=== design 1 ===
design_1/placed.png
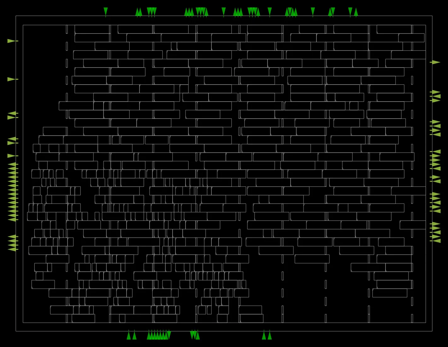

### config.mk
export PLATFORM = sky130hd
export DESIGN_NAME = fifo_channel_batch_reader_flat
export DESIGN_NICKNAME = d
export VERILOG_FILES = /design/src/rtl/fifo_channel_batch_reader_if.sv /design/src/rtl/fifo_channel_batch_reader.sv /design/src/flat_wrapper.sv
export SDC_FILE = /design/constraint.sdc
export NUM_CORES = 1
export LEC_CHECK = 0
export CAP_MARGIN = 40
export CORE_ASPECT_RATIO = 0.75
export CORE_MARGIN = 2
export CORE_UTILIZATION = 55
export DETAILED_ROUTE_END_ITERATION = 10
export DONT_BUFFER_PORTS = 1
export PLACE_DENSITY = 0.75
export SETUP_SLACK_MARGIN = 0.02
export SYNTH_ARGS = -nofsm -noshare
export SYNTH_HDL_FRONTEND = slang
export SYNTH_SLANG_ARGS = --single-unit
### constraint.sdc
create_clock -name clk -period 7 [get_ports clk]
set_clock_uncertainty 0.15 [all_clocks]
set_input_delay 1.4 -clock clk [delete_from_list [all_inputs] [get_ports clk]]
set_output_delay 1.4 -clock clk [all_outputs]
set_load 0.01 [all_outputs]
### src/rtl/fifo_channel_batch_reader_if.sv
// Bundle of the channel pop side and the outgoing word stream for the batch reader.
//
// Handshake semantics:
//   Channel side: pop_enable requests one word; the channel answers with
//   pop_valid/pop_data exactly one cycle later (non-showahead). pop_dw and
//   pop_empty report the channel fill level.
//   Stream side: a word moves when out_valid & out_ready are both high on a
//   rising clk edge. Once out_valid is high, out_data/out_last stay stable and
//   out_valid stays high until that transfer happens. out_ready may depend on
//   out_valid; out_valid never depends on out_ready.
interface fifo_channel_batch_reader_if #(
  parameter int DATA_WIDTH = 32,
  parameter int LOG_DEPTH  = 5
);
  logic                  pop_enable;
  logic                  pop_valid;
  logic [DATA_WIDTH-1:0] pop_data;
  logic [LOG_DEPTH-1:0]  pop_dw;
  logic                  pop_empty;
  logic                  out_valid;
  logic [DATA_WIDTH-1:0] out_data;
  logic                  out_last;
  logic                  out_ready;

  // Batch reader side
  modport master (
    output pop_enable, out_valid, out_data, out_last,
    input  pop_valid, pop_data, pop_dw, pop_empty, out_ready
  );

  // Channel + downstream consumer side
  modport slave (
    input  pop_enable, out_valid, out_data, out_last,
    output pop_valid, pop_data, pop_dw, pop_empty, out_ready
  );
endinterface

### src/rtl/fifo_channel_batch_reader.sv
// Batch reader for the pop side of an async FIFO channel. Waits for a full
// batch (or a timeout / flush with a partial batch), pops the words under
// credit control into a small output buffer and re-emits them on a
// valid/ready stream with the final word of each batch tagged last.
module fifo_channel_batch_reader #(
  parameter int DATA_WIDTH     = 32,
  parameter int LOG_DEPTH      = 5,
  parameter int BATCH_SIZE     = 4,
  parameter int TIMEOUT        = 64,
  parameter int OBUF_LOG_DEPTH = 2
) (
  input  logic                              clk,
  input  logic                              reset,
  fifo_channel_batch_reader_if.master       bus,
  input  logic                              flush,
  output logic [15:0]                       batch_count,
  output logic                              error,
  output logic                              dbg_state
);

  typedef enum logic {
    IDLE  = 1'b0,
    DRAIN = 1'b1
  } state_t;

  localparam int OBUF_DEPTH = 1 << OBUF_LOG_DEPTH;
  localparam int TW         = $clog2(TIMEOUT + 1);

  localparam logic [TW-1:0]               TIMER_LAST = TW'(TIMEOUT - 1);
  localparam logic [LOG_DEPTH-1:0]        BATCH      = LOG_DEPTH'(BATCH_SIZE);
  localparam logic [OBUF_LOG_DEPTH:0]     OBUF_FULL  = (OBUF_LOG_DEPTH + 1)'(OBUF_DEPTH);
  localparam logic [OBUF_LOG_DEPTH+1:0]   OBUF_CAP   = (OBUF_LOG_DEPTH + 2)'(OBUF_DEPTH);

  state_t                  state;
  logic [LOG_DEPTH-1:0]    remaining;
  logic [TW-1:0]           timer;
  logic                    inflight;
  logic                    inflight_last;

  logic [DATA_WIDTH:0]     obuf_mem [OBUF_DEPTH];
  logic [OBUF_LOG_DEPTH-1:0] wr_ptr;
  logic [OBUF_LOG_DEPTH-1:0] rd_ptr;
  logic [OBUF_LOG_DEPTH:0]   obuf_count;

  logic                    pop_en;
  logic [OBUF_LOG_DEPTH+1:0] credit_used;
  logic                    obuf_full;
  logic                    obuf_wr;
  logic                    obuf_rd;
  logic                    obuf_wr_ok;
  logic                    out_valid_int;

  // A pop is only issued when its word is guaranteed a slot in the output
  // buffer, counting the word already on its way back from the channel.
  assign credit_used = {1'b0, obuf_count} + {{(OBUF_LOG_DEPTH + 1){1'b0}}, inflight};
  assign pop_en      = ~reset & (state == DRAIN) & (remaining != '0) &
                       ~bus.pop_empty & (credit_used < OBUF_CAP);

  assign obuf_full     = (obuf_count == OBUF_FULL);
  assign out_valid_int = (obuf_count != '0);
  assign obuf_wr       = bus.pop_valid;
  assign obuf_rd       = out_valid_int & bus.out_ready;
  // When full, a write is only safe if the head leaves in the same cycle.
  assign obuf_wr_ok    = obuf_wr & (~obuf_full | obuf_rd);

  assign bus.pop_enable = pop_en;
  assign bus.out_valid  = out_valid_int;
  assign bus.out_data   = obuf_mem[rd_ptr][DATA_WIDTH-1:0];
  assign bus.out_last   = out_valid_int & obuf_mem[rd_ptr][DATA_WIDTH];
  assign dbg_state      = state;

  // Batch FSM: decide when to drain, count down the batch, track the in-flight pop and its last tag.
  always_ff @(posedge clk) begin
    if (reset) begin
      state         <= IDLE;
      remaining     <= '0;
      timer         <= '0;
      inflight      <= 1'b0;
      inflight_last <= 1'b0;
    end else begin
      inflight      <= pop_en;
      inflight_last <= pop_en & (remaining == LOG_DEPTH'(1));
      case (state)
        IDLE: begin
          if (bus.pop_dw >= BATCH) begin
            state     <= DRAIN;
            remaining <= BATCH;
            timer     <= '0;
          end else if ((bus.pop_dw != '0) && ((timer == TIMER_LAST) || flush)) begin
            state     <= DRAIN;
            remaining <= bus.pop_dw;
            timer     <= '0;
          end else if (bus.pop_dw != '0) begin
            timer <= timer + TW'(1);
          end else begin
            timer <= '0;
          end
        end
        DRAIN: begin
          if (pop_en) begin
            remaining <= remaining - LOG_DEPTH'(1);
          end
          if ((remaining == '0) && !inflight) begin
            state <= IDLE;
            timer <= '0;
          end
        end
        default: state <= IDLE;
      endcase
    end
  end

  // Output buffer storage; contents are only meaningful where obuf_count says so.
  always_ff @(posedge clk) begin
    if (!reset && obuf_wr_ok) begin
      obuf_mem[wr_ptr] <= {inflight_last, bus.pop_data};
    end
  end

  // Output buffer pointers and occupancy.
  always_ff @(posedge clk) begin
    if (reset) begin
      wr_ptr     <= '0;
      rd_ptr     <= '0;
      obuf_count <= '0;
    end else begin
      if (obuf_wr_ok) begin
        wr_ptr <= wr_ptr + OBUF_LOG_DEPTH'(1);
      end
      if (obuf_rd) begin
        rd_ptr <= rd_ptr + OBUF_LOG_DEPTH'(1);
      end
      if (obuf_wr_ok && !obuf_rd) begin
        obuf_count <= obuf_count + (OBUF_LOG_DEPTH + 1)'(1);
      end else if (!obuf_wr_ok && obuf_rd) begin
        obuf_count <= obuf_count - (OBUF_LOG_DEPTH + 1)'(1);
      end
    end
  end

  // Completed-batch counter and sticky protocol error flag.
  always_ff @(posedge clk) begin
    if (reset) begin
      batch_count <= '0;
      error       <= 1'b0;
    end else begin
      if (obuf_rd && bus.out_last) begin
        batch_count <= batch_count + 16'd1;
      end
      if ((bus.pop_valid && !inflight) || (obuf_wr && obuf_full && !obuf_rd)) begin
        error <= 1'b1;
      end
    end
  end

endmodule

### src/flat_wrapper.sv
// flat-port wrapper written by rule: the top's interface ports become plain ports
module fifo_channel_batch_reader_flat 
#(
  parameter int DATA_WIDTH     = 32,
  parameter int LOG_DEPTH      = 5,
  parameter int BATCH_SIZE     = 4,
  parameter int TIMEOUT        = 64,
  parameter int OBUF_LOG_DEPTH = 2
)
  (clk, reset, flush, batch_count, error, dbg_state, bus_pop_enable, bus_out_valid, bus_out_data, bus_out_last, bus_pop_valid, bus_pop_data, bus_pop_dw, bus_pop_empty, bus_out_ready);
  fifo_channel_batch_reader_if #(.DATA_WIDTH(DATA_WIDTH), .LOG_DEPTH(LOG_DEPTH)) bus_i ();
  input  logic clk;
  input  logic reset;
  input  logic flush;
  output logic [15:0] batch_count;
  output logic error;
  output logic dbg_state;
  output wire logic [$bits(bus_i.pop_enable)-1:0] bus_pop_enable;
  output wire logic [$bits(bus_i.out_valid)-1:0] bus_out_valid;
  output wire logic [$bits(bus_i.out_data)-1:0] bus_out_data;
  output wire logic [$bits(bus_i.out_last)-1:0] bus_out_last;
  input wire logic [$bits(bus_i.pop_valid)-1:0] bus_pop_valid;
  input wire logic [$bits(bus_i.pop_data)-1:0] bus_pop_data;
  input wire logic [$bits(bus_i.pop_dw)-1:0] bus_pop_dw;
  input wire logic [$bits(bus_i.pop_empty)-1:0] bus_pop_empty;
  input wire logic [$bits(bus_i.out_ready)-1:0] bus_out_ready;
  assign bus_pop_enable = bus_i.pop_enable;
  assign bus_out_valid = bus_i.out_valid;
  assign bus_out_data = bus_i.out_data;
  assign bus_out_last = bus_i.out_last;
  assign bus_i.pop_valid = bus_pop_valid;
  assign bus_i.pop_data = bus_pop_data;
  assign bus_i.pop_dw = bus_pop_dw;
  assign bus_i.pop_empty = bus_pop_empty;
  assign bus_i.out_ready = bus_out_ready;
  fifo_channel_batch_reader #(.DATA_WIDTH(DATA_WIDTH), .LOG_DEPTH(LOG_DEPTH), .BATCH_SIZE(BATCH_SIZE), .TIMEOUT(TIMEOUT), .OBUF_LOG_DEPTH(OBUF_LOG_DEPTH)) u_core (.clk(clk), .reset(reset), .bus(bus_i), .flush(flush), .batch_count(batch_count), .error(error), .dbg_state(dbg_state));
endmodule
=== design 2 ===
==> src/rtl/acc_pkg.sv <==
// Shared definitions for the 5-bit-address accumulator core:
// widths, opcodes and fetch state encodings.
package acc_pkg;

  localparam int ADDR_W = 5;
  localparam int DATA_W = 8;

  localparam logic [2:0] OP_LOAD  = 3'b000;
  localparam logic [2:0] OP_ADD   = 3'b001;
  localparam logic [2:0] OP_SUB   = 3'b010;
  localparam logic [2:0] OP_STORE = 3'b011;
  localparam logic [2:0] OP_JMP   = 3'b100;
  localparam logic [2:0] OP_JZ    = 3'b101;
  localparam logic [2:0] OP_NOP   = 3'b110;
  localparam logic [2:0] OP_HALT  = 3'b111;

  typedef enum logic [2:0] {
    S_IDLE,
    S_FETCH,
    S_ISSUE,
    S_MEMWAIT,
    S_HALT
  } fetch_state_t;

  function automatic logic is_mem_op(input logic [2:0] opc);
    return ~opc[2];
  endfunction

endpackage

==> src/rtl/next_pc_sel.sv <==
// Next-PC and memory-flag selection for one issued instruction.
// wrap flags a sequential increment out of the top address.
module next_pc_sel
  import acc_pkg::*;
(
  input  logic [2:0]        opc,
  input  logic [ADDR_W-1:0] arg,
  input  logic [ADDR_W-1:0] pc_cur,
  input  logic              acc_zero,
  output logic [ADDR_W-1:0] pc_next,
  output logic              rmem_next,
  output logic              halt_req,
  output logic              wrap
);

  localparam logic [ADDR_W-1:0] ONE = 1;

  logic [ADDR_W-1:0] pc_inc;
  logic              at_top;

  assign pc_inc = pc_cur + ONE;
  assign at_top = &pc_cur;

  always_comb begin
    pc_next   = pc_cur;
    rmem_next = 1'b0;
    halt_req  = 1'b0;
    wrap      = 1'b0;
    unique case (1'b1)
      is_mem_op(opc): begin
        pc_next   = pc_inc;
        rmem_next = 1'b1;
        wrap      = at_top;
      end
      (opc == OP_JMP): begin
        pc_next = arg;
      end
      (opc == OP_JZ): begin
        if (acc_zero) begin
          pc_next = arg;
        end else begin
          pc_next = pc_inc;
          wrap    = at_top;
        end
      end
      (opc == OP_NOP): begin
        pc_next = pc_inc;
        wrap    = at_top;
      end
      default: begin
        halt_req = 1'b1;
      end
    endcase
  end

endmodule

==> src/rtl/fetch_ctrl.sv <==
// Instruction-fetch controller: fetch, issue, yield after memory ops.
// FETCH_WRAP_HALT_EN: halt instead of wrapping a sequential PC past 31.
module fetch_ctrl
  import acc_pkg::*;
(
  input  logic              clock,
  input  logic              reset,
  input  logic [ADDR_W-1:0] pc_cur_i,
  input  logic              rmem_cur_i,
  output logic [ADDR_W-1:0] pc_o,
  output logic              rmem_o,
  output logic              imem_req_o,
  output logic [ADDR_W-1:0] imem_addr_o,
  input  logic              imem_ack_i,
  input  logic [DATA_W-1:0] imem_data_i,
  input  logic              acc_zero_i,
  output logic              ins_valid_o,
  input  logic              ins_ready_i,
  output logic [2:0]        ins_opc_o,
  output logic [ADDR_W-1:0] ins_arg_o,
  output logic              halted_o
);

`ifdef FETCH_WRAP_HALT_EN
  localparam bit WRAP_HALT = 1'b1;
`else
  localparam bit WRAP_HALT = 1'b0;
`endif

  fetch_state_t      state;
  logic [DATA_W-1:0] ir;
  logic              wrap_pend;

  logic [ADDR_W-1:0] sel_pc;
  logic              sel_rmem;
  logic              sel_halt;
  logic              sel_wrap;
  logic              wrap_stop;
  logic              hs;

  assign ins_opc_o   = ir[DATA_W-1:ADDR_W];
  assign ins_arg_o   = ir[ADDR_W-1:0];
  assign imem_addr_o = pc_cur_i;
  // The shared port belongs to data memory while rmem_cur_i is high.
  assign imem_req_o  = (state == S_FETCH) && !rmem_cur_i;
  assign ins_valid_o = (state == S_ISSUE);
  assign halted_o    = (state == S_HALT);
  assign hs          = ins_valid_o && ins_ready_i;
  assign wrap_stop   = WRAP_HALT & sel_wrap;

  next_pc_sel u_sel (
    .opc       (ins_opc_o),
    .arg       (ins_arg_o),
    .pc_cur    (pc_cur_i),
    .acc_zero  (acc_zero_i),
    .pc_next   (sel_pc),
    .rmem_next (sel_rmem),
    .halt_req  (sel_halt),
    .wrap      (sel_wrap)
  );

  always_comb begin
    pc_o   = pc_cur_i;
    rmem_o = 1'b0;
    if (hs && !wrap_stop) begin
      pc_o   = sel_pc;
      rmem_o = sel_rmem;
    end
  end

  always_ff @(posedge clock) begin
    if (reset) begin
      state     <= S_IDLE;
      ir        <= '0;
      wrap_pend <= 1'b0;
    end else begin
      unique case (state)
        S_IDLE: state <= S_FETCH;
        S_FETCH: begin
          if (imem_req_o && imem_ack_i) begin
            ir    <= imem_data_i;
            state <= S_ISSUE;
          end
        end
        S_ISSUE: begin
          if (ins_ready_i) begin
            wrap_pend <= wrap_stop;
            if (sel_halt || (wrap_stop && !sel_rmem))
              state <= S_HALT;
            else if (sel_rmem)
              state <= S_MEMWAIT;
            else
              state <= S_FETCH;
          end
        end
        S_MEMWAIT: state <= wrap_pend ? S_HALT : S_FETCH;
        S_HALT:    state <= S_HALT;
        default:   state <= S_IDLE;
      endcase
    end
  end

endmodule

==> config.mk <==
export PLATFORM = sky130hd
export DESIGN_NAME = fetch_ctrl
export DESIGN_NICKNAME = d
export VERILOG_FILES = /design/src/rtl/acc_pkg.sv /design/src/rtl/next_pc_sel.sv /design/src/rtl/fetch_ctrl.sv
export SDC_FILE = /design/constraint.sdc
export NUM_CORES = 1
export LEC_CHECK = 0
export CAP_MARGIN = 40
export CORE_MARGIN = 3
export CORE_UTILIZATION = 30
export CTS_CLUSTER_DIAMETER = 50
export DETAILED_ROUTE_END_ITERATION = 8
export GPL_ROUTABILITY_DRIVEN = 0
export PLACE_DENSITY = 0.72
export SLEW_MARGIN = 30
export SYNTH_ARGS = -nofsm -noshare
export SYNTH_HDL_FRONTEND = slang
export SYNTH_SLANG_ARGS = --single-unit
export TNS_END_PERCENT = 10
==> constraint.sdc <==
create_clock -name clock -period 2.1 [get_ports clock]
set_input_delay 0.21 -clock clock [delete_from_list [all_inputs] [get_ports clock]]
set_output_delay 0.21 -clock clock [all_outputs]
set_load 0.005 [all_outputs]

## Gallery

Ports around the boundary.
Plate I
Drawn at 8 px/µm. Pins as bars across the die edge, other pins in grey.
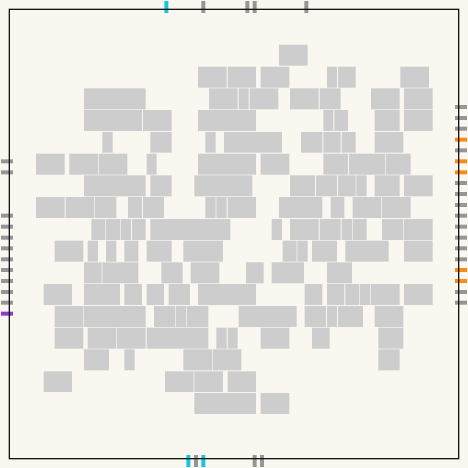
Plate II
Drawn at 4 px/µm. Pins as bars across the die edge, other pins in grey.
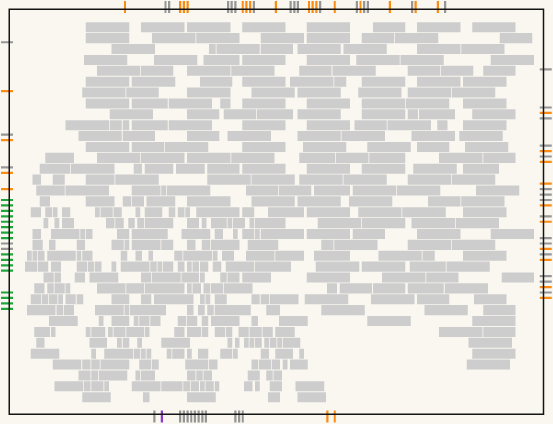
For design 2, see Plate I.
For design 1, see Plate II.
Of these, largest die: Plate II
Of these, most pins: Plate II

design_1/port_trees.png
Drawn at 2 px/µm.
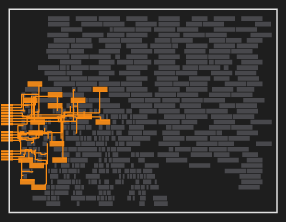
Key: orange = batch_count [bits 16, direction output, edge left, end cells 16, buffers 0, wire 732 µm]

## Picture notes: design_1/placed.png
Flops: 173
final std cells w/o fill: 607

==> impl_metrics.csv, design 1 <==
group,metric,value,unit
floorplanning,core,12300,µm²
power,powerSeq,1260,µW
clock_tree,hold_buffers,0,
detailed_routing,antenna_left,0,
synth,postSynthSeqShare,69.5,%
cells_and_area,top_regs,"u_core.obuf_mem x132, u_core.batch_count x16, u_core.timer x7",
clock_tree,h-tree-depth,4,
detailed_routing,drc_errors,0,
synth,topCellsByArea,"edfxtp_1 58%, dfxtp_1 12%, mux4_2 11%",
placed_design,place_inst,575,
worst_setup_path,cp_data_required_time,5.45,ns
timing,fin_crit_sh,53.6,%
cells_and_area,seqCellArea,4790,µm²
worst_setup_path,endpoint_kind,"output port",
run_status,status,"finished, final reports clean",
synth,synthCells,421,
cells_and_area,nNetsFinal,482,
synth,syn-cell-area,6880,µm²
worst_setup_path,crit_chain,"buf_4, mux4_2",
cells_and_area,largest_register,"u_core.obuf_mem",
cells_and_area,largest_reg_flops,132,
design_2/placed.png
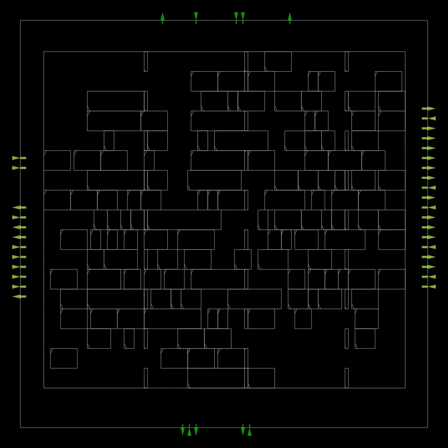
flop share of the area: 18.2%
FP Rows: 17

==> impl_metrics.csv, design 2 <==
group,metric,value,unit
run_status,status,"finished, final reports clean",
worst_setup_path,cp-startpoint,"pc_cur_i[0]",
clock_tree,cts_sinks,11,
floorplanning,fp.dieW,56.0,µm
cells_and_area,fin_cells,160,
synth,common_cells,"14 x nor2_1, 11 x dfxtp_1, 9 x mux2i_1",
cells_and_area,buffer_area_share,37.9,%
cells_and_area,diodes,0,
global_routing,grt_max_degree,12,
clock_tree,postCtsSetupBuffers,0,
synth,synthAoiAreaFrac,14.7,%
synth,synthXorXnorAreaFrac,0,%
power,worst_ir_drop_vdd,428,µV
detailed_routing,first_pass_iters,4,
power,p_leak,0.000494,µW

=== design 3 ===
**config.mk**
```make
export PLATFORM = sky130hd
export DESIGN_NAME = token_queue
export DESIGN_NICKNAME = d
export VERILOG_FILES = /design/src/rtl/token_queue_pkg.sv /design/src/rtl/token_queue_ring_ptr.sv /design/src/rtl/token_queue.sv
export SDC_FILE = /design/constraint.sdc
export NUM_CORES = 1
export LEC_CHECK = 0
export ABC_AREA = 1
export CORE_MARGIN = 2
export CORE_UTILIZATION = 30
export DETAILED_ROUTE_END_ITERATION = 8
export PLACE_DENSITY = 0.54
export SLEW_MARGIN = 20
export SYNTH_ARGS = -nofsm -noshare
export SYNTH_HDL_FRONTEND = slang
export SYNTH_SLANG_ARGS = --single-unit
```
**constraint.sdc**
```tcl
create_clock -name clk -period 3.5 [get_ports clk]
set_clock_uncertainty 0.2 [all_clocks]
set_input_delay 0.7 -clock clk [delete_from_list [all_inputs] [get_ports clk]]
set_output_delay 0.7 -clock clk [all_outputs]
set_load 0.02 [all_outputs]
```
**src/rtl/token_queue_pkg.sv**
```systemverilog
// Shared types for the RLL -> execute token path: the packed token layout,
// its width, and a saturating add used by the squash statistics counter.
package token_queue_pkg;

    typedef enum logic [7:0] {
        IT_ALU    = 8'h00,
        IT_LOAD   = 8'h01,
        IT_STORE  = 8'h02,
        IT_BRANCH = 8'h03,
        IT_JUMP   = 8'h04
    } instruction_type;

    typedef enum logic [3:0] {
        XU_INT = 4'h0,
        XU_MEM = 4'h1,
        XU_BR  = 4'h2
    } xu;

    typedef struct packed {
        logic [31:0]     opA;
        logic [31:0]     opB;
        logic [31:0]     opC;
        logic [31:0]     NPC;
        instruction_type i;
        xu               xu_sel;
    } token_t;

    localparam int TOKEN_W = $bits(token_t);
    localparam int SQ_W    = 16;

    function automatic logic [SQ_W-1:0] sat_add(input logic [SQ_W-1:0] a,
                                                 input logic [SQ_W-1:0] b);
        logic [SQ_W:0] s;
        s = {1'b0, a} + {1'b0, b};
        return s[SQ_W] ? '1 : s[SQ_W-1:0];
    endfunction

endpackage

```
**src/rtl/token_queue_ring_ptr.sv**
```systemverilog
// Circular pointer increment that wraps DEPTH-1 -> 0 for any DEPTH,
// including non-power-of-two sizes.
module ring_ptr #(
    parameter int DEPTH = 2,
    parameter int PTR_W = (DEPTH > 1) ? $clog2(DEPTH) : 1
) (
    input  logic [PTR_W-1:0] i_ptr,
    input  logic             i_adv,
    output logic [PTR_W-1:0] o_next
);

    logic w_at_last;

    assign w_at_last = (i_ptr == PTR_W'(DEPTH - 1));

    always_comb begin
        o_next = i_ptr;
        if (i_adv) begin
            o_next = w_at_last ? '0 : i_ptr + PTR_W'(1);
        end
    end

endmodule

```
**src/rtl/token_queue.sv**
```systemverilog
// Elastic circular token FIFO between register-lock and execute, with
// valid/ready on both sides and tag-based squash of in-flight tokens.
module token_queue
    import token_queue_pkg::*;
#(
    parameter int DEPTH       = 2,
    parameter int DATA_W      = TOKEN_W,
    parameter int TAG_W       = 4,
    parameter int FALLTHROUGH = 0
) (
    input  logic                         clk,
    input  logic                         reset,
    input  logic                         in_valid,
    output logic                         in_ready,
    input  logic [DATA_W-1:0]            in_data,
    input  logic [TAG_W-1:0]             in_tag,
    output logic                         out_valid,
    input  logic                         out_ready,
    output logic [DATA_W-1:0]            out_data,
    output logic [TAG_W-1:0]             out_tag,
    input  logic                         squash,
    input  logic [TAG_W-1:0]             squash_tag,
    output logic [$clog2(DEPTH+1)-1:0]   count,
    output logic                         full,
    output logic                         empty,
    output logic [15:0]                  squashed
);

    localparam int PTR_W = (DEPTH > 1) ? $clog2(DEPTH) : 1;
    localparam int CNT_W = $clog2(DEPTH + 1);
    localparam bit FT    = (FALLTHROUGH != 0);

    // Handshake: a transfer happens on a side when valid && ready are both
    // high at the rising edge; in_ready depends on registered occupancy only.
    logic [DATA_W-1:0] r_data [DEPTH];
    logic [TAG_W-1:0]  r_tag  [DEPTH];
    logic [DEPTH-1:0]  r_live;
    logic [PTR_W-1:0]  r_head;
    logic [PTR_W-1:0]  r_tail;
    logic [CNT_W-1:0]  r_count;
    logic [15:0]       r_squashed;

    logic [PTR_W-1:0]  w_head_next;
    logic [PTR_W-1:0]  w_tail_next;
    logic [15:0]       w_kill_cnt;
    logic              w_empty;
    logic              w_full;
    logic              w_fall;
    logic              w_in_kill;
    logic              w_head_kill;
    logic              w_push;
    logic              w_out_valid;
    logic              w_ft_pass;
    logic              w_ft_drop;
    logic              w_write;
    logic              w_pop;
    logic              w_skip;
    logic              w_adv;

    assign w_empty     = (r_count == '0);
    assign w_full      = (r_count == CNT_W'(DEPTH));
    assign w_fall      = FT && w_empty;
    assign w_in_kill   = squash && (in_tag != squash_tag);
    assign w_head_kill = squash && (r_tag[r_head] != squash_tag);
    assign w_push      = in_valid && !w_full;

    assign w_out_valid = w_fall ? (in_valid && !w_in_kill)
                                : (!w_empty && r_live[r_head] && !w_head_kill);

    // An empty fallthrough queue never stores what it forwards or kills.
    assign w_ft_pass = w_fall && in_valid && out_ready && !w_in_kill;
    assign w_ft_drop = w_fall && in_valid && w_in_kill;
    assign w_write   = w_push && !w_ft_pass && !w_ft_drop;

    assign w_pop  = !w_empty && w_out_valid && out_ready;
    assign w_skip = !w_empty && !r_live[r_head];
    assign w_adv  = w_pop || w_skip;

    ring_ptr #(.DEPTH(DEPTH)) u_head_ptr (
        .i_ptr  (r_head),
        .i_adv  (w_adv),
        .o_next (w_head_next)
    );

    ring_ptr #(.DEPTH(DEPTH)) u_tail_ptr (
        .i_ptr  (r_tail),
        .i_adv  (w_write),
        .o_next (w_tail_next)
    );

    // Live bits are cleared on dequeue, so live implies occupied here.
    always_comb begin
        w_kill_cnt = '0;
        if (squash) begin
            for (int i = 0; i < DEPTH; i++) begin
                if (r_live[i] && (r_tag[i] != squash_tag)) begin
                    w_kill_cnt = w_kill_cnt + 16'd1;
                end
            end
            if (w_push && w_in_kill) begin
                w_kill_cnt = w_kill_cnt + 16'd1;
            end
        end
    end

    always_ff @(posedge clk or negedge reset) begin
        if (!reset) begin
            r_head     <= '0;
            r_tail     <= '0;
            r_count    <= '0;
            r_live     <= '0;
            r_squashed <= '0;
            for (int i = 0; i < DEPTH; i++) begin
                r_data[i] <= '0;
                r_tag[i]  <= '0;
            end
        end else begin
            r_head  <= w_head_next;
            r_tail  <= w_tail_next;
            r_count <= r_count + CNT_W'(w_write) - CNT_W'(w_adv);
            if (squash) begin
                r_squashed <= sat_add(r_squashed, w_kill_cnt);
                for (int i = 0; i < DEPTH; i++) begin
                    if (r_tag[i] != squash_tag) begin
                        r_live[i] <= 1'b0;
                    end
                end
            end
            if (w_adv) begin
                r_live[r_head] <= 1'b0;
            end
            if (w_write) begin
                r_data[r_tail] <= in_data;
                r_tag[r_tail]  <= in_tag;
                r_live[r_tail] <= !w_in_kill;
            end
        end
    end

    assign in_ready  = !w_full;
    assign out_valid = w_out_valid;
    assign out_data  = (w_fall && in_valid) ? in_data : r_data[r_head];
    assign out_tag   = (w_fall && in_valid) ? in_tag  : r_tag[r_head];
    assign count     = r_count;
    assign full      = w_full;
    assign empty     = w_empty;
    assign squashed  = r_squashed;

endmodule

```
=== design 4 ===
`src/rtl/systolic_feeder.sv`:
```
// rtl/systolic_feeder.sv - skewing operand sequencer for the NxN systolic multiply array
module systolic_feeder #(
   parameter int N     = 16,
   parameter int DW    = 16,
   parameter int KW    = 16,
   parameter int DRAIN = 3*(N-1)+1
) (
   input  logic            clk,
   input  logic            rst,
   input  logic            start,
   input  logic [KW-1:0]   k_len,
   input  logic            in_valid,
   output logic            in_ready,
   input  logic [N*DW-1:0] in_a,
   input  logic [N*DW-1:0] in_b,
   output logic [N*DW-1:0] out_a,
   output logic [N*DW-1:0] out_b,
   output logic            busy,
   output logic            done
);

   localparam int CW = $clog2(DRAIN+1);

   typedef enum logic [1:0] {S_IDLE, S_LOAD, S_FLUSH, S_DONE} state_t;

   state_t        r_state;
   logic [KW-1:0] r_k_len;
   logic [KW-1:0] r_beat_cnt;
   logic [CW-1:0] r_drain_cnt;
   logic          w_accept;

   assign w_accept = (r_state == S_LOAD) && in_valid && in_ready;

   always_ff @(posedge clk or negedge rst) begin
      if (!rst) begin
         r_state     <= S_IDLE;
         r_k_len     <= '0;
         r_beat_cnt  <= '0;
         r_drain_cnt <= '0;
         in_ready    <= 1'b0;
         busy        <= 1'b0;
         done        <= 1'b0;
      end else begin
         case (r_state)
            S_IDLE: begin
               if (start && (k_len != '0)) begin
                  r_k_len    <= k_len;
                  r_beat_cnt <= '0;
                  in_ready   <= 1'b1;
                  busy       <= 1'b1;
                  r_state    <= S_LOAD;
               end
            end
            S_LOAD: begin
               if (w_accept) begin
                  r_beat_cnt <= r_beat_cnt + KW'(1);
                  if (r_beat_cnt == r_k_len - KW'(1)) begin
                     in_ready    <= 1'b0;
                     r_drain_cnt <= CW'(DRAIN-1);
                     r_state     <= S_FLUSH;
                  end
               end
            end
            S_FLUSH: begin
               if (r_drain_cnt == '0) begin
                  busy    <= 1'b0;
                  done    <= 1'b1;
                  r_state <= S_DONE;
               end else begin
                  r_drain_cnt <= r_drain_cnt - CW'(1);
               end
            end
            S_DONE: begin
               done    <= 1'b0;
               r_state <= S_IDLE;
            end
            default: r_state <= S_IDLE;
         endcase
      end
   end

   // Lane g is a chain of g+1 registers; idle cycles shift zeros in.
   for (genvar g = 0; g < N; g++) begin : g_lane
      logic [DW-1:0] r_sa [0:g];
      logic [DW-1:0] r_sb [0:g];

      always_ff @(posedge clk or negedge rst) begin
         if (!rst) begin
            for (int s = 0; s <= g; s++) begin
               r_sa[s] <= '0;
               r_sb[s] <= '0;
            end
         end else begin
            r_sa[0] <= w_accept ? in_a[DW*g +: DW] : '0;
            r_sb[0] <= w_accept ? in_b[DW*g +: DW] : '0;
            for (int s = 1; s <= g; s++) begin
               r_sa[s] <= r_sa[s-1];
               r_sb[s] <= r_sb[s-1];
            end
         end
      end

      assign out_a[DW*g +: DW] = r_sa[g];
      assign out_b[DW*g +: DW] = r_sb[g];
   end

endmodule
```
`config.mk`:
```
export PLATFORM = sky130hd
export DESIGN_NAME = systolic_feeder
export DESIGN_NICKNAME = d
export VERILOG_FILES = /design/src/rtl/systolic_feeder.sv
export SDC_FILE = /design/constraint.sdc
export NUM_CORES = 2
export LEC_CHECK = 0
export CORE_UTILIZATION = 23
export DETAILED_ROUTE_END_ITERATION = 6
export PLACE_DENSITY = 0.48
export SYNTH_ARGS = -nofsm -noshare
export SYNTH_HDL_FRONTEND = slang
export SYNTH_SLANG_ARGS = --single-unit
```
`constraint.sdc`:
```
create_clock -name clk -period 3.41 [get_ports clk]
set_input_delay 0.5115 -clock clk [delete_from_list [all_inputs] [get_ports clk]]
set_output_delay 0.5115 -clock clk [all_outputs]
set_load 0.1 [all_outputs]
```
design_4/port_trees.png
Drawn at 1 px/µm.
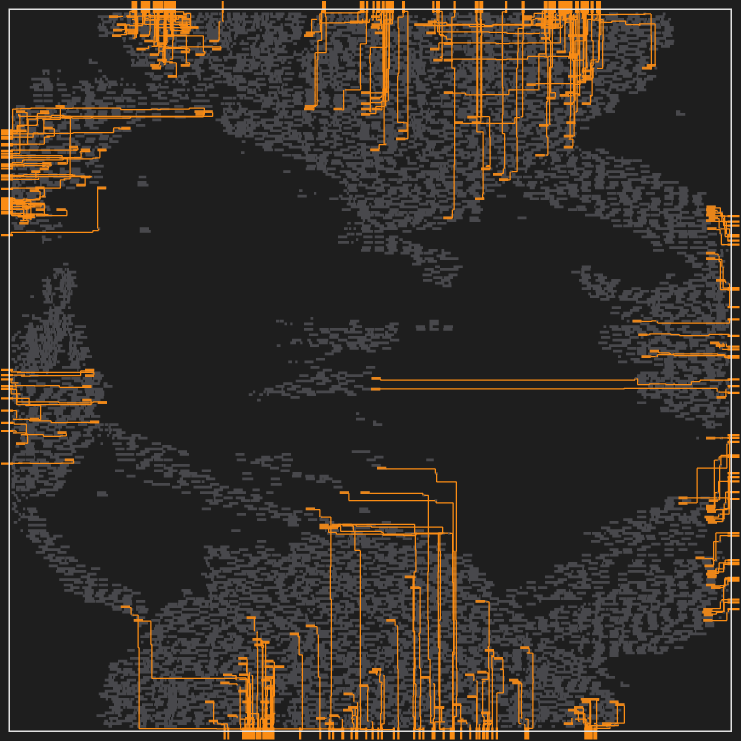
Key: orange = out_b [bits 256, direction output, edge 102 top, 73 bottom, 41 left, 40 right, end cells 256, buffers 256, wire 20.4 mm]
IO Count: 1047
I/O Buffers: 1046

design_4/pinout.png
Drawn at 0.5 px/µm. Pins as bars across the die edge, other pins in grey.
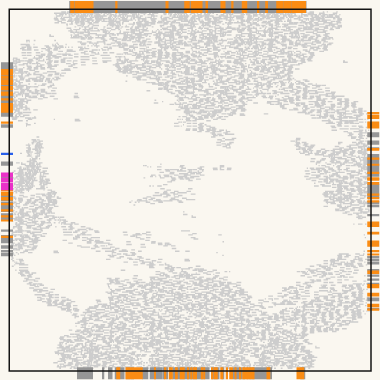
Key: orange = out_b [pins 256, direction output, edge 102 top, 73 bottom, 41 left, 40 right]; blue = busy [pins 1, direction output, edge left]; magenta = k_len [pins 16, direction input, edge left]
All pins by edge: 512 top, 288 bottom, 150 left, 97 right.

==> impl_metrics.csv, design 4 <==
group,metric,value,unit
run_status,status,"finished, final reports clean",
cells_and_area,largestClassByArea,"registers",
timing,drv_slew,0,
power,power_leader,"sequential cells",
clock_tree,cts_sinks,4395,
synth,ys_warn_count,0,
power,combinationalPowerShare,4.4,%
worst_setup_path,cp_max_fo,4,
timing,whs,0.126,ns
cells_and_area,clock_area_share,9.96,%
synth,synthAoiAreaFrac,0.355,%
timing,fin_tns_setup,0,ns
detailed_routing,antenna_left,0,
clock_tree,root_buffer,"clkbuf_16",
timing,rsz0062_at_grt,"false",
job,warning_count,50,
detailed_routing,drtIter0Drc,2647,
cells_and_area,logic_area,4850,µm²
worst_setup_path,cp.arrival,4.07,ns
synth,synthTopLogicFamily,"buffers and inverters",
power,clk-power,49000,µW
cells_and_area,num-clock-buffers,630,
power,worst_ir_drop_vdd,457,µV
cells_and_area,top_regs,"g_lane.r_sa x1936, g_lane.r_sb x1936",
cells_and_area,layout_top_cell,"dfrtp_1",
cells_and_area,stdcell_area,153000,µm²
synth,topCellsByArea,"dfrtp_1 93%, buf_4 3.0%, and2_1 2.7%",
worst_setup_path,cp-startpoint,"r_k_len[0]$_DFFE_PN0P_",
hold_path,hold_path_depth,2,
floorplanning,fp.dieW,721,µm
clock_tree,clock_path_buffers,4,
cells_and_area,diodes,24,
worst_setup_path,slowest_delay,0.42,ns
detailed_routing,num_vias,47264,
detailed_routing,avgViaCountPerCell,3.29,
power,internal_power,84400,µW
synth,synthCells,5700,
synth,postSynthSeqShare,92.6,%
detailed_routing,wl_met2,118000,µm
global_routing,grt_overflow,0,
synth,ys_area,119000,µm²
detailed_routing,drc_errors,0,
job,max-cap-violations,0,
placed_design,gp_congestion,0.838,
global_routing,grt_max_degree,165,
detailed_routing,top_layer,"met5",
design_3/pinout.png
Drawn at 2 px/µm. Pins as bars across the die edge, other pins in grey.
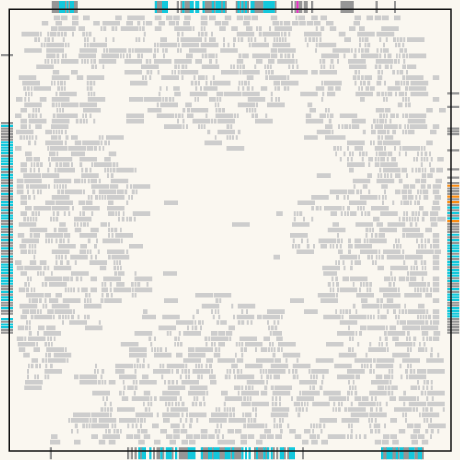
Key: magenta = in_ready [pins 1, direction output, edge top]; orange = in_tag [pins 4, direction input, edge right]; cyan = out_data [pins 140, direction output, edge 47 bottom, 38 left, 32 top, 23 right]
I/O Buffers: 318
die width: 220 µm

design_3/gates.png
Drawn at 2 px/µm.
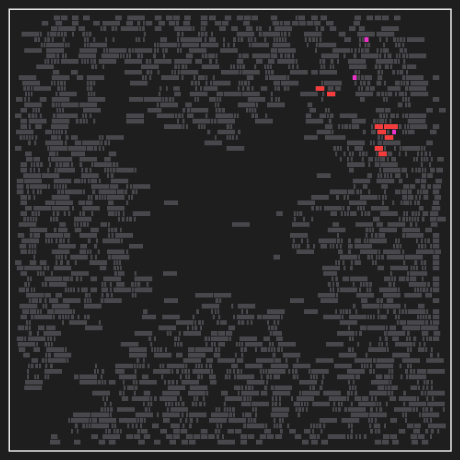
Key: red = fa/ha/maj cells [cells 8, most used ha_1, where top right]; magenta = and/or cells [cells 3, most used or2_2]

==> impl_metrics.csv, design 3 <==
group,metric,value,unit
run_status,status,"finished, final reports clean",
synth,synth_flops,310,
synth,fp_nets,1924,
cells_and_area,layout_top_cell,"nand2_1",
placed_design,place_inst,2636,
clock_tree,clkTransAtPathRegs,0.06,ns
worst_setup_path,timing.critical_path.mode_cell,"buf_12",
synth,yosysMostFrequentCell,"nand2_1",
power,powerSeq,5940,µW
cells_and_area,num-multi-input-gates,1174,
detailed_routing,antenna_left,0,
detailed_routing,avgViaCountPerCell,4.50,
job,warning_count,36,
power,power.switching,7610,µW
cells_and_area,buffer_area_share,19.5,%
synth,ys_sh_mux,0,%
synth,synthTopLogicFamily,"simple AND/OR/NAND/NOR gates",
timing,report.final.setup_viol,0,
detailed_routing,drc_errors,0,
timing,hold_viol,0,
cells_and_area,nNetsFinal,2232,
worst_setup_path,cp_top_family,"buffers and inverters",
hold_path,hp-class,"reg2reg",
worst_setup_path,crit_type,"reg2out",
cells_and_area,drive_above_1_share,6.14,%
synth,syn-cell-area,14000,µm²
detailed_routing,met1Wirelength,17400,µm
worst_setup_path,crit_chain,"buf_12, buf_12, o21ai_0, clkdlybuf4s50_1",
synth,synthCells,1763,
global_routing,met1_usage,21.0,%
clock_tree,cts_sinks,310,
clock_tree,clock_path_buffers,3,
global_routing,grt_max_degree,144,
cells_and_area,fin_cells,2709,
synth,synthXorXnorAreaFrac,1.06,%
power,worst_ir_drop_vdd,476,µV
power,power_leader,"combinational logic",
power,swShare,39.9,%
synth,synthAoiAreaFrac,10.8,%
cells_and_area,comb-cell-share,26.2,%
clock_tree,clock_latency,0.53,ns
worst_setup_path,r2r_start,"r_tag[3]$_DFFE_PN0P_",
detailed_routing,top_layer,"met5",
worst_setup_path,cp_data_required_time,2.60,ns
synth,yosys.area.top_type,"dfrtp_1",
detailed_routing,first_pass_iters,5,
cells_and_area,diodes,2,
global_routing,use_met2,26.3,%
placed_design,dpl-instance-area,18000,µm²
cells_and_area,clock_area_share,6.70,%
floorplanning,rows,79,
power,clk-power,4050,µW
cells_and_area,logic_area,5080,µm²
detailed_routing,wl_met3,3160,µm
global_routing,use_met3,5.25,%
detailed_routing,num_vias,12184,
synth,async_flop_share,100,%
worst_setup_path,crit_end,"out_data[110]",
synth,synth-main-ff-cell,"dfrtp_1",
timing,fin_crit,3.38,ns
cells_and_area,num-clock-buffers,57,
floorplanning,chipArea,48500,µm²
synth,ys_area,14000,µm²

==> notes/layouts.md <==
Pictures saved along the way, in no particular order.

Cell placement.
picture 1
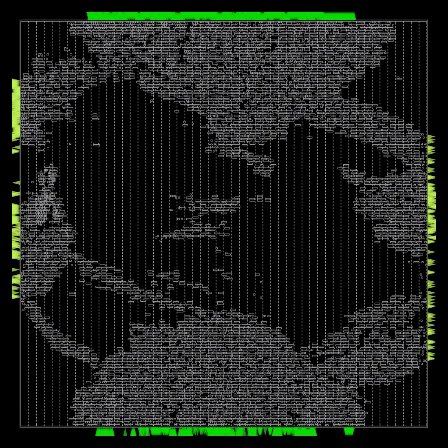
picture 2
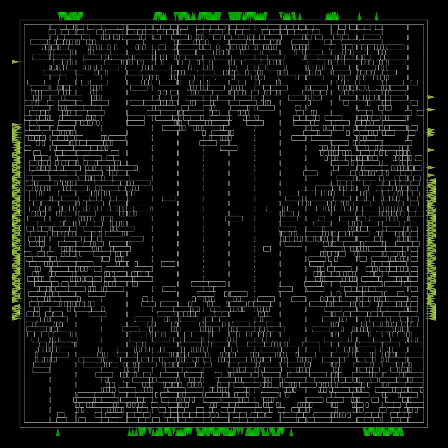
| from | picture |
|---|---|
| design 4 | picture 1 |
| design 3 | picture 2 |
- most cells: picture 1


=== design 5 ===
design_5/placed.png
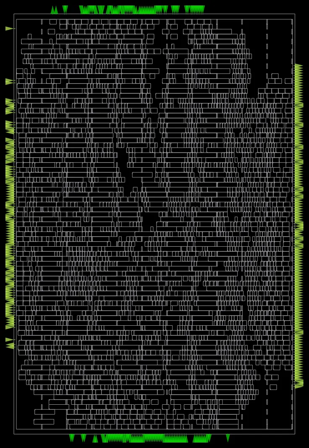

## src/rtl/id_decode_queue.sv

```systemverilog
// Multi-way RV32I decode stage feeding an in-order circular decode queue.
// Instructions are decoded at enqueue; dispatch drains up to WAYS oldest entries per cycle.
module id_decode_queue #(
  parameter int unsigned WAYS  = 2,
  parameter int unsigned DEPTH = 4
) (
  input  logic                         clock,
  input  logic                         reset,
  input  logic                         flush,
  input  logic [WAYS-1:0]              in_valid,
  input  logic [WAYS*32-1:0]           in_inst,
  input  logic [WAYS*32-1:0]           in_pc,
  output logic                         in_ready,
  output logic [WAYS-1:0]              out_valid,
  output logic [WAYS*32-1:0]           out_inst,
  output logic [WAYS*32-1:0]           out_pc,
  output logic [WAYS*32-1:0]           out_npc,
  output logic [WAYS*12-1:0]           out_dec,
  input  logic [$clog2(WAYS+1)-1:0]    out_accept,
  output logic [$clog2(DEPTH+1)-1:0]   count
);

  localparam int unsigned PW = (DEPTH > 1) ? $clog2(DEPTH) : 1;
  localparam int unsigned CW = $clog2(DEPTH+1);

  typedef enum logic [1:0] {
    OPA_RS1  = 2'd0,
    OPA_PC   = 2'd1,
    OPA_ZERO = 2'd2
  } opa_e;

  typedef enum logic [2:0] {
    OPB_RS2 = 3'd0,
    OPB_I   = 3'd1,
    OPB_S   = 3'd2,
    OPB_B   = 3'd3,
    OPB_U   = 3'd4,
    OPB_J   = 3'd5
  } opb_e;

  logic [31:0]   r_inst [DEPTH];
  logic [31:0]   r_pc   [DEPTH];
  logic [11:0]   r_dec  [DEPTH];
  logic [PW-1:0] r_head;
  logic [PW-1:0] r_tail;
  logic [CW-1:0] r_count;

  logic [CW-1:0] w_lead;
  logic          w_run;
  logic [CW-1:0] w_enq;
  logic [CW-1:0] w_deq;
  logic [CW-1:0] w_avail;
  logic [CW-1:0] w_acc;
  logic [PW-1:0] w_wr_idx [WAYS];
  logic [PW-1:0] w_rd_idx [WAYS];
  logic [11:0]   w_dec    [WAYS];

  // Pointer advance modulo DEPTH; DEPTH need not be a power of two.
  function automatic logic [PW-1:0] wrap_add(input logic [PW-1:0] ptr, input int unsigned k);
    int unsigned s;
    s = 32'(ptr) + k;
    if (s >= DEPTH) s = s - DEPTH;
    return PW'(s);
  endfunction

  function automatic logic [11:0] decode(input logic [31:0] inst);
    opa_e opa;
    opb_e opb;
    logic ill, rdm, wrm, cnd, unc, csr, dst, rdnz;
    opa  = OPA_RS1;
    opb  = OPB_RS2;
    ill  = 1'b0;
    rdm  = 1'b0;
    wrm  = 1'b0;
    cnd  = 1'b0;
    unc  = 1'b0;
    csr  = 1'b0;
    dst  = 1'b0;
    rdnz = (inst[11:7] != 5'd0);
    case (inst[6:0])
      7'b0110111: begin opa = OPA_ZERO; opb = OPB_U; dst = rdnz; end
      7'b0010111: begin opa = OPA_PC;   opb = OPB_U; dst = rdnz; end
      7'b1101111: begin opa = OPA_PC;   opb = OPB_J; unc = 1'b1; dst = rdnz; end
      7'b1100111: begin opa = OPA_RS1;  opb = OPB_I; unc = 1'b1; dst = rdnz; end
      7'b1100011: begin opa = OPA_PC;   opb = OPB_B; cnd = 1'b1; end
      7'b0000011: begin opa = OPA_RS1;  opb = OPB_I; rdm = 1'b1; dst = rdnz; end
      7'b0100011: begin opa = OPA_RS1;  opb = OPB_S; wrm = 1'b1; end
      7'b0010011: begin opa = OPA_RS1;  opb = OPB_I; dst = rdnz; end
      7'b0110011: begin opa = OPA_RS1;  opb = OPB_RS2; dst = rdnz; end
      7'b0001111: begin end
      7'b1110011: begin
        opb = OPB_I;
        csr = (inst[14:12] != 3'd0);
        dst = csr && rdnz;
      end
      default:    ill = 1'b1;
    endcase
    return {opb, opa, dst, csr, unc, cnd, wrm, rdm, ill};
  endfunction

  assign in_ready = (r_count <= CW'(DEPTH - WAYS));
  assign count    = r_count;

  always_comb begin
    w_lead = '0;
    w_run  = 1'b1;
    for (int unsigned i = 0; i < WAYS; i++) begin
      if (w_run && in_valid[i]) w_lead = w_lead + CW'(1);
      else                      w_run  = 1'b0;
    end
    w_enq   = (in_ready && !flush) ? w_lead : '0;
    w_avail = (r_count > CW'(WAYS)) ? CW'(WAYS) : r_count;
    w_acc   = CW'(out_accept);
    w_deq   = flush ? '0 : ((w_acc < w_avail) ? w_acc : w_avail);
  end

  always_comb begin
    for (int unsigned i = 0; i < WAYS; i++) begin
      w_wr_idx[i] = wrap_add(r_tail, i);
      w_rd_idx[i] = wrap_add(r_head, i);
      w_dec[i]    = decode(in_inst[32*i +: 32]);
    end
  end

  always_ff @(posedge clock or negedge reset) begin
    if (!reset) begin
      r_head  <= '0;
      r_tail  <= '0;
      r_count <= '0;
    end else if (flush) begin
      r_head  <= '0;
      r_tail  <= '0;
      r_count <= '0;
    end else begin
      r_head  <= wrap_add(r_head, 32'(w_deq));
      r_tail  <= wrap_add(r_tail, 32'(w_enq));
      r_count <= r_count - w_deq + w_enq;
    end
  end

  // Payload storage carries no reset; validity is tracked solely by r_count.
  always_ff @(posedge clock) begin
    for (int unsigned i = 0; i < WAYS; i++) begin
      if (CW'(i) < w_enq) begin
        r_inst[w_wr_idx[i]] <= in_inst[32*i +: 32];
        r_pc[w_wr_idx[i]]   <= in_pc[32*i +: 32];
        r_dec[w_wr_idx[i]]  <= w_dec[i];
      end
    end
  end

  always_comb begin
    for (int unsigned i = 0; i < WAYS; i++) begin
      out_valid[i]         = (CW'(i) < r_count);
      out_inst[32*i +: 32] = r_inst[w_rd_idx[i]];
      out_pc[32*i +: 32]   = r_pc[w_rd_idx[i]];
      out_npc[32*i +: 32]  = r_pc[w_rd_idx[i]] + 32'd4;
      out_dec[12*i +: 12]  = r_dec[w_rd_idx[i]];
    end
  end

endmodule

```

## config.mk

```make
export PLATFORM = sky130hd
export DESIGN_NAME = id_decode_queue
export DESIGN_NICKNAME = d
export VERILOG_FILES = /design/src/rtl/id_decode_queue.sv
export SDC_FILE = /design/constraint.sdc
export NUM_CORES = 1
export LEC_CHECK = 0
export ABC_AREA = 1
export CAP_MARGIN = 15
export CORE_ASPECT_RATIO = 1.5
export CORE_MARGIN = 1
export CORE_UTILIZATION = 58
export DETAILED_ROUTE_END_ITERATION = 8
export GPL_ROUTABILITY_DRIVEN = 0
export HOLD_SLACK_MARGIN = 0.03
export PLACE_DENSITY = 0.87
export SYNTH_ARGS = -nofsm -noshare
export SYNTH_HDL_FRONTEND = slang
export SYNTH_SLANG_ARGS = --single-unit
```

## constraint.sdc

```tcl
create_clock -name clock -period 11.65 [get_ports clock]
set_input_delay 3.495 -clock clock [delete_from_list [all_inputs] [get_ports clock]]
set_output_delay 3.495 -clock clock [all_outputs]
set_load 0.05 [all_outputs]
```

=== design 6 ===
<file path="src/rtl/rom_stream_reader.sv">
`default_nettype none
// ============================================================================
// Module      : rom_stream_reader
// Description : Burst reader for a synchronous ROM with one-cycle read
//               latency. Walks base, base+1, ... (modulo 2**ADDRW) for len
//               words and presents the returned words as a valid/ready
//               stream with full backpressure, one word per cycle when the
//               sink never stalls.
// Ports       : clk, rst_n           - clock, asynchronous active-low reset
//               start_i, base_i,     - burst request (sampled only when idle)
//               len_i                  and its first address / word count
//               busy_o, done_o       - burst in progress / completion pulse
//               rom_addr_o           - registered ROM address
//               rom_data_i           - ROM dout for the address on rom_addr_o
//               m_data_o, m_valid_o, - output stream, m_last_o marks the
//               m_ready_i, m_last_o    final beat of a burst
// Revision    : 1.0 - initial release
// ============================================================================
module rom_stream_reader #(
    parameter int ADDRW = 8,
    parameter int DATAW = 8
) (
    input  logic             clk,
    input  logic             rst_n,
    input  logic             start_i,
    input  logic [ADDRW-1:0] base_i,
    input  logic [ADDRW:0]   len_i,
    output logic             busy_o,
    output logic             done_o,
    output logic [ADDRW-1:0] rom_addr_o,
    input  logic [DATAW-1:0] rom_data_i,
    output logic [DATAW-1:0] m_data_o,
    output logic             m_valid_o,
    input  logic             m_ready_i,
    output logic             m_last_o
);

    localparam logic [ADDRW:0] c_len_zero = '0;
    localparam logic [ADDRW:0] c_len_one  = {{ADDRW{1'b0}}, 1'b1};

    typedef enum logic [1:0] {
        S_IDLE  = 2'd0,
        S_RUN   = 2'd1,
        S_DRAIN = 2'd2
    } state_t;

    state_t           state_q, state_d;
    logic [ADDRW-1:0] addr_q, addr_d;
    logic [ADDRW:0]   rem_q, rem_d;
    logic             infl_q, infl_d;
    logic             infl_last_q, infl_last_d;

    // Two-entry output buffer
    logic [DATAW-1:0] fifo_data_q [2];
    logic [1:0]       fifo_last_q;
    logic             rd_ptr_q;
    logic             wr_ptr_q;
    logic [1:0]       count_q;

    logic w_push;
    logic w_pop;
    logic w_issue_ok;
    logic w_done;

    assign w_push = infl_q;
    assign w_pop  = m_valid_o & m_ready_i;

    // Occupancy after this edge (buffer + word in flight, minus the beat
    // leaving) must leave room for one more word issued now.
    assign w_issue_ok = (({1'b0, count_q} + {2'b00, infl_q}) <
                         (3'd2 + {2'b00, w_pop}));

    // ------------------------------------------------------------------
    // Burst control: next-state and issue logic
    // ------------------------------------------------------------------
    always_comb begin
        state_d     = state_q;
        addr_d      = addr_q;
        rem_d       = rem_q;
        infl_d      = 1'b0;
        infl_last_d = 1'b0;
        w_done      = 1'b0;
        case (state_q)
            S_IDLE: begin
                if (start_i) begin
                    addr_d = base_i;
                    if (len_i == c_len_zero) begin
                        rem_d   = c_len_zero;
                        state_d = S_DRAIN;
                    end else begin
                        // The start edge itself issues the first read.
                        rem_d       = len_i - c_len_one;
                        infl_d      = 1'b1;
                        infl_last_d = (len_i == c_len_one);
                        state_d     = (len_i == c_len_one) ? S_DRAIN : S_RUN;
                    end
                end
            end
            S_RUN: begin
                if (w_issue_ok) begin
                    addr_d      = addr_q + 1'b1;
                    rem_d       = rem_q - c_len_one;
                    infl_d      = 1'b1;
                    infl_last_d = (rem_q == c_len_one);
                    if (rem_q == c_len_one) begin
                        state_d = S_DRAIN;
                    end
                end
            end
            S_DRAIN: begin
                if (!infl_q && (count_q == 2'd0)) begin
                    w_done  = 1'b1;
                    state_d = S_IDLE;
                end
            end
            default: begin
                state_d = S_IDLE;
            end
        endcase
    end

    always_ff @(posedge clk or negedge rst_n) begin
        if (!rst_n) begin
            state_q     <= S_IDLE;
            addr_q      <= '0;
            rem_q       <= '0;
            infl_q      <= 1'b0;
            infl_last_q <= 1'b0;
        end else begin
            state_q     <= state_d;
            addr_q      <= addr_d;
            rem_q       <= rem_d;
            infl_q      <= infl_d;
            infl_last_q <= infl_last_d;
        end
    end

    // ------------------------------------------------------------------
    // Output buffer: rom_data_i belongs to the read issued one edge ago
    // ------------------------------------------------------------------
    always_ff @(posedge clk or negedge rst_n) begin
        if (!rst_n) begin
            fifo_data_q[0] <= '0;
            fifo_data_q[1] <= '0;
            fifo_last_q    <= '0;
            rd_ptr_q       <= 1'b0;
            wr_ptr_q       <= 1'b0;
            count_q        <= 2'd0;
        end else begin
            if (w_push) begin
                fifo_data_q[wr_ptr_q] <= rom_data_i;
                fifo_last_q[wr_ptr_q] <= infl_last_q;
                wr_ptr_q              <= ~wr_ptr_q;
            end
            if (w_pop) begin
                rd_ptr_q <= ~rd_ptr_q;
            end
            case ({w_push, w_pop})
                2'b10:   count_q <= count_q + 2'd1;
                2'b01:   count_q <= count_q - 2'd1;
                default: count_q <= count_q;
            endcase
        end
    end

    assign rom_addr_o = addr_q;
    assign m_valid_o  = (count_q != 2'd0);
    assign m_data_o   = fifo_data_q[rd_ptr_q];
    assign m_last_o   = fifo_last_q[rd_ptr_q] & m_valid_o;
    assign done_o     = w_done;
    assign busy_o     = (state_q != S_IDLE) & ~w_done;

endmodule
`default_nettype wire

</file>
<file path="config.mk">
export PLATFORM = sky130hd
export DESIGN_NAME = rom_stream_reader
export DESIGN_NICKNAME = d
export VERILOG_FILES = /design/src/rtl/rom_stream_reader.sv
export SDC_FILE = /design/constraint.sdc
export NUM_CORES = 1
export LEC_CHECK = 0
export ABC_CLOCK_PERIOD_IN_PS = 2540
export CORE_ASPECT_RATIO = 1.4
export CORE_UTILIZATION = 50
export DETAILED_ROUTE_END_ITERATION = 16
export HOLD_SLACK_MARGIN = 0.12
export PLACE_DENSITY = 0.83
export SKIP_CTS_REPAIR_TIMING = 1
export SLEW_MARGIN = 30
export SYNTH_ARGS = -nofsm -noshare
export SYNTH_HDL_FRONTEND = slang
export SYNTH_SLANG_ARGS = --single-unit
</file>
<file path="constraint.sdc">
create_clock -name clk -period 2.54 [get_ports clk]
set_input_delay 0.762 -clock clk [delete_from_list [all_inputs] [get_ports clk]]
set_output_delay 0.762 -clock clk [all_outputs]
set_load 0.05 [all_outputs]
</file>
=== design 7 ===
`config.mk`:
```
export PLATFORM = sky130hd
export DESIGN_NAME = date_edit_ctrl_flat
export DESIGN_NICKNAME = d
export VERILOG_FILES = /design/src/rtl/date_edit_ctrl_if.sv /design/src/rtl/date_edit_ctrl.sv /design/src/flat_wrapper.sv
export SDC_FILE = /design/constraint.sdc
export NUM_CORES = 1
export LEC_CHECK = 0
export ABC_AREA = 1
export CAP_MARGIN = 20
export CORE_ASPECT_RATIO = 0.7
export CORE_MARGIN = 2
export CORE_UTILIZATION = 45
export CTS_CLUSTER_SIZE = 20
export DETAILED_ROUTE_END_ITERATION = 10
export PLACE_DENSITY = 0.75
export SLEW_MARGIN = 0
export SYNTH_ARGS = -nofsm -noshare
export SYNTH_HDL_FRONTEND = slang
export SYNTH_SLANG_ARGS = --single-unit
```
`constraint.sdc`:
```
create_clock -name clk -period 3.7 [get_ports clk]
set_clock_uncertainty 0.2 [all_clocks]
set_input_delay 0.74 -clock clk [delete_from_list [all_inputs] [get_ports clk]]
set_output_delay 0.74 -clock clk [all_outputs]
set_load 0.1 [all_outputs]
```
`src/rtl/date_edit_ctrl_if.sv`:
```
// Front-panel edit bus: button/tick/calendar inputs toward the edit sequencer
// and the field, gating, blink and counter pulse outputs back from it.
interface date_edit_ctrl_if;
  logic       tick;
  logic       btn_mode;
  logic       btn_up;
  logic       btn_down;
  logic [4:0] day_value;
  logic [3:0] month_value;
  logic       leap;
  logic [1:0] field;
  logic       run_en;
  logic       blink;
  logic       day_inc;
  logic       day_dec;
  logic       mon_inc;
  logic       mon_dec;
  logic       year_inc;
  logic       year_dec;

  modport master (
    output tick, btn_mode, btn_up, btn_down, day_value, month_value, leap,
    input  field, run_en, blink, day_inc, day_dec, mon_inc, mon_dec,
           year_inc, year_dec
  );

  modport slave (
    input  tick, btn_mode, btn_up, btn_down, day_value, month_value, leap,
    output field, run_en, blink, day_inc, day_dec, mon_inc, mon_dec,
           year_inc, year_dec
  );
endinterface

```
`src/rtl/date_edit_ctrl.sv`:
```
// Calendar edit sequencer: mode/up/down buttons to inc/dec pulses with auto-repeat,
// day clamping after month/year edits, inactivity timeout and field blink.
module date_edit_ctrl #(
  parameter int REPEAT_DELAY = 500,
  parameter int REPEAT_RATE  = 100,
  parameter int TIMEOUT      = 10000,
  parameter int BLINK_HALF   = 250
) (
  input logic             clk,
  input logic             rst_n,
  date_edit_ctrl_if.slave bus
);

  localparam int HW = $clog2(REPEAT_DELAY + 1);
  localparam int IW = $clog2(TIMEOUT + 1);
  localparam int BW = $clog2(BLINK_HALF + 1);

  localparam int P_DI = 0;
  localparam int P_DD = 1;
  localparam int P_MI = 2;
  localparam int P_MD = 3;
  localparam int P_YI = 4;
  localparam int P_YD = 5;

  typedef enum logic [2:0] {
    RUN     = 3'd0,
    E_DAY   = 3'd1,
    E_MON   = 3'd2,
    E_YEAR  = 3'd3,
    CL_WAIT = 3'd4,
    CL_CHK  = 3'd5
  } state_t;

  function automatic logic [4:0] days_in_month(input logic [3:0] m, input logic lp);
    case (m)
      4'd2:                         days_in_month = lp ? 5'd29 : 5'd28;
      4'd4, 4'd6, 4'd9, 4'd11:      days_in_month = 5'd30;
      default:                      days_in_month = 5'd31;
    endcase
  endfunction

  function automatic state_t next_edit(input state_t s);
    case (s)
      E_DAY:   next_edit = E_MON;
      E_MON:   next_edit = E_YEAR;
      default: next_edit = RUN;
    endcase
  endfunction

  state_t          state_r, state_nx_s, ret_r, ret_nx_s;
  logic            mode_q_r, up_q_r, down_q_r;
  logic [HW-1:0]   hold_r, hold_nx_s;
  logic [IW-1:0]   idle_r, idle_nx_s;
  logic [BW-1:0]   blink_cnt_r, blink_cnt_nx_s;
  logic            blink_r, blink_nx_s;
  logic [1:0]      field_r, field_nx_s;
  logic            run_en_r;
  logic [5:0]      pulse_r, pulse_nx_s;
  logic            inc_s, dec_s;

  logic mode_e_s, up_e_s, down_e_s, any_btn_s, one_held_s, fresh_s, fire_s;
  logic is_edit_s, timeout_s;

  assign mode_e_s   = bus.btn_mode & ~mode_q_r;
  assign up_e_s     = bus.btn_up & ~up_q_r;
  assign down_e_s   = bus.btn_down & ~down_q_r;
  assign any_btn_s  = bus.btn_mode | bus.btn_up | bus.btn_down;
  assign one_held_s = bus.btn_up ^ bus.btn_down;
  // A fresh up/down edge restarts the hold count (covers direction changes).
  assign fresh_s    = up_e_s | down_e_s;
  assign fire_s     = bus.tick & one_held_s & ~fresh_s & (hold_r == HW'(REPEAT_DELAY - 1));
  assign is_edit_s  = (state_r == E_DAY) | (state_r == E_MON) | (state_r == E_YEAR);
  assign timeout_s  = is_edit_s & bus.tick & ~any_btn_s & (idle_r == IW'(TIMEOUT - 1));

  // Next-state, hold counter and pulse decode.
  always_comb begin
    state_nx_s = state_r;
    ret_nx_s   = ret_r;
    hold_nx_s  = hold_r;
    pulse_nx_s = 6'b000000;
    inc_s      = 1'b0;
    dec_s      = 1'b0;
    case (state_r)
      RUN: begin
        hold_nx_s = '0;
        if (mode_e_s) begin
          state_nx_s = E_DAY;
        end else begin
          state_nx_s = RUN;
        end
      end
      E_DAY, E_MON, E_YEAR: begin
        if (timeout_s) begin
          state_nx_s = RUN;
          hold_nx_s  = '0;
        end else if (mode_e_s) begin
          state_nx_s = next_edit(state_r);
          hold_nx_s  = '0;
        end else begin
          if (!one_held_s) begin
            hold_nx_s = '0;
          end else if (fresh_s) begin
            hold_nx_s = bus.tick ? HW'(1) : HW'(0);
          end else if (fire_s) begin
            hold_nx_s = HW'(REPEAT_DELAY - REPEAT_RATE);
          end else if (bus.tick) begin
            hold_nx_s = hold_r + HW'(1);
          end else begin
            hold_nx_s = hold_r;
          end
          inc_s = one_held_s & bus.btn_up & (up_e_s | fire_s);
          dec_s = one_held_s & bus.btn_down & (down_e_s | fire_s);
          case (state_r)
            E_DAY: begin
              pulse_nx_s[P_DI] = inc_s;
              pulse_nx_s[P_DD] = dec_s;
            end
            E_MON: begin
              pulse_nx_s[P_MI] = inc_s;
              pulse_nx_s[P_MD] = dec_s;
            end
            E_YEAR: begin
              pulse_nx_s[P_YI] = inc_s;
              pulse_nx_s[P_YD] = dec_s;
            end
            default: pulse_nx_s = 6'b000000;
          endcase
          // Month and year edits may leave the day beyond the new month length.
          if ((state_r != E_DAY) && (inc_s || dec_s)) begin
            state_nx_s = CL_WAIT;
            ret_nx_s   = state_r;
          end else begin
            state_nx_s = state_r;
          end
        end
      end
      CL_WAIT: begin
        hold_nx_s  = '0;
        state_nx_s = CL_CHK;
      end
      CL_CHK: begin
        hold_nx_s = '0;
        if (bus.day_value > days_in_month(bus.month_value, bus.leap)) begin
          pulse_nx_s[P_DD] = 1'b1;
          state_nx_s       = CL_WAIT;
        end else begin
          state_nx_s = ret_r;
        end
      end
      default: begin
        state_nx_s = RUN;
        hold_nx_s  = '0;
      end
    endcase
  end

  // Idle, blink and field decode driven from the next state.
  always_comb begin
    idle_nx_s      = idle_r;
    blink_cnt_nx_s = blink_cnt_r;
    blink_nx_s     = blink_r;
    field_nx_s     = field_r;
    if ((state_nx_s == RUN) || any_btn_s) begin
      idle_nx_s = '0;
    end else if (is_edit_s && bus.tick) begin
      idle_nx_s = idle_r + IW'(1);
    end else begin
      idle_nx_s = idle_r;
    end
    if (state_nx_s == RUN) begin
      blink_cnt_nx_s = '0;
      blink_nx_s     = 1'b0;
    end else if (is_edit_s && bus.tick) begin
      if (blink_cnt_r == BW'(BLINK_HALF - 1)) begin
        blink_cnt_nx_s = '0;
        blink_nx_s     = ~blink_r;
      end else begin
        blink_cnt_nx_s = blink_cnt_r + BW'(1);
        blink_nx_s     = blink_r;
      end
    end else begin
      blink_cnt_nx_s = blink_cnt_r;
      blink_nx_s     = blink_r;
    end
    case (state_nx_s)
      RUN:     field_nx_s = 2'd0;
      E_DAY:   field_nx_s = 2'd1;
      E_MON:   field_nx_s = 2'd2;
      E_YEAR:  field_nx_s = 2'd3;
      default: field_nx_s = field_r;
    endcase
  end

  // State, counters and registered outputs; button history resets high.
  always_ff @(posedge clk or negedge rst_n) begin
    if (!rst_n) begin
      state_r     <= RUN;
      ret_r       <= RUN;
      mode_q_r    <= 1'b1;
      up_q_r      <= 1'b1;
      down_q_r    <= 1'b1;
      hold_r      <= '0;
      idle_r      <= '0;
      blink_cnt_r <= '0;
      blink_r     <= 1'b0;
      field_r     <= 2'd0;
      run_en_r    <= 1'b1;
      pulse_r     <= 6'b000000;
    end else begin
      state_r     <= state_nx_s;
      ret_r       <= ret_nx_s;
      mode_q_r    <= bus.btn_mode;
      up_q_r      <= bus.btn_up;
      down_q_r    <= bus.btn_down;
      hold_r      <= hold_nx_s;
      idle_r      <= idle_nx_s;
      blink_cnt_r <= blink_cnt_nx_s;
      blink_r     <= blink_nx_s;
      field_r     <= field_nx_s;
      run_en_r    <= (state_nx_s == RUN);
      pulse_r     <= pulse_nx_s;
    end
  end

  assign bus.field    = field_r;
  assign bus.run_en   = run_en_r;
  assign bus.blink    = blink_r;
  assign bus.day_inc  = pulse_r[P_DI];
  assign bus.day_dec  = pulse_r[P_DD];
  assign bus.mon_inc  = pulse_r[P_MI];
  assign bus.mon_dec  = pulse_r[P_MD];
  assign bus.year_inc = pulse_r[P_YI];
  assign bus.year_dec = pulse_r[P_YD];

endmodule

```
`src/flat_wrapper.sv`:
```
// flat-port wrapper written by rule: the top's interface ports become plain ports
module date_edit_ctrl_flat 
#(
  parameter int REPEAT_DELAY = 500,
  parameter int REPEAT_RATE  = 100,
  parameter int TIMEOUT      = 10000,
  parameter int BLINK_HALF   = 250
)
  (clk, rst_n, bus_tick, bus_btn_mode, bus_btn_up, bus_btn_down, bus_day_value, bus_month_value, bus_leap, bus_field, bus_run_en, bus_blink, bus_day_inc, bus_day_dec, bus_mon_inc, bus_mon_dec, bus_year_inc, bus_year_dec);
  date_edit_ctrl_if bus_i ();
  input logic clk;
  input logic rst_n;
  input wire logic [$bits(bus_i.tick)-1:0] bus_tick;
  input wire logic [$bits(bus_i.btn_mode)-1:0] bus_btn_mode;
  input wire logic [$bits(bus_i.btn_up)-1:0] bus_btn_up;
  input wire logic [$bits(bus_i.btn_down)-1:0] bus_btn_down;
  input wire logic [$bits(bus_i.day_value)-1:0] bus_day_value;
  input wire logic [$bits(bus_i.month_value)-1:0] bus_month_value;
  input wire logic [$bits(bus_i.leap)-1:0] bus_leap;
  output wire logic [$bits(bus_i.field)-1:0] bus_field;
  output wire logic [$bits(bus_i.run_en)-1:0] bus_run_en;
  output wire logic [$bits(bus_i.blink)-1:0] bus_blink;
  output wire logic [$bits(bus_i.day_inc)-1:0] bus_day_inc;
  output wire logic [$bits(bus_i.day_dec)-1:0] bus_day_dec;
  output wire logic [$bits(bus_i.mon_inc)-1:0] bus_mon_inc;
  output wire logic [$bits(bus_i.mon_dec)-1:0] bus_mon_dec;
  output wire logic [$bits(bus_i.year_inc)-1:0] bus_year_inc;
  output wire logic [$bits(bus_i.year_dec)-1:0] bus_year_dec;
  assign bus_i.tick = bus_tick;
  assign bus_i.btn_mode = bus_btn_mode;
  assign bus_i.btn_up = bus_btn_up;
  assign bus_i.btn_down = bus_btn_down;
  assign bus_i.day_value = bus_day_value;
  assign bus_i.month_value = bus_month_value;
  assign bus_i.leap = bus_leap;
  assign bus_field = bus_i.field;
  assign bus_run_en = bus_i.run_en;
  assign bus_blink = bus_i.blink;
  assign bus_day_inc = bus_i.day_inc;
  assign bus_day_dec = bus_i.day_dec;
  assign bus_mon_inc = bus_i.mon_inc;
  assign bus_mon_dec = bus_i.mon_dec;
  assign bus_year_inc = bus_i.year_inc;
  assign bus_year_dec = bus_i.year_dec;
  date_edit_ctrl #(.REPEAT_DELAY(REPEAT_DELAY), .REPEAT_RATE(REPEAT_RATE), .TIMEOUT(TIMEOUT), .BLINK_HALF(BLINK_HALF)) u_core (.clk(clk), .rst_n(rst_n), .bus(bus_i));
endmodule
```
design_5/sizing.png
Drawn at 2 px/µm.
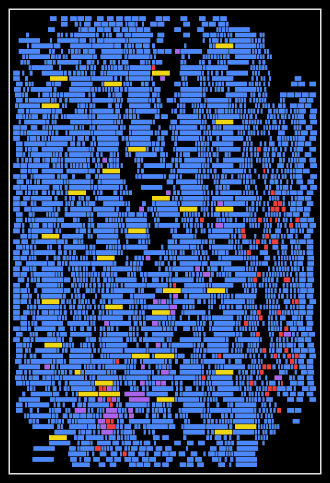
Key: purple = x3 and x4 [cells 39, most used buf_4]; yellow = x6 and larger [cells 32, most used clkbuf_16]; blue = x1 and smaller [cells 2878, most used nand2_1]; red = x2 [cells 63]

design_5/pinout.png
Drawn at 2 px/µm. Pins as bars across the die edge, other pins in grey.
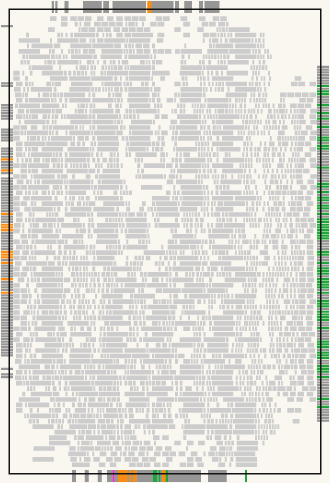
Key: magenta = in_ready [pins 1, direction output, edge bottom]; orange = out_dec [pins 24, direction output, edge 12 left, 10 bottom, 2 top]; green = out_npc [pins 64, direction output, edge 59 right, 5 bottom]
All pins by edge: 131 right, 93 left, 68 bottom, 65 top.

Notes on design_5/placed.png above:
flop share of the area: 37.6%
total core area: 34400 µm²

==> impl_metrics.csv, design 5 <==
group,metric,value,unit
global_routing,grt_pass1_wl,102000,µm
clock_tree,clock_path_buffers,3,
hold_path,hold_path_depth,3,
timing,hold_viol,0,
synth,ys_sh_adder,0.504,%
synth,synth_cell_types,44,
worst_setup_path,crit_slowest_cell,"nand2_4",
clock_tree,cts_tree,"built",
detailed_routing,drc_errors,0,
synth,topCellsByArea,"edfxtp_1 45%, nand2_1 20%, o21ai_0 9.9%",
detailed_routing,post_drt_wl_per_cell,19.2,µm
global_routing,grt_max_degree,123,
clock_tree,hold_buffers,0,
timing,fin_ws,2.65,ns
synth,yosysMostFrequentCell,"nand2_1",
run_status,status,"finished, final reports clean",
synth,postSynthSeqShare,45.7,%
placed_design,hpwl,44400,µm
cells_and_area,clock_area_share,3.36,%
timing,slew_headroom,23.5,%
detailed_routing,drtIter0Drc,2550,
cells_and_area,stdcell_area,24800,µm²
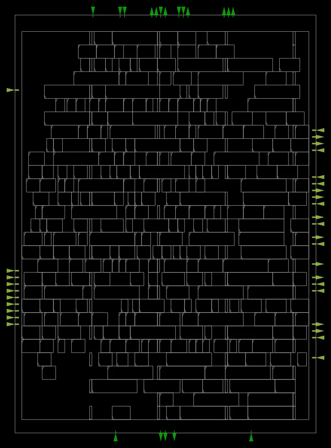
design_6/placed.png
final std cells w/o fill: 378
Tap Count: 62

==> impl_metrics.csv, design 6 <==
group,metric,value,unit
detailed_routing,met1Wirelength,2190,µm
power,pg_comb,2800,µW
power,power_leader,"combinational logic",
worst_setup_path,worst-r2r-cell-count,8,
cells_and_area,stdcell_area,3290,µm²
detailed_routing,drtIter0Drc,88,
global_routing,grtUsageTotal,25.3,%
clock_tree,root_buffer,"clkbuf_8",
timing,worstMarginPinSlew,0.571,ns
cells_and_area,seq_share,32.7,%
worst_setup_path,cp-startpoint,"rom_addr_o[4]$_DFFE_PN0P_",
clock_tree,cts_tree,"built",
timing,skew,0.00684,ns
timing,rsz0062_at_grt,"false",
timing,fin_crit,2.36,ns
synth,ys_sh_adder,4.58,%
cells_and_area,seqCellArea,1080,µm²
global_routing,grt_pass1_vias,2135,
cells_and_area,clock_area_share,3.58,%
placed_design,portBuffers,48,
worst_setup_path,worst-path-buf-inv,1,
synth,ys_area,2460,µm²
job,warning_count,29,
timing,fin_crit_sh,92.7,%
global_routing,busiest_layer,"met2",
cells_and_area,num-clock-buffers,6,
synth,avgSynthCellArea,10.2,µm²
worst_setup_path,crit_end,"rom_addr_o[4]",
detailed_routing,drc_errors,0,
synth,synthCells,240,
synth,synthAoiAreaFrac,17.1,%
floorplanning,fp_util,53.3,%
global_routing,grt_max_degree,25,
synth,yosysMostFrequentCell,"dfrtp_1",
global_routing,met1_usage,26.7,%
cells_and_area,seq_cells,43,
global_routing,grt_pass1_wl,9760,µm
clock_tree,clock_latency,0.30,ns
timing,fin_ws,0.185,ns
run_status,status,"finished, final reports clean",
synth,common_cells,"43 x dfrtp_1, 26 x mux2_2, 19 x nor2_1",
power,swShare,46.2,%
hold_path,hp-class,"in2async",
floorplanning,chipArea,5200,µm²
floorplanning,dieHeight,85.0,µm
clock_tree,h-tree-depth,2,
worst_setup_path,cp_data_required_time,1.78,ns
synth,topCellsByArea,"dfrtp_1 44%, mux2_2 12%, ha_1 4.6%",
detailed_routing,top_layer,"met4",
power,internal_power,2500,µW
synth,ys_warn_count,0,
timing,whs,0.435,ns
cells_and_area,largest_register,"fifo_data_q",
design_7/sizing.png
Drawn at 4 px/µm.
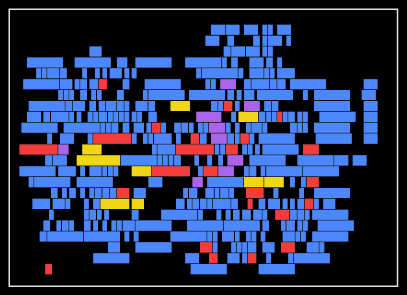
Key: yellow = x6 and larger [cells 9, most used clkbuf_8]; purple = x3 and x4 [cells 9, most used nand2_4]; red = x2 [cells 24, most used dfstp_2]; blue = x1 and smaller [cells 310, most used nand2_1]
Final WS setup: 0.621 ns
post-route design area: 3160 µm²
Non-clock buffers: 26

design_7/placed.png
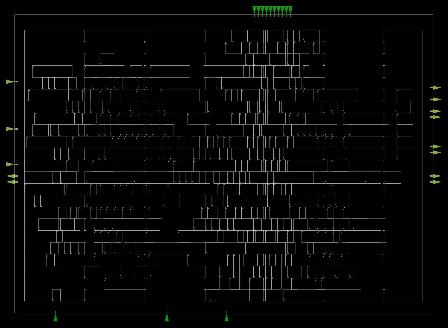
final std cells w/o fill: 427
flop share of the area: 39.8%
Final Util: 54.8%
Flops: 50
total core area: 5760 µm²

==> impl_metrics.csv, design 7 <==
group,metric,value,unit
power,combinationalPowerShare,34.4,%
floorplanning,taps,75,
clock_tree,cts_tree,"built",
cells_and_area,inverters,44,
timing,fin_crit,3.08,ns
timing,hold_viol,0,
detailed_routing,wl_met3,284,µm
cells_and_area,drive_above_1_share,11.9,%
floorplanning,io_pins,26,
worst_setup_path,r2r_start,"u_core.down_q_r$_DFF_PN1_",
worst_setup_path,crit_end,"u_core.blink_cnt_r[2]$_DFFE_PN0P_",
placed_design,pre_cts_slack,0.316,ns
worst_setup_path,crit_slowest_cell,"clkdlybuf4s50_1",
power,powerSeq,634,µW
worst_setup_path,worst-path-buf-inv,3,
power,power_density,503,nW/µm²
detailed_routing,drc_errors,0,
detailed_routing,met1Wirelength,2610,µm
synth,syn-cell-area,2710,µm²
floorplanning,chipArea,6660,µm²
global_routing,busiest_layer,"met2",
cells_and_area,largestClassByArea,"logic gates",
global_routing,grt_overflow,0,
synth,synth_flops,50,
timing,worstMarginPinSlew,0.972,ns
timing,drv_slew,0,
detailed_routing,num_vias,2125,
cells_and_area,final_layout_top_logic_cells,"57 x nand2_1, 46 x dfrtp_1, 44 x nor2_1, 42 x inv_1, 23 x clkdlybuf4s50_1",
global_routing,use_met3,4.84,%
cells_and_area,comb-cell-share,40.2,%
run_status,status,"finished, final reports clean",
power,total_power,1590,µW
worst_setup_path,timing.critical_path.mode_cell,"o21ai_0",
worst_setup_path,cp-startpoint,"bus_month_value[0]",

=== design 8 ===
design_8/port_trees.png
Drawn at 4 px/µm.
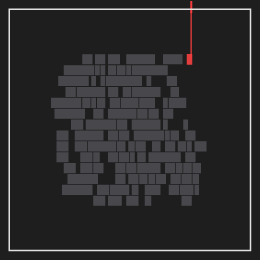

[src/rtl/bus_rr_arbiter.sv]
// Round-robin owner selection for a shared tri-state bus. Grant is one-hot or zero, and a programmable all-zero turnaround gap separates owners.
// Optional forced release of a long-holding owner is enabled by defining BUS_ARB_TIMEOUT_EN.
module bus_rr_arbiter #(
   parameter int unsigned NREQ        = 4,
   parameter int unsigned TURN_CYCLES = 1,
   parameter int unsigned MAX_HOLD    = 8
) (
   input  logic                    clk,
   input  logic                    rst,
   input  logic [NREQ-1:0]         req,
   output logic [NREQ-1:0]         grant,
   output logic [$clog2(NREQ)-1:0] grant_id,
   output logic                    bus_busy,
   output logic                    timeout
);

   localparam int unsigned IDW = $clog2(NREQ);
   localparam int unsigned TCW = 3;
`ifdef BUS_ARB_TIMEOUT_EN
   localparam int unsigned HCW = 8;
`endif

   // Elaboration-time parameter range guards
   if (NREQ < 2 || NREQ > 16) begin : g_bad_nreq
      $error("bus_rr_arbiter: NREQ must be 2..16");
   end
   if (TURN_CYCLES < 1 || TURN_CYCLES > 7) begin : g_bad_turn
      $error("bus_rr_arbiter: TURN_CYCLES must be 1..7");
   end
   if (MAX_HOLD < 2 || MAX_HOLD > 255) begin : g_bad_hold
      $error("bus_rr_arbiter: MAX_HOLD must be 2..255");
   end

   typedef enum logic [1:0] {
      ST_IDLE  = 2'd0,
      ST_GRANT = 2'd1,
      ST_TURN  = 2'd2
   } state_t;

   state_t            state;
   state_t            state_nxt;
   logic [IDW-1:0]    ptr;
   logic [IDW-1:0]    ptr_nxt;
   logic [TCW-1:0]    turn_cnt;
   logic [TCW-1:0]    turn_nxt;
   logic [NREQ-1:0]   grant_nxt;
   logic [IDW-1:0]    grant_id_nxt;
   logic              bus_busy_nxt;
   logic              timeout_nxt;
`ifdef BUS_ARB_TIMEOUT_EN
   logic [HCW-1:0]    hold;
   logic [HCW-1:0]    hold_nxt;
`endif

   logic              win_valid;
   logic [IDW-1:0]    win_id;
   logic [IDW-1:0]    cand;
   logic              drop_rel;
   logic              force_rel;
   logic              arb_now;

   // Rotating-priority pick: first set req bit after the last owner, with wrap
   always_comb begin : p_pick
      win_valid = 1'b0;
      win_id    = '0;
      cand      = '0;
      for (int unsigned i = 1; i <= NREQ; i++) begin
         cand = IDW'((32'(ptr) + i) % NREQ);
         if (!win_valid && req[cand]) begin
            win_valid = 1'b1;
            win_id    = cand;
         end
      end
   end

   // Release conditions for the current owner
   always_comb begin : p_release
      drop_rel  = !req[grant_id];
      force_rel = 1'b0;
`ifdef BUS_ARB_TIMEOUT_EN
      force_rel = (hold == HCW'(MAX_HOLD)) && (|(req & ~grant));
`endif
      arb_now   = (state == ST_IDLE) || ((state == ST_TURN) && (turn_cnt == '0));
   end

   // State register plus registered outputs
   always_ff @(posedge clk) begin : p_state
      if (!rst) begin
         state    <= ST_IDLE;
         grant    <= '0;
         grant_id <= '0;
         bus_busy <= 1'b0;
         timeout  <= 1'b0;
         ptr      <= IDW'(NREQ - 1);
         turn_cnt <= '0;
`ifdef BUS_ARB_TIMEOUT_EN
         hold     <= '0;
`endif
      end else begin
         state    <= state_nxt;
         grant    <= grant_nxt;
         grant_id <= grant_id_nxt;
         bus_busy <= bus_busy_nxt;
         timeout  <= timeout_nxt;
         ptr      <= ptr_nxt;
         turn_cnt <= turn_nxt;
`ifdef BUS_ARB_TIMEOUT_EN
         hold     <= hold_nxt;
`endif
      end
   end

   // Next-state logic
   always_comb begin : p_next
      state_nxt = state;
      case (state)
         ST_IDLE: begin
            if (win_valid) state_nxt = ST_GRANT;
         end
         ST_GRANT: begin
            if (drop_rel || force_rel) state_nxt = ST_TURN;
         end
         ST_TURN: begin
            if (turn_cnt == '0) state_nxt = win_valid ? ST_GRANT : ST_IDLE;
         end
         default: state_nxt = ST_IDLE;
      endcase
   end

   // Next values of the registered outputs and datapath
   always_comb begin : p_out
      grant_nxt    = grant;
      grant_id_nxt = grant_id;
      ptr_nxt      = ptr;
      turn_nxt     = turn_cnt;
      timeout_nxt  = 1'b0;
`ifdef BUS_ARB_TIMEOUT_EN
      hold_nxt     = hold;
`endif
      case (state)
         ST_GRANT: begin
            if (drop_rel || force_rel) begin
               grant_nxt   = '0;
               turn_nxt    = TCW'(TURN_CYCLES - 1);
               timeout_nxt = force_rel && !drop_rel;
            end else begin
`ifdef BUS_ARB_TIMEOUT_EN
               if (hold != HCW'(MAX_HOLD)) hold_nxt = hold + HCW'(1);
`endif
            end
         end
         ST_TURN: begin
            if (turn_cnt != '0) turn_nxt = turn_cnt - TCW'(1);
         end
         default: ;
      endcase
      if (arb_now) begin
         grant_nxt = '0;
         if (win_valid) begin
            grant_nxt    = NREQ'(1) << win_id;
            grant_id_nxt = win_id;
            ptr_nxt      = win_id;
`ifdef BUS_ARB_TIMEOUT_EN
            hold_nxt     = HCW'(1);
`endif
         end
      end
      bus_busy_nxt = |grant_nxt;
   end

`ifndef SYNTHESIS
   // Bus-safety invariants
   a_onehot : assert property (@(posedge clk) disable iff (!rst) $onehot0(grant));
   a_no_switch : assert property (@(posedge clk) disable iff (!rst)
      ((grant != '0) && ($past(grant) != '0)) |-> (grant == $past(grant)));
   a_id_match : assert property (@(posedge clk) disable iff (!rst)
      (bus_busy == (|grant)) && (!bus_busy || grant[grant_id]));
`endif

endmodule

[config.mk]
export PLATFORM = sky130hd
export DESIGN_NAME = bus_rr_arbiter
export DESIGN_NICKNAME = d
export VERILOG_FILES = /design/src/rtl/bus_rr_arbiter.sv
export SDC_FILE = /design/constraint.sdc
export NUM_CORES = 1
export LEC_CHECK = 0
export CAP_MARGIN = 15
export CORE_MARGIN = 10
export CORE_UTILIZATION = 43
export DETAILED_ROUTE_END_ITERATION = 7
export PLACE_DENSITY = 0.71
export SLEW_MARGIN = 20
export SYNTH_ARGS = -nofsm -noshare
export SYNTH_HDL_FRONTEND = slang
export SYNTH_SLANG_ARGS = --single-unit
[constraint.sdc]
create_clock -name clk -period 1.6 [get_ports clk]
set_clock_uncertainty 0.1 [all_clocks]
set_input_delay 0.48 -clock clk [delete_from_list [all_inputs] [get_ports clk]]
set_output_delay 0.48 -clock clk [all_outputs]
set_load 0.005 [all_outputs]
=== design 9 ===
$ cat config.mk
export PLATFORM = sky130hd
export DESIGN_NAME = ps2_mouse_tracker
export DESIGN_NICKNAME = d
export VERILOG_FILES = /design/src/rtl/ps2_mouse_tracker.sv
export SDC_FILE = /design/constraint.sdc
export NUM_CORES = 1
export LEC_CHECK = 0
export CORE_MARGIN = 5
export CORE_UTILIZATION = 61
export DETAILED_ROUTE_END_ITERATION = 10
export PLACE_DENSITY = 0.95
export SYNTH_ARGS = -nofsm -noshare
export SYNTH_HDL_FRONTEND = slang
export SYNTH_SLANG_ARGS = --single-unit
export TNS_END_PERCENT = 5
$ cat constraint.sdc
create_clock -name clock -period 5.8 [get_ports clock]
set_input_delay 0.87 -clock clock [delete_from_list [all_inputs] [get_ports clock]]
set_output_delay 0.87 -clock clock [all_outputs]
set_load 0.01 [all_outputs]
$ cat src/rtl/ps2_mouse_tracker.sv
// ps2_mouse_tracker: assembles 3-byte PS/2 mouse packets from the receiver byte
// stream and accumulates a clamped cursor position plus button state.
// Optional feature macro: PS2_MOUSE_TIMEOUT_EN enables an inter-byte timeout that
// abandons a partial packet after TIMEOUT idle clocks.
module ps2_mouse_tracker #(
  parameter int X_W     = 9,
  parameter int Y_W     = 9,
  parameter int X_MAX   = 319,
  parameter int Y_MAX   = 239,
  parameter int X_INIT  = 160,
  parameter int Y_INIT  = 120,
  parameter int SHIFT   = 0,
  parameter int TIMEOUT = 1000000
) (
  input  logic           clock,
  input  logic           resetn,
  input  logic [7:0]     rx_data,
  input  logic           rx_valid,
  input  logic           recenter,
  output logic [X_W-1:0] x,
  output logic [Y_W-1:0] y,
  output logic [2:0]     buttons,
  output logic           left_click,
  output logic           pkt_valid,
  output logic           resync
);

  // Arithmetic width: two guard bits above the wider axis so sums never wrap.
  localparam int W = ((X_W > Y_W) ? X_W : Y_W) + 2;
  localparam logic signed [W-1:0] X_MAX_S = W'(X_MAX);
  localparam logic signed [W-1:0] Y_MAX_S = W'(Y_MAX);
  localparam logic signed [W-1:0] ZERO_S  = W'(0);

  typedef enum logic [1:0] {
    WAIT_B0 = 2'd0,
    WAIT_B1 = 2'd1,
    WAIT_B2 = 2'd2,
    UPDATE  = 2'd3
  } state_t;

  state_t state_r, state_s;

  // Packet fields captured from the three bytes (b0 sync bit 3 is not kept).
  logic [2:0] btn_r;
  logic       dx_hi_r, dy_hi_r, xov_r, yov_r;
  logic [7:0] b1_r, b2_r;

  logic accept_b0_s, accept_b1_s, accept_b2_s, resync_s, timeout_s;

  logic signed [8:0]   dx_raw_s, dy_raw_s, dx_sh_s, dy_sh_s;
  logic signed [W-1:0] dx_w_s, dy_w_s, x_w_s, y_w_s, sum_x_s, sum_y_s;
  logic [X_W-1:0]      x_upd_s;
  logic [Y_W-1:0]      y_upd_s;

`ifdef PS2_MOUSE_TIMEOUT_EN
  localparam int CW = $clog2(TIMEOUT + 1);
  logic [CW-1:0] cnt_r;

  // Idle counter: runs only while a packet is partially received, cleared by any byte.
  always_ff @(posedge clock or negedge resetn) begin
    if (!resetn) begin
      cnt_r <= CW'(0);
    end else if (((state_r == WAIT_B1) || (state_r == WAIT_B2)) && !rx_valid) begin
      cnt_r <= cnt_r + CW'(1);
    end else begin
      cnt_r <= CW'(0);
    end
  end

  assign timeout_s = ((state_r == WAIT_B1) || (state_r == WAIT_B2)) &&
                     (cnt_r == CW'(TIMEOUT));
`else
  assign timeout_s = 1'b0;
`endif

  // State register.
  always_ff @(posedge clock or negedge resetn) begin
    if (!resetn) begin
      state_r <= WAIT_B0;
    end else begin
      state_r <= state_s;
    end
  end

  // Next-state and byte-acceptance decode; UPDATE handles a new byte like WAIT_B0.
  always_comb begin
    state_s     = state_r;
    accept_b0_s = 1'b0;
    accept_b1_s = 1'b0;
    accept_b2_s = 1'b0;
    resync_s    = 1'b0;
    case (state_r)
      WAIT_B0, UPDATE: begin
        if (rx_valid) begin
          if (rx_data[3]) begin
            accept_b0_s = 1'b1;
            state_s     = WAIT_B1;
          end else begin
            resync_s = 1'b1;
            state_s  = WAIT_B0;
          end
        end else begin
          state_s = WAIT_B0;
        end
      end
      WAIT_B1: begin
        if (rx_valid) begin
          accept_b1_s = 1'b1;
          state_s     = WAIT_B2;
        end else if (timeout_s) begin
          resync_s = 1'b1;
          state_s  = WAIT_B0;
        end else begin
          state_s = WAIT_B1;
        end
      end
      WAIT_B2: begin
        if (rx_valid) begin
          accept_b2_s = 1'b1;
          state_s     = UPDATE;
        end else if (timeout_s) begin
          resync_s = 1'b1;
          state_s  = WAIT_B0;
        end else begin
          state_s = WAIT_B2;
        end
      end
      default: begin
        state_s = WAIT_B0;
      end
    endcase
  end

  // Packet byte capture.
  always_ff @(posedge clock or negedge resetn) begin
    if (!resetn) begin
      btn_r   <= 3'd0;
      dx_hi_r <= 1'b0;
      dy_hi_r <= 1'b0;
      xov_r   <= 1'b0;
      yov_r   <= 1'b0;
      b1_r    <= 8'd0;
      b2_r    <= 8'd0;
    end else begin
      if (accept_b0_s) begin
        btn_r   <= rx_data[2:0];
        dx_hi_r <= rx_data[4];
        dy_hi_r <= rx_data[5];
        xov_r   <= rx_data[6];
        yov_r   <= rx_data[7];
      end
      if (accept_b1_s) begin
        b1_r <= rx_data;
      end
      if (accept_b2_s) begin
        b2_r <= rx_data;
      end
    end
  end

  // Delta scaling and clamped position update; y is inverted since PS/2 +dy is up.
  always_comb begin
    dx_raw_s = $signed({dx_hi_r, b1_r});
    dy_raw_s = $signed({dy_hi_r, b2_r});
    dx_sh_s  = dx_raw_s >>> SHIFT;
    dy_sh_s  = dy_raw_s >>> SHIFT;
    if (xov_r) begin
      dx_w_s = ZERO_S;
    end else begin
      dx_w_s = W'(dx_sh_s);
    end
    if (yov_r) begin
      dy_w_s = ZERO_S;
    end else begin
      dy_w_s = W'(dy_sh_s);
    end
    x_w_s   = $signed({{(W - X_W){1'b0}}, x});
    y_w_s   = $signed({{(W - Y_W){1'b0}}, y});
    sum_x_s = x_w_s + dx_w_s;
    sum_y_s = y_w_s - dy_w_s;
    if (sum_x_s < ZERO_S) begin
      x_upd_s = X_W'(0);
    end else if (sum_x_s > X_MAX_S) begin
      x_upd_s = X_W'(X_MAX);
    end else begin
      x_upd_s = sum_x_s[X_W-1:0];
    end
    if (sum_y_s < ZERO_S) begin
      y_upd_s = Y_W'(0);
    end else if (sum_y_s > Y_MAX_S) begin
      y_upd_s = Y_W'(Y_MAX);
    end else begin
      y_upd_s = sum_y_s[Y_W-1:0];
    end
  end

  // Registered outputs; recenter overrides the position but not the packet strobes.
  always_ff @(posedge clock or negedge resetn) begin
    if (!resetn) begin
      x          <= X_W'(X_INIT);
      y          <= Y_W'(Y_INIT);
      buttons    <= 3'd0;
      left_click <= 1'b0;
      pkt_valid  <= 1'b0;
      resync     <= 1'b0;
    end else begin
      pkt_valid  <= (state_r == UPDATE);
      left_click <= (state_r == UPDATE) && btn_r[0] && !buttons[0];
      resync     <= resync_s;
      if (state_r == UPDATE) begin
        buttons <= btn_r;
      end
      if (recenter) begin
        x <= X_W'(X_INIT);
        y <= Y_W'(Y_INIT);
      end else if (state_r == UPDATE) begin
        x <= x_upd_s;
        y <= y_upd_s;
      end
    end
  end

endmodule
design_9/pinout.png
Drawn at 6 px/µm. Pins as bars across the die edge, other pins in grey.
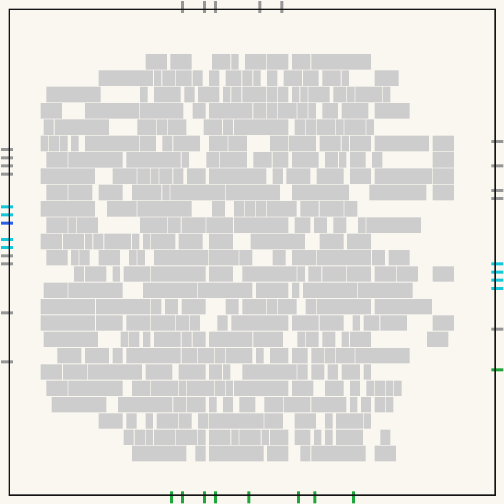
Key: blue = pkt_valid [pins 1, direction output, edge left]; cyan = rx_data [pins 8, direction input, edge 4 left, 4 right]; green = x [pins 9, direction output, edge 8 bottom, 1 right]

==> impl_metrics.csv, design 9 <==
group,metric,value,unit
timing,report.final.setup_viol,0,
job,max-cap-violations,0,
placed_design,hpwl,5050,µm
cells_and_area,drive_above_1_share,16.1,%
power,combinationalPowerShare,42.6,%
global_routing,met1_usage,31.1,%
cells_and_area,comb-cell-share,48.9,%
floorplanning,chipArea,6520,µm²
cells_and_area,fin_cells,396,
global_routing,use_met3,4.32,%
cells_and_area,area_growth,15.2,%
worst_setup_path,cp-start-kind,"register",
worst_setup_path,worst-r2r-cell-count,10,
cells_and_area,num-clock-buffers,7,
clock_tree,h-tree-depth,2,
timing,skew,0.0103,ns
global_routing,busiest_layer,"met2",
cells_and_area,seqCellArea,1230,µm²
detailed_routing,avgViaCountPerCell,6.03,
floorplanning,rows,25,
clock_tree,root_buffer,"clkbuf_8",
detailed_routing,post_drt_wl_per_cell,17.5,µm
power,worst_ir_drop_vdd,215,µV
synth,synth_flops,49,
worst_setup_path,r2r_start,"xov_r$_DFFE_PN0P_",
detailed_routing,drt_wl_total,6930,µm
synth,synth_cell_types,58,
detailed_routing,met1Wirelength,2960,µm
cells_and_area,stdcell_area,3510,µm²
floorplanning,fp.dieW,80.7,µm
clock_tree,cts_tree,"built",
worst_setup_path,reg2reg_setup_slack,2.55,ns
worst_setup_path,endpoint_kind,"register",
synth,avgSynthCellArea,10.4,µm²
timing,fin_tns_setup,0,ns
power,power_density,310,nW/µm²
synth,async_flop_share,100,%
synth,ys_area,3050,µm²
job,warning_count,30,
run_status,status,"finished, final reports clean",
synth,yosys.area.top_type_share,35.3,%
worst_setup_path,crit_chain,"nor2b_1, ha_1, fa_1, a211oi_2, o21bai_1, a221oi_2, xnor2_1, a21boi_1, nor3_1, o21ai_0",
cells_and_area,seq_cells,49,
cells_and_area,diodes,0,
power,internal_power,688,µW
synth,common_cells,"43 x dfrtp_1, 25 x mux2_2, 24 x nand2_1",
worst_setup_path,crit_end,"x[4]$_DFFE_PN0P_",
cells_and_area,fillers,313,
synth,postSynthSeqShare,40.4,%
cells_and_area,layout_top_cell,"dfrtp_1",
timing,worstMarginPinSlew,1.06,ns
power,power_leader,"combinational logic",
detailed_routing,drtIter0Drc,251,
worst_setup_path,cp_top_family,"AND-OR/OR-AND gates",
cells_and_area,top_regs,"x x9, y x9",
worst_setup_path,crit_slowest_cell,"a21boi_1",
cells_and_area,num-nonclk-buffers,35,
placed_design,gp_congestion,0.910,
global_routing,grt_pass1_vias,2466,
synth,synthAoiAreaFrac,17.8,%
placed_design,portBuffers,35,
timing,fin_crit,3.25,ns
detailed_routing,wl_met3,449,µm
placed_design,pre_cts_slack,2.69,ns
synth,yosys.area.top_type,"dfrtp_1",
worst_setup_path,crit_type,"reg2reg",
global_routing,use_met2,39.4,%
power,p_leak,0.00152,µW
global_routing,antenna_found_initial,0,
design_8/placed.png
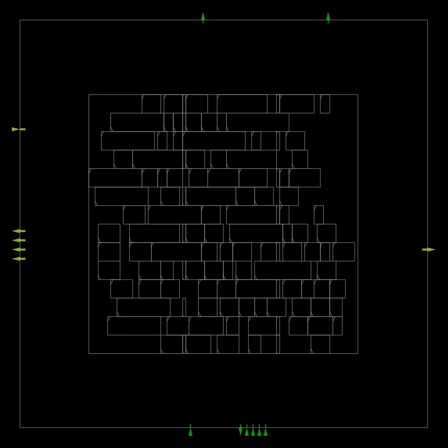
Tap Count: 16
flop share of the area: 28.1%
FP Rows: 14

## Picture notes: design_8/port_trees.png
Key: red = timeout [bits 1, direction output, edge top, end cells 1, buffers 0, wire 11.7 µm]
I/O Buffers: 12
IO Count: 14

==> impl_metrics.csv, design 8 <==
group,metric,value,unit
synth,synthXorXnorAreaFrac,0,%
power,power_leader,"sequential cells",
power,power_density,872,nW/µm²
run_status,violations,"setup timing",
synth,avgSynthCellArea,9.27,µm²
worst_setup_path,cp_max_fo,4,
power,swShare,27.3,%
floorplanning,core,1510,µm²
timing,report.final.setup_viol,1,
cells_and_area,layout_top_cell,"buf_4",
floorplanning,fp.dieW,59.9,µm
timing,fin_crit_sh,103,%
synth,synthCells,74,
synth,ys_sh_adder,3.65,%
detailed_routing,drtIter0Drc,19,
power,worst_ir_drop_vdd,528,µV
power,powerSeq,408,µW
timing,rsz0062_at_grt,"true",
cells_and_area,stdcell_area,1030,µm²
cells_and_area,final_util,68.5,%
synth,synthAoiAreaFrac,19.7,%
synth,synth_flops,14,
detailed_routing,wl_met2,874,µm
global_routing,met1_usage,10.7,%
worst_setup_path,cp_data_required_time,1.68,ns
power,pg_comb,240,µW
synth,simple_gate_area_share,24.8,%
global_routing,use_met2,15.6,%
worst_setup_path,cp-start-kind,"input port",
cells_and_area,fillers,130,
cells_and_area,fin_cells,122,
timing,fin_tns_setup,-0.0465,ns
worst_setup_path,rr_endpoint,"grant[2]$_SDFF_PN0_",
worst_setup_path,r2r_start,"grant_id[1]$_SDFFE_PN0P_",
placed_design,place_inst,115,
run_status,status,"finished with violations",
worst_setup_path,cp_top_family,"multiplexers",
cells_and_area,final_layout_top_logic_cells,"19 x buf_4, 8 x dfxtp_2, 7 x dlygate4sd2_1, 6 x nand2_1, 6 x dfxtp_1",
cells_and_area,buffer_area_share,23.3,%
cells_and_area,nNetsFinal,115,
timing,fin_ws,-0.0465,ns
worst_setup_path,slowest_delay,0.49,ns
power,p_clk_share,28.1,%
global_routing,use_met3,4.03,%

=== design 10 ===
$ cat config.mk
export PLATFORM = sky130hd
export DESIGN_NAME = shf_rr_arbiter
export DESIGN_NICKNAME = d
export VERILOG_FILES = /design/src/rtl/shf_arb_pkg.sv /design/src/rtl/SHF_right.sv /design/src/rtl/shf_rr_arbiter.sv
export SDC_FILE = /design/constraint.sdc
export NUM_CORES = 1
export LEC_CHECK = 0
export CORE_ASPECT_RATIO = 0.9
export CORE_UTILIZATION = 49
export DETAILED_ROUTE_END_ITERATION = 10
export GPL_TIMING_DRIVEN = 0
export MAX_ROUTING_LAYER = met4
export PLACE_DENSITY_LB_ADDON = 0.08
export SLEW_MARGIN = 20
export SYNTH_ARGS = -nofsm -noshare
export SYNTH_HDL_FRONTEND = slang
export SYNTH_SLANG_ARGS = --single-unit
$ cat constraint.sdc
create_clock -name i_clk -period 4.8 [get_ports i_clk]
set_clock_uncertainty 0.2 [all_clocks]
set_input_delay 0.48 -clock i_clk [delete_from_list [all_inputs] [get_ports i_clk]]
set_output_delay 0.48 -clock i_clk [all_outputs]
set_load 0.03 [all_outputs]
$ cat src/rtl/shf_arb_pkg.sv
// ============================================================================
// Module : shf_arb_pkg
// Brief  : Shared defaults and request/response record types for the
//          shifter-sharing round-robin arbiter.
// Rev    : 1.0 - initial release
// ============================================================================
`default_nettype none

package shf_arb_pkg;

    // Default configuration of the arbiter.
    localparam int NUM_REQ    = 4;
    localparam int SIZE_DATA  = 32;
    localparam int SIZE_SHIFT = 5;

    // Request as captured into the S1 stage (default-configuration view).
    typedef struct packed {
        logic [SIZE_DATA-1:0]       data;
        logic [SIZE_SHIFT-1:0]      shift;
        logic [$clog2(NUM_REQ)-1:0] id;
    } shf_req_t;

    // Response as held in the S2 stage (default-configuration view).
    typedef struct packed {
        logic [SIZE_DATA-1:0]       data;
        logic                       sticky;
        logic [$clog2(NUM_REQ)-1:0] id;
    } shf_rsp_t;

endpackage

`default_nettype wire

$ cat src/rtl/SHF_right.sv
// ============================================================================
// Module : SHF_right
// Brief  : Combinational logical right barrel shifter, zero-filled.
//          Shift amounts at or beyond the operand width yield zero.
// Rev    : 1.0 - initial release
// ============================================================================
`default_nettype none

module SHF_right #(
    parameter int SIZE_DATA  = 32,
    parameter int SIZE_SHIFT = 5
) (
    input  logic [SIZE_DATA-1:0]  i_data,
    input  logic [SIZE_SHIFT-1:0] i_shift,
    output logic [SIZE_DATA-1:0]  o_data
);

    // Logical shift; oversized amounts naturally produce all zeros.
    assign o_data = i_data >> i_shift;

endmodule

`default_nettype wire

$ cat src/rtl/shf_rr_arbiter.sv
// ============================================================================
// Module : shf_rr_arbiter
// Brief  : Round-robin arbiter sharing one right barrel shifter between
//          NUM_REQ requesters. Two-stage pipeline: S1 captures the granted
//          operand, S2 holds the shifted result for the single consumer.
// Config : SHF_ARB_STICKY_EN - when defined, o_rsp_sticky reports the OR of
//          all bits shifted out; otherwise it is tied to 0.
// Rev    : 1.0 - initial release
// ============================================================================
`default_nettype none

module shf_rr_arbiter #(
    parameter int NUM_REQ    = shf_arb_pkg::NUM_REQ,
    parameter int SIZE_DATA  = shf_arb_pkg::SIZE_DATA,
    parameter int SIZE_SHIFT = shf_arb_pkg::SIZE_SHIFT,
    parameter int ID_W       = $clog2(NUM_REQ)
) (
    input  logic                          i_clk,
    input  logic                          i_rst_n,
    input  logic [NUM_REQ-1:0]            i_req_valid,
    output logic [NUM_REQ-1:0]            o_req_ready,
    input  logic [NUM_REQ*SIZE_DATA-1:0]  i_req_data,
    input  logic [NUM_REQ*SIZE_SHIFT-1:0] i_req_shift,
    output logic                          o_rsp_valid,
    input  logic                          i_rsp_ready,
    output logic [SIZE_DATA-1:0]          o_rsp_data,
    output logic [ID_W-1:0]               o_rsp_id,
    output logic                          o_rsp_sticky
);

    typedef struct packed {
        logic [SIZE_DATA-1:0]  data;
        logic [SIZE_SHIFT-1:0] shift;
        logic [ID_W-1:0]       id;
    } s1_t;

    // Pipeline state
    s1_t                  s1_q;
    logic                 s1_valid_q;
    logic [SIZE_DATA-1:0] s2_data_q;
    logic [ID_W-1:0]      s2_id_q;
    logic                 s2_valid_q;
    logic [ID_W-1:0]      rr_ptr_q;
    logic [ID_W-1:0]      rr_ptr_d;

    // Combinational helpers
    logic                 s2_adv;
    logic                 s1_adv;
    logic [NUM_REQ-1:0]   grant;
    logic [ID_W-1:0]      gnt_id;
    logic                 gnt_any;
    logic                 accept;
    int                   arb_idx;
    s1_t                  s1_d;
    logic [SIZE_DATA-1:0] shifted;

    assign s2_adv = !s2_valid_q || i_rsp_ready;
    assign s1_adv = !s1_valid_q || s2_adv;

    // Round-robin search: first valid requester at or after the pointer.
    always_comb begin
        grant   = '0;
        gnt_id  = '0;
        gnt_any = 1'b0;
        arb_idx = 0;
        for (int i = 0; i < NUM_REQ; i++) begin
            arb_idx = int'(rr_ptr_q) + i;
            if (arb_idx >= NUM_REQ) begin
                arb_idx = arb_idx - NUM_REQ;
            end
            if (!gnt_any && i_req_valid[arb_idx]) begin
                gnt_any        = 1'b1;
                grant[arb_idx] = 1'b1;
                gnt_id         = ID_W'(arb_idx);
            end
        end
    end

    // Ready depends only on valids and pipeline occupancy, never on operands.
    assign o_req_ready = grant & {NUM_REQ{s1_adv}};
    assign accept      = gnt_any && s1_adv;

    // Operand mux and pointer advance for the granted requester.
    always_comb begin
        s1_d.data  = i_req_data[int'(gnt_id)*SIZE_DATA +: SIZE_DATA];
        s1_d.shift = i_req_shift[int'(gnt_id)*SIZE_SHIFT +: SIZE_SHIFT];
        s1_d.id    = gnt_id;
        rr_ptr_d   = (gnt_id == ID_W'(NUM_REQ - 1)) ? '0 : gnt_id + ID_W'(1);
    end

    // S1 capture stage and round-robin pointer.
    always_ff @(posedge i_clk) begin
        if (!i_rst_n) begin
            s1_valid_q <= 1'b0;
            s1_q       <= '0;
            rr_ptr_q   <= '0;
        end else if (accept) begin
            s1_valid_q <= 1'b1;
            s1_q       <= s1_d;
            rr_ptr_q   <= rr_ptr_d;
        end else if (s2_adv) begin
            s1_valid_q <= 1'b0;
        end
    end

    SHF_right #(
        .SIZE_DATA  (SIZE_DATA),
        .SIZE_SHIFT (SIZE_SHIFT)
    ) u_shf_right (
        .i_data  (s1_q.data),
        .i_shift (s1_q.shift),
        .o_data  (shifted)
    );

    // S2 result stage; holds its contents while the consumer stalls.
    always_ff @(posedge i_clk) begin
        if (!i_rst_n) begin
            s2_valid_q <= 1'b0;
            s2_data_q  <= '0;
            s2_id_q    <= '0;
        end else if (s2_adv) begin
            s2_valid_q <= s1_valid_q;
            if (s1_valid_q) begin
                s2_data_q <= shifted;
                s2_id_q   <= s1_q.id;
            end
        end
    end

`ifdef SHF_ARB_STICKY_EN
    logic [SIZE_DATA-1:0] sticky_mask;
    logic                 sticky_d;
    logic                 s2_sticky_q;

    // Mask of bit positions discarded by the shift; all ones when the
    // amount reaches or exceeds the operand width.
    always_comb begin
        sticky_mask = ~({SIZE_DATA{1'b1}} << s1_q.shift);
        sticky_d    = |(s1_q.data & sticky_mask);
    end

    // Sticky bit travels alongside the S2 result.
    always_ff @(posedge i_clk) begin
        if (!i_rst_n) begin
            s2_sticky_q <= 1'b0;
        end else if (s2_adv && s1_valid_q) begin
            s2_sticky_q <= sticky_d;
        end
    end

    assign o_rsp_sticky = s2_sticky_q;
`else
    assign o_rsp_sticky = 1'b0;
`endif

    assign o_rsp_valid = s2_valid_q;
    assign o_rsp_data  = s2_data_q;
    assign o_rsp_id    = s2_id_q;

endmodule

`default_nettype wire

=== design 11 ===
$ cat src/rtl/arb_pkg.sv
// Shared types and constants for the 4:1 round-robin mux arbiter.
package arb_pkg;

    typedef enum logic {
        IDLE  = 1'b0,
        GRANT = 1'b1
    } arb_state_e;

    localparam int NUM_REQ = 4;
    localparam int SEL_W   = 2;

endpackage

$ cat src/rtl/rr_pick4.sv
// Combinational round-robin picker: first set request after last_grant, with wrap.
module rr_pick4
    import arb_pkg::*;
(
    input  logic [NUM_REQ-1:0] req,
    input  logic [SEL_W-1:0]   last_grant,
    output logic [SEL_W-1:0]   winner,
    output logic               any
);

    logic [SEL_W-1:0] idx;
    logic             found;

    // Offsets 1..4 from last_grant; offset 4 wraps back onto last_grant itself.
    always_comb begin
        winner = last_grant;
        found  = 1'b0;
        idx    = '0;
        any    = |req;
        for (int k = 1; k <= NUM_REQ; k++) begin
            idx = last_grant + SEL_W'(k);
            if (!found && req[idx]) begin
                winner = idx;
                found  = 1'b1;
            end
        end
    end

endmodule

$ cat src/rtl/rr_mux_arbiter_4x1.sv
// Round-robin arbiter/sequencer for a 4:1 packet mux with a registered output beat.
// Grants are held until end-of-packet or MAX_BEATS accepted beats; grants are separated by one IDLE cycle.
module rr_mux_arbiter_4x1
    import arb_pkg::*;
#(
    parameter int WIDTH     = 8,
    parameter int MAX_BEATS = 16
) (
    input  logic                       clk,
    input  logic                       rst,
    input  logic [NUM_REQ-1:0]         req,
    input  logic [NUM_REQ*WIDTH-1:0]   in_data,
    input  logic [NUM_REQ-1:0]         in_last,
    output logic [NUM_REQ-1:0]         in_ready,
    output logic                       out_valid,
    output logic [WIDTH-1:0]           out_data,
    output logic                       out_last,
    input  logic                       out_ready,
    output logic [SEL_W-1:0]           sel,
    output logic                       busy
);

    localparam int               CNT_W    = $clog2(MAX_BEATS + 1);
    localparam logic [CNT_W-1:0] BEAT_CAP = CNT_W'(MAX_BEATS);

    arb_state_e       state_q, state_d;
    logic [SEL_W-1:0] sel_q, sel_d;
    logic [SEL_W-1:0] last_grant_q, last_grant_d;
    logic [CNT_W-1:0] beat_cnt_q, beat_cnt_d;
    logic             out_valid_q, out_valid_d;
    logic [WIDTH-1:0] out_data_q, out_data_d;
    logic             out_last_q, out_last_d;

    logic [SEL_W-1:0] winner;
    logic             any_req;
    logic             slot_free;
    logic             accept;
    logic             release_now;
    logic [WIDTH-1:0] sel_data;

    rr_pick4 u_pick (
        .req        (req),
        .last_grant (last_grant_q),
        .winner     (winner),
        .any        (any_req)
    );

    // Handshake: a beat moves on req[sel] && in_ready[sel]; the output slot is free
    // when empty or being drained this cycle, which allows 1 beat/cycle throughput.
    always_comb begin
        sel_data = '0;
        for (int i = 0; i < NUM_REQ; i++) begin
            if (sel_q == SEL_W'(i)) sel_data = in_data[i*WIDTH +: WIDTH];
        end
        slot_free   = !out_valid_q || out_ready;
        accept      = (state_q == GRANT) && slot_free && req[sel_q];
        release_now = accept && (in_last[sel_q] || (beat_cnt_q + CNT_W'(1) == BEAT_CAP));
        in_ready    = '0;
        if (state_q == GRANT && slot_free) in_ready[sel_q] = 1'b1;
    end

    always_comb begin
        state_d      = state_q;
        sel_d        = sel_q;
        last_grant_d = last_grant_q;
        beat_cnt_d   = beat_cnt_q;
        case (state_q)
            IDLE: begin
                if (any_req) begin
                    state_d      = GRANT;
                    sel_d        = winner;
                    last_grant_d = winner;
                    beat_cnt_d   = '0;
                end
            end
            GRANT: begin
                if (accept) beat_cnt_d = beat_cnt_q + CNT_W'(1);
                if (release_now) state_d = IDLE;
            end
            default: state_d = IDLE;
        endcase
    end

    always_comb begin
        out_valid_d = out_valid_q;
        out_data_d  = out_data_q;
        out_last_d  = out_last_q;
        if (accept) begin
            out_valid_d = 1'b1;
            out_data_d  = sel_data;
            out_last_d  = in_last[sel_q];
        end else if (out_ready) begin
            out_valid_d = 1'b0;
        end
    end

    // last_grant resets to 3 so requester 0 has first priority after reset.
    always_ff @(posedge clk or posedge rst) begin
        if (rst) begin
            state_q      <= IDLE;
            sel_q        <= '0;
            last_grant_q <= SEL_W'(NUM_REQ - 1);
            beat_cnt_q   <= '0;
            out_valid_q  <= 1'b0;
            out_data_q   <= '0;
            out_last_q   <= 1'b0;
        end else begin
            state_q      <= state_d;
            sel_q        <= sel_d;
            last_grant_q <= last_grant_d;
            beat_cnt_q   <= beat_cnt_d;
            out_valid_q  <= out_valid_d;
            out_data_q   <= out_data_d;
            out_last_q   <= out_last_d;
        end
    end

    assign out_valid = out_valid_q;
    assign out_data  = out_data_q;
    assign out_last  = out_last_q;
    assign sel       = sel_q;
    assign busy      = (state_q == GRANT);

endmodule

$ cat config.mk
export PLATFORM = sky130hd
export DESIGN_NAME = rr_mux_arbiter_4x1
export DESIGN_NICKNAME = d
export VERILOG_FILES = /design/src/rtl/arb_pkg.sv /design/src/rtl/rr_pick4.sv /design/src/rtl/rr_mux_arbiter_4x1.sv
export SDC_FILE = /design/constraint.sdc
export NUM_CORES = 1
export LEC_CHECK = 0
export ABC_AREA = 1
export CAP_MARGIN = 10
export CORE_MARGIN = 5
export CORE_UTILIZATION = 40
export DETAILED_ROUTE_END_ITERATION = 10
export PLACE_DENSITY_LB_ADDON = 0.1
export RECOVER_POWER = 25
export SETUP_SLACK_MARGIN = 0.15
export SYNTH_ARGS = -nofsm -noshare
export SYNTH_HDL_FRONTEND = slang
export SYNTH_SLANG_ARGS = --single-unit
$ cat constraint.sdc
create_clock -name clk -period 1.9 [get_ports clk]
set_clock_uncertainty 0.05 [all_clocks]
set_input_delay 0.19 -clock clk [delete_from_list [all_inputs] [get_ports clk]]
set_output_delay 0.19 -clock clk [all_outputs]
set_load 0.01 [all_outputs]
design_11/sizing.png
Drawn at 6 px/µm.
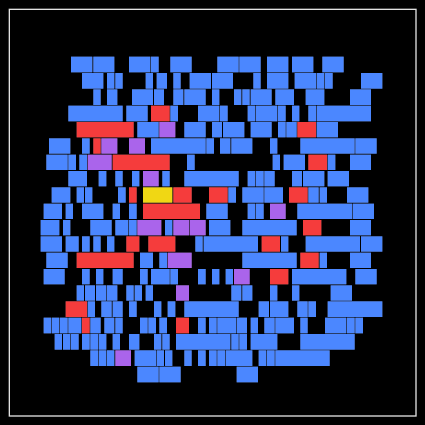
Key: purple = x3 and x4 [cells 13, most used buf_4]; blue = x1 and smaller [cells 219, most used nand2_1]; yellow = x6 and larger [cells 1, most used clkbuf_8]; red = x2 [cells 21, most used o21ai_2]

design_11/pinout.png
Drawn at 6 px/µm. Pins as bars across the die edge, other pins in grey.
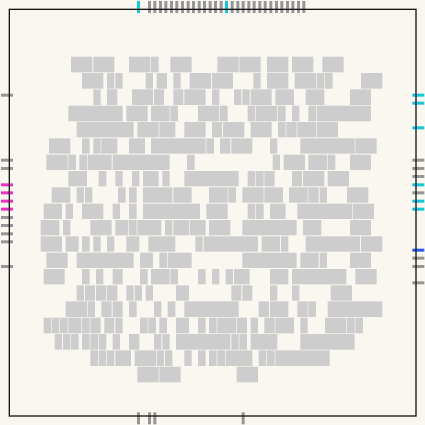
Key: blue = busy [pins 1, direction output, edge right]; magenta = in_ready [pins 4, direction output, edge left]; cyan = out_data [pins 8, direction output, edge 6 right, 2 top]
die width: 67.6 µm
I/O Buffers: 59
DIE HEIGHT: 67.6 µm

==> impl_metrics.csv, design 11 <==
group,metric,value,unit
run_status,status,"finished, final reports clean",
cells_and_area,clock_area_share,1.78,%
detailed_routing,num_vias,1426,
global_routing,grt_max_degree,22,
hold_path,hp-class,"in2reg",
timing,drv_slew,0,
synth,synth_flops,20,
power,power.switching,1420,µW
cells_and_area,diodes,0,
synth,async_flop_share,100,%
cells_and_area,num-nonclk-buffers,66,
worst_setup_path,path_depth,5,
job,max-cap-violations,0,
cells_and_area,num-multi-input-gates,147,
global_routing,grt_pass1_wl,5920,µm
synth,avgSynthCellArea,7.09,µm²
cells_and_area,comb-cell-share,36.3,%
clock_tree,cts_sinks,20,
floorplanning,rows,20,
worst_setup_path,worst-r2r-cell-count,11,
synth,yosys.area.top_type_share,34.0,%
timing,hold_viol,0,
synth,synthCells,187,
power,worst_ir_drop_vdd,924,µV
clock_tree,numCtsBuffers,3,
clock_tree,h-tree-depth,1,
timing,worstMarginPinSlew,1.09,ns
detailed_routing,drt_wl_total,3800,µm
cells_and_area,seq_share,24.8,%
clock_tree,cts_tree,"built",
global_routing,use_met3,3.99,%
timing,report.final.setup_viol,0,
clock_tree,clkTransAtPathRegs,0.11,ns
global_routing,use_met2,28.1,%
power,powerSeq,778,µW
worst_setup_path,slowest_delay,0.42,ns
cells_and_area,num-clock-buffers,4,
clock_tree,clock_path_buffers,2,
power,power_density,1490,nW/µm²
cells_and_area,stdcell_area,2040,µm²
cells_and_area,fin_cells,298,
worst_setup_path,crit_type,"reg2out",
floorplanning,taps,44,
worst_setup_path,crit_slowest_cell,"dfrtp_2",
synth,ys_warn_count,0,
global_routing,busiest_layer,"met2",
hold_path,hold_path_startpoint,"out_ready",
worst_setup_path,cp-startpoint,"sel[1]$_DFFE_PP0P_",
synth,synth_cell_types,22,
power,total_power,3040,µW
detailed_routing,top_layer,"met4",
synth,synth-main-ff-cell,"dfrtp_1",
cells_and_area,inverters,17,
power,p_clk_share,8.2,%
detailed_routing,met1Wirelength,1670,µm
detailed_routing,antenna_left,0,
cells_and_area,area_growth,53.6,%
detailed_routing,drc_errors,0,
clock_tree,hold_buffers,0,
cells_and_area,drive_above_1_share,13.8,%
design_10/placed.png
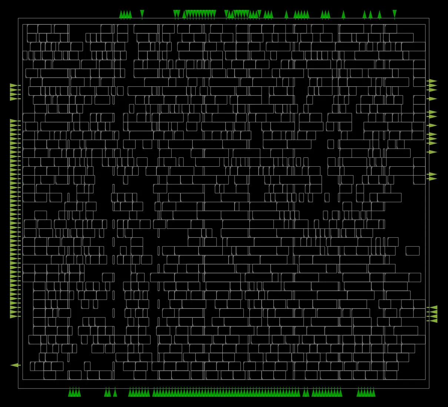
Final Util: 68.5%
Tap Count: 168

==> impl_metrics.csv, design 10 <==
group,metric,value,unit
run_status,status,"finished, final reports clean",
synth,syn-cell-area,6760,µm²
worst_setup_path,cp_max_fo,18,
synth,async_flop_share,0,%
job,max-cap-violations,0,
worst_setup_path,crit_end,"o_req_ready[2]",
cells_and_area,inverters,9,
cells_and_area,seq_cells,77,
timing,rsz0062_at_grt,"false",
detailed_routing,antenna_left,0,
detailed_routing,drtIter0Drc,735,
power,p_clk_share,11.8,%
cells_and_area,fin_cells,1126,
synth,ys_sh_mux,24.9,%
synth,yosys.area.top_type_share,22.8,%
worst_setup_path,worst-r2r-cell-count,12,
cells_and_area,drive_above_1_share,13.2,%
global_routing,grt_max_degree,19,
power,worst_ir_drop_vdd,322,µV
worst_setup_path,path_depth,13,
cells_and_area,largestClassByArea,"logic gates",
hold_path,hold_path_depth,2,
clock_tree,clock_path_buffers,2,
timing,report.final.setup_viol,0,
timing,fin_ws,0.224,ns
cells_and_area,clock_area_share,3.13,%
power,internal_power,3010,µW
power,swShare,47.9,%
floorplanning,dieHeight,113,µm
hold_path,hold_path_startpoint,"s1_q[1]$_SDFFE_PN0P_",
floorplanning,fp.dieW,126,µm
cells_and_area,largest_reg_flops,39,
power,total_power,5770,µW

=== design 12 ===
design_12/port_trees.png
Drawn at 2 px/µm.
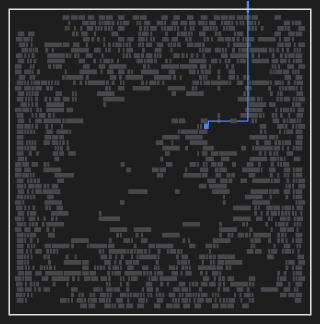
design_12/placed.png
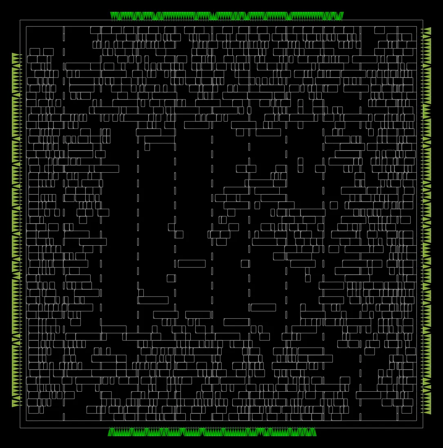
`src/rtl/output_sram_arbiter.sv`:
```
// output_sram_arbiter: round-robin arbiter from vertex-buffer banks into the output SRAM, with stream sos/eos tracking
module output_sram_arbiter #(
    parameter int NUM_REQ = 4,
    parameter int DATA_W  = 64,
    parameter int NODE_W  = 8
) (
    input  logic                      clk,
    input  logic                      reset,
    input  logic [NUM_REQ-1:0]        bank_req,
    input  logic [NUM_REQ*DATA_W-1:0] bank_data,
    input  logic [NUM_REQ*NODE_W-1:0] bank_node_id,
    input  logic [NUM_REQ-1:0]        bank_sos,
    input  logic [NUM_REQ-1:0]        bank_eos,
    output logic [NUM_REQ-1:0]        req_grant,
    output logic                      sram_wen,
    output logic [NODE_W-1:0]         sram_addr,
    output logic [DATA_W-1:0]         sram_wdata,
    output logic                      stream_done,
    output logic                      busy
);
    localparam int PTR_W = NUM_REQ > 1 ? $clog2(NUM_REQ) : 1;

    typedef enum logic [1:0] {IDLE, ACTIVE, DONE} state_t;

    state_t             r_state;
    logic [PTR_W-1:0]   r_rr_ptr;
    logic [NUM_REQ-1:0] r_eos_seen;
    logic               w_xfer;
    logic [PTR_W-1:0]   w_gidx;
    logic               w_sos;
    logic               w_eos;
    logic [NUM_REQ-1:0] w_eos_nxt;

    // first requester at or after rr_ptr, wrapping; grant is suppressed while reset is held
    always_comb begin
        w_xfer = 1'b0;
        w_gidx = '0;
        for (int k = 0; k < NUM_REQ; k++) begin
            if (!w_xfer && bank_req[(int'(r_rr_ptr) + k) % NUM_REQ]) begin
                w_xfer = 1'b1;
                w_gidx = PTR_W'((int'(r_rr_ptr) + k) % NUM_REQ);
            end
        end
        w_xfer = w_xfer & ~reset;
    end

    assign req_grant   = w_xfer ? NUM_REQ'(1) << w_gidx : '0;
    assign w_sos       = w_xfer & bank_sos[w_gidx];
    assign w_eos       = w_xfer & bank_eos[w_gidx];
    assign w_eos_nxt   = (w_sos ? '0 : r_eos_seen) | (w_eos ? req_grant : '0);
    assign stream_done = r_state == DONE;
    assign busy        = (r_state != IDLE) | sram_wen;

    // rotate the priority pointer past the bank just granted
    always_ff @(posedge clk or posedge reset) begin
        if (reset)
            r_rr_ptr <= '0;
        else if (w_xfer)
            r_rr_ptr <= w_gidx == PTR_W'(NUM_REQ - 1) ? '0 : w_gidx + 1'b1;
    end

    // one-cycle write pipeline; address and data hold when nothing is transferred
    always_ff @(posedge clk or posedge reset) begin
        if (reset) begin
            sram_wen   <= 1'b0;
            sram_addr  <= '0;
            sram_wdata <= '0;
        end else begin
            sram_wen <= w_xfer;
            if (w_xfer) begin
                sram_addr  <= bank_node_id[w_gidx*NODE_W +: NODE_W];
                sram_wdata <= bank_data[w_gidx*DATA_W +: DATA_W];
            end
        end
    end

    // stream FSM: sos (re)starts collection of eos per bank, DONE lasts one cycle
    always_ff @(posedge clk or posedge reset) begin
        if (reset) begin
            r_state    <= IDLE;
            r_eos_seen <= '0;
        end else begin
            case (r_state)
                IDLE: if (w_sos) begin
                    r_eos_seen <= w_eos_nxt;
                    r_state    <= &w_eos_nxt ? DONE : ACTIVE;
                end
                ACTIVE: if (w_xfer) begin
                    r_eos_seen <= w_eos_nxt;
                    if (&w_eos_nxt) r_state <= DONE;
                end
                default: r_state <= IDLE;
            endcase
        end
    end
endmodule
```
`config.mk`:
```
export PLATFORM = sky130hd
export DESIGN_NAME = output_sram_arbiter
export DESIGN_NICKNAME = d
export VERILOG_FILES = /design/src/rtl/output_sram_arbiter.sv
export SDC_FILE = /design/constraint.sdc
export NUM_CORES = 1
export LEC_CHECK = 0
export CAP_MARGIN = 15
export CORE_AREA = 2 2 148 150
export CTS_BUF_LIST = sky130_fd_sc_hd__clkbuf_2
export CTS_CLUSTER_DIAMETER = 80
export DETAILED_ROUTE_END_ITERATION = 10
export DIE_AREA = 0 0 150 152
export PLACE_DENSITY = 0.67
export SLEW_MARGIN = 20
export SYNTH_ARGS = -nofsm -noshare
export SYNTH_HDL_FRONTEND = slang
export SYNTH_SLANG_ARGS = --single-unit
```
`constraint.sdc`:
```
create_clock -name clk -period 7.1 [get_ports clk]
set_input_delay 1.42 -clock clk [delete_from_list [all_inputs] [get_ports clk]]
set_output_delay 1.42 -clock clk [all_outputs]
set_load 0.05 [all_outputs]
```
==> impl_metrics.csv <==
group,metric,value,unit
hold_path,hold_path_depth,2,
run_status,status,"finished, final reports clean",
detailed_routing,drtIter0Drc,271,
synth,async_flop_share,100,%
cells_and_area,stdcell_area,9540,µm²
timing,skew,0.0188,ns
cells_and_area,clock_area_share,1.30,%
floorplanning,dieHeight,152,µm
detailed_routing,post_drt_wl_per_cell,14.5,µm
clock_tree,root_buffer,"clkbuf_2",
job,max-cap-violations,0,
power,combinationalPowerShare,66.2,%
clock_tree,clkTransAtPathRegs,0.21,ns
clock_tree,h-tree-depth,3,
timing,whs,0.508,ns
cells_and_area,largestClassByArea,"buffers",
detailed_routing,top_layer,"met4",
timing,fin_crit,5.46,ns
synth,synthTopLogicFamily,"simple AND/OR/NAND/NOR gates",
floorplanning,chipArea,22800,µm²
power,pg_comb,1960,µW
worst_setup_path,endpoint_kind,"output port",
cells_and_area,buffer_area_share,40.6,%
global_routing,grt_max_degree,116,
clock_tree,hold_buffers,0,
detailed_routing,avgViaCountPerCell,4.53,
hold_path,hp-class,"reg2reg",
power,clk-power,278,µW
About design_12/port_trees.png:
Key: blue = busy [bits 1, direction output, edge top, end cells 1, buffers 1, wire 73.6 µm]

About design_12/placed.png:
total core area: 21400 µm²
flop share of the area: 21.2%
Final Util: 44.7%
fillers: 2212
Flops: 81



## Gallery

I/O nets highlighted.
image #1
Drawn at 3 px/µm.
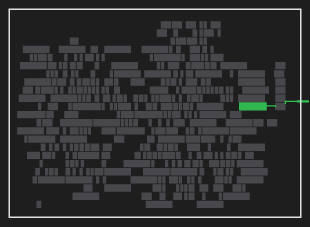
image #2
Drawn at 1 px/µm.
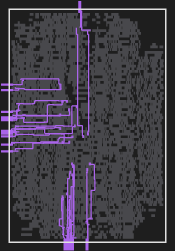
image #3
Drawn at 2 px/µm.
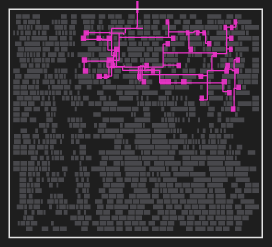
image #4
Drawn at 4 px/µm.
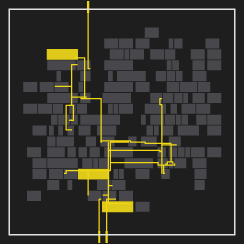
image #5
Drawn at 4 px/µm.
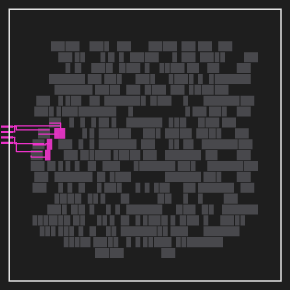
image #6
Drawn at 1 px/µm.
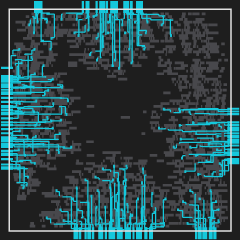
Image #6 comes from design 3.
Image #5 comes from design 11.
Image #3 comes from design 10.
Image #2 comes from design 5.
Image #1 comes from design 7.
Image #4 comes from design 2.
Of these, smallest die: image #4

Key to image #2:
Key: purple = out_dec [bits 24, direction output, edge 12 left, 10 bottom, 2 top, end cells 24, buffers 24, wire 1820 µm]


==> notes/layouts.md <==
Pictures saved along the way, in no particular order.

Cells by drive strength.
panel A
Drawn at 3 px/µm.
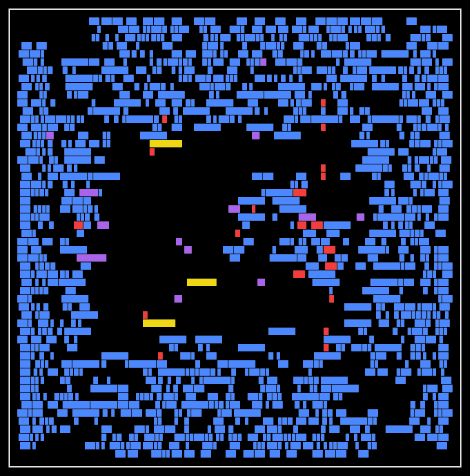
panel B
Drawn at 8 px/µm.
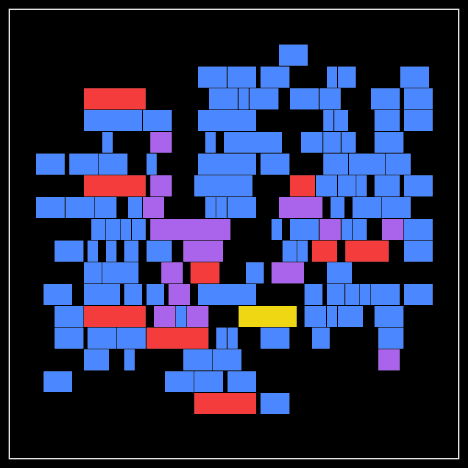
panel C
Drawn at 8 px/µm.
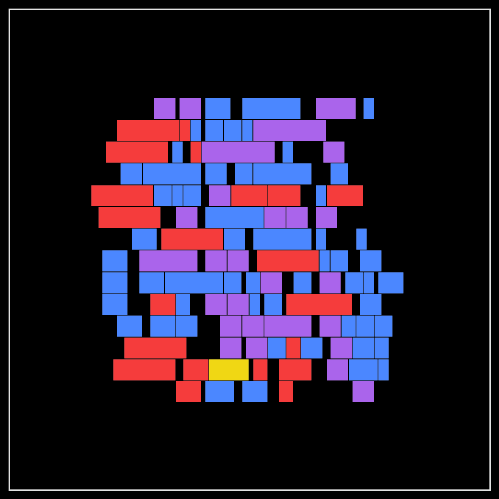
panel D
Drawn at 6 px/µm.
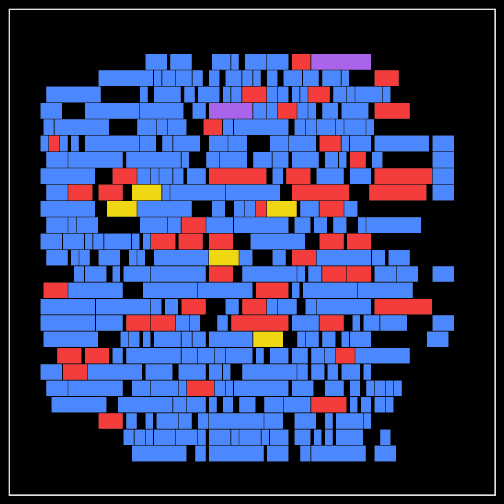
panel E
Drawn at 2 px/µm.
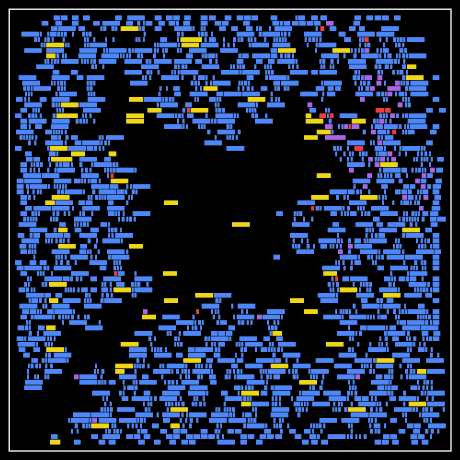
panel F
Drawn at 4 px/µm.
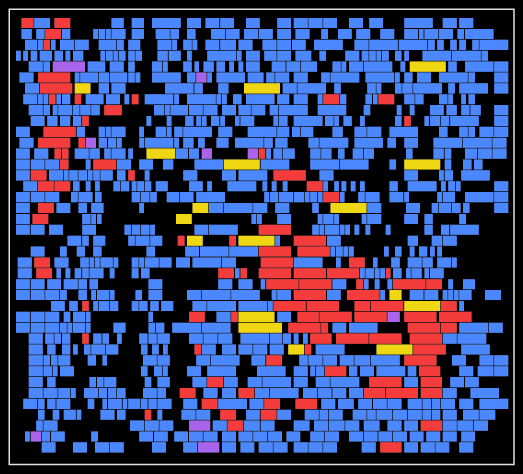
- panel E = design 3
- panel D = design 9
- panel C = design 8
- panel B = design 2
- panel A = design 12
- panel F = design 10
Of these, largest die: panel E
Of these, most cells: panel E

Key to panel B:
Key: yellow = x6 and larger [cells 1, most used buf_12]; red = x2 [cells 9, most used dfxtp_2]; blue = x1 and smaller [cells 108, most used clkdlybuf4s50_1]; purple = x3 and x4 [cells 14, most used buf_4]

Power is estimated from default activity; no workload was simulated.
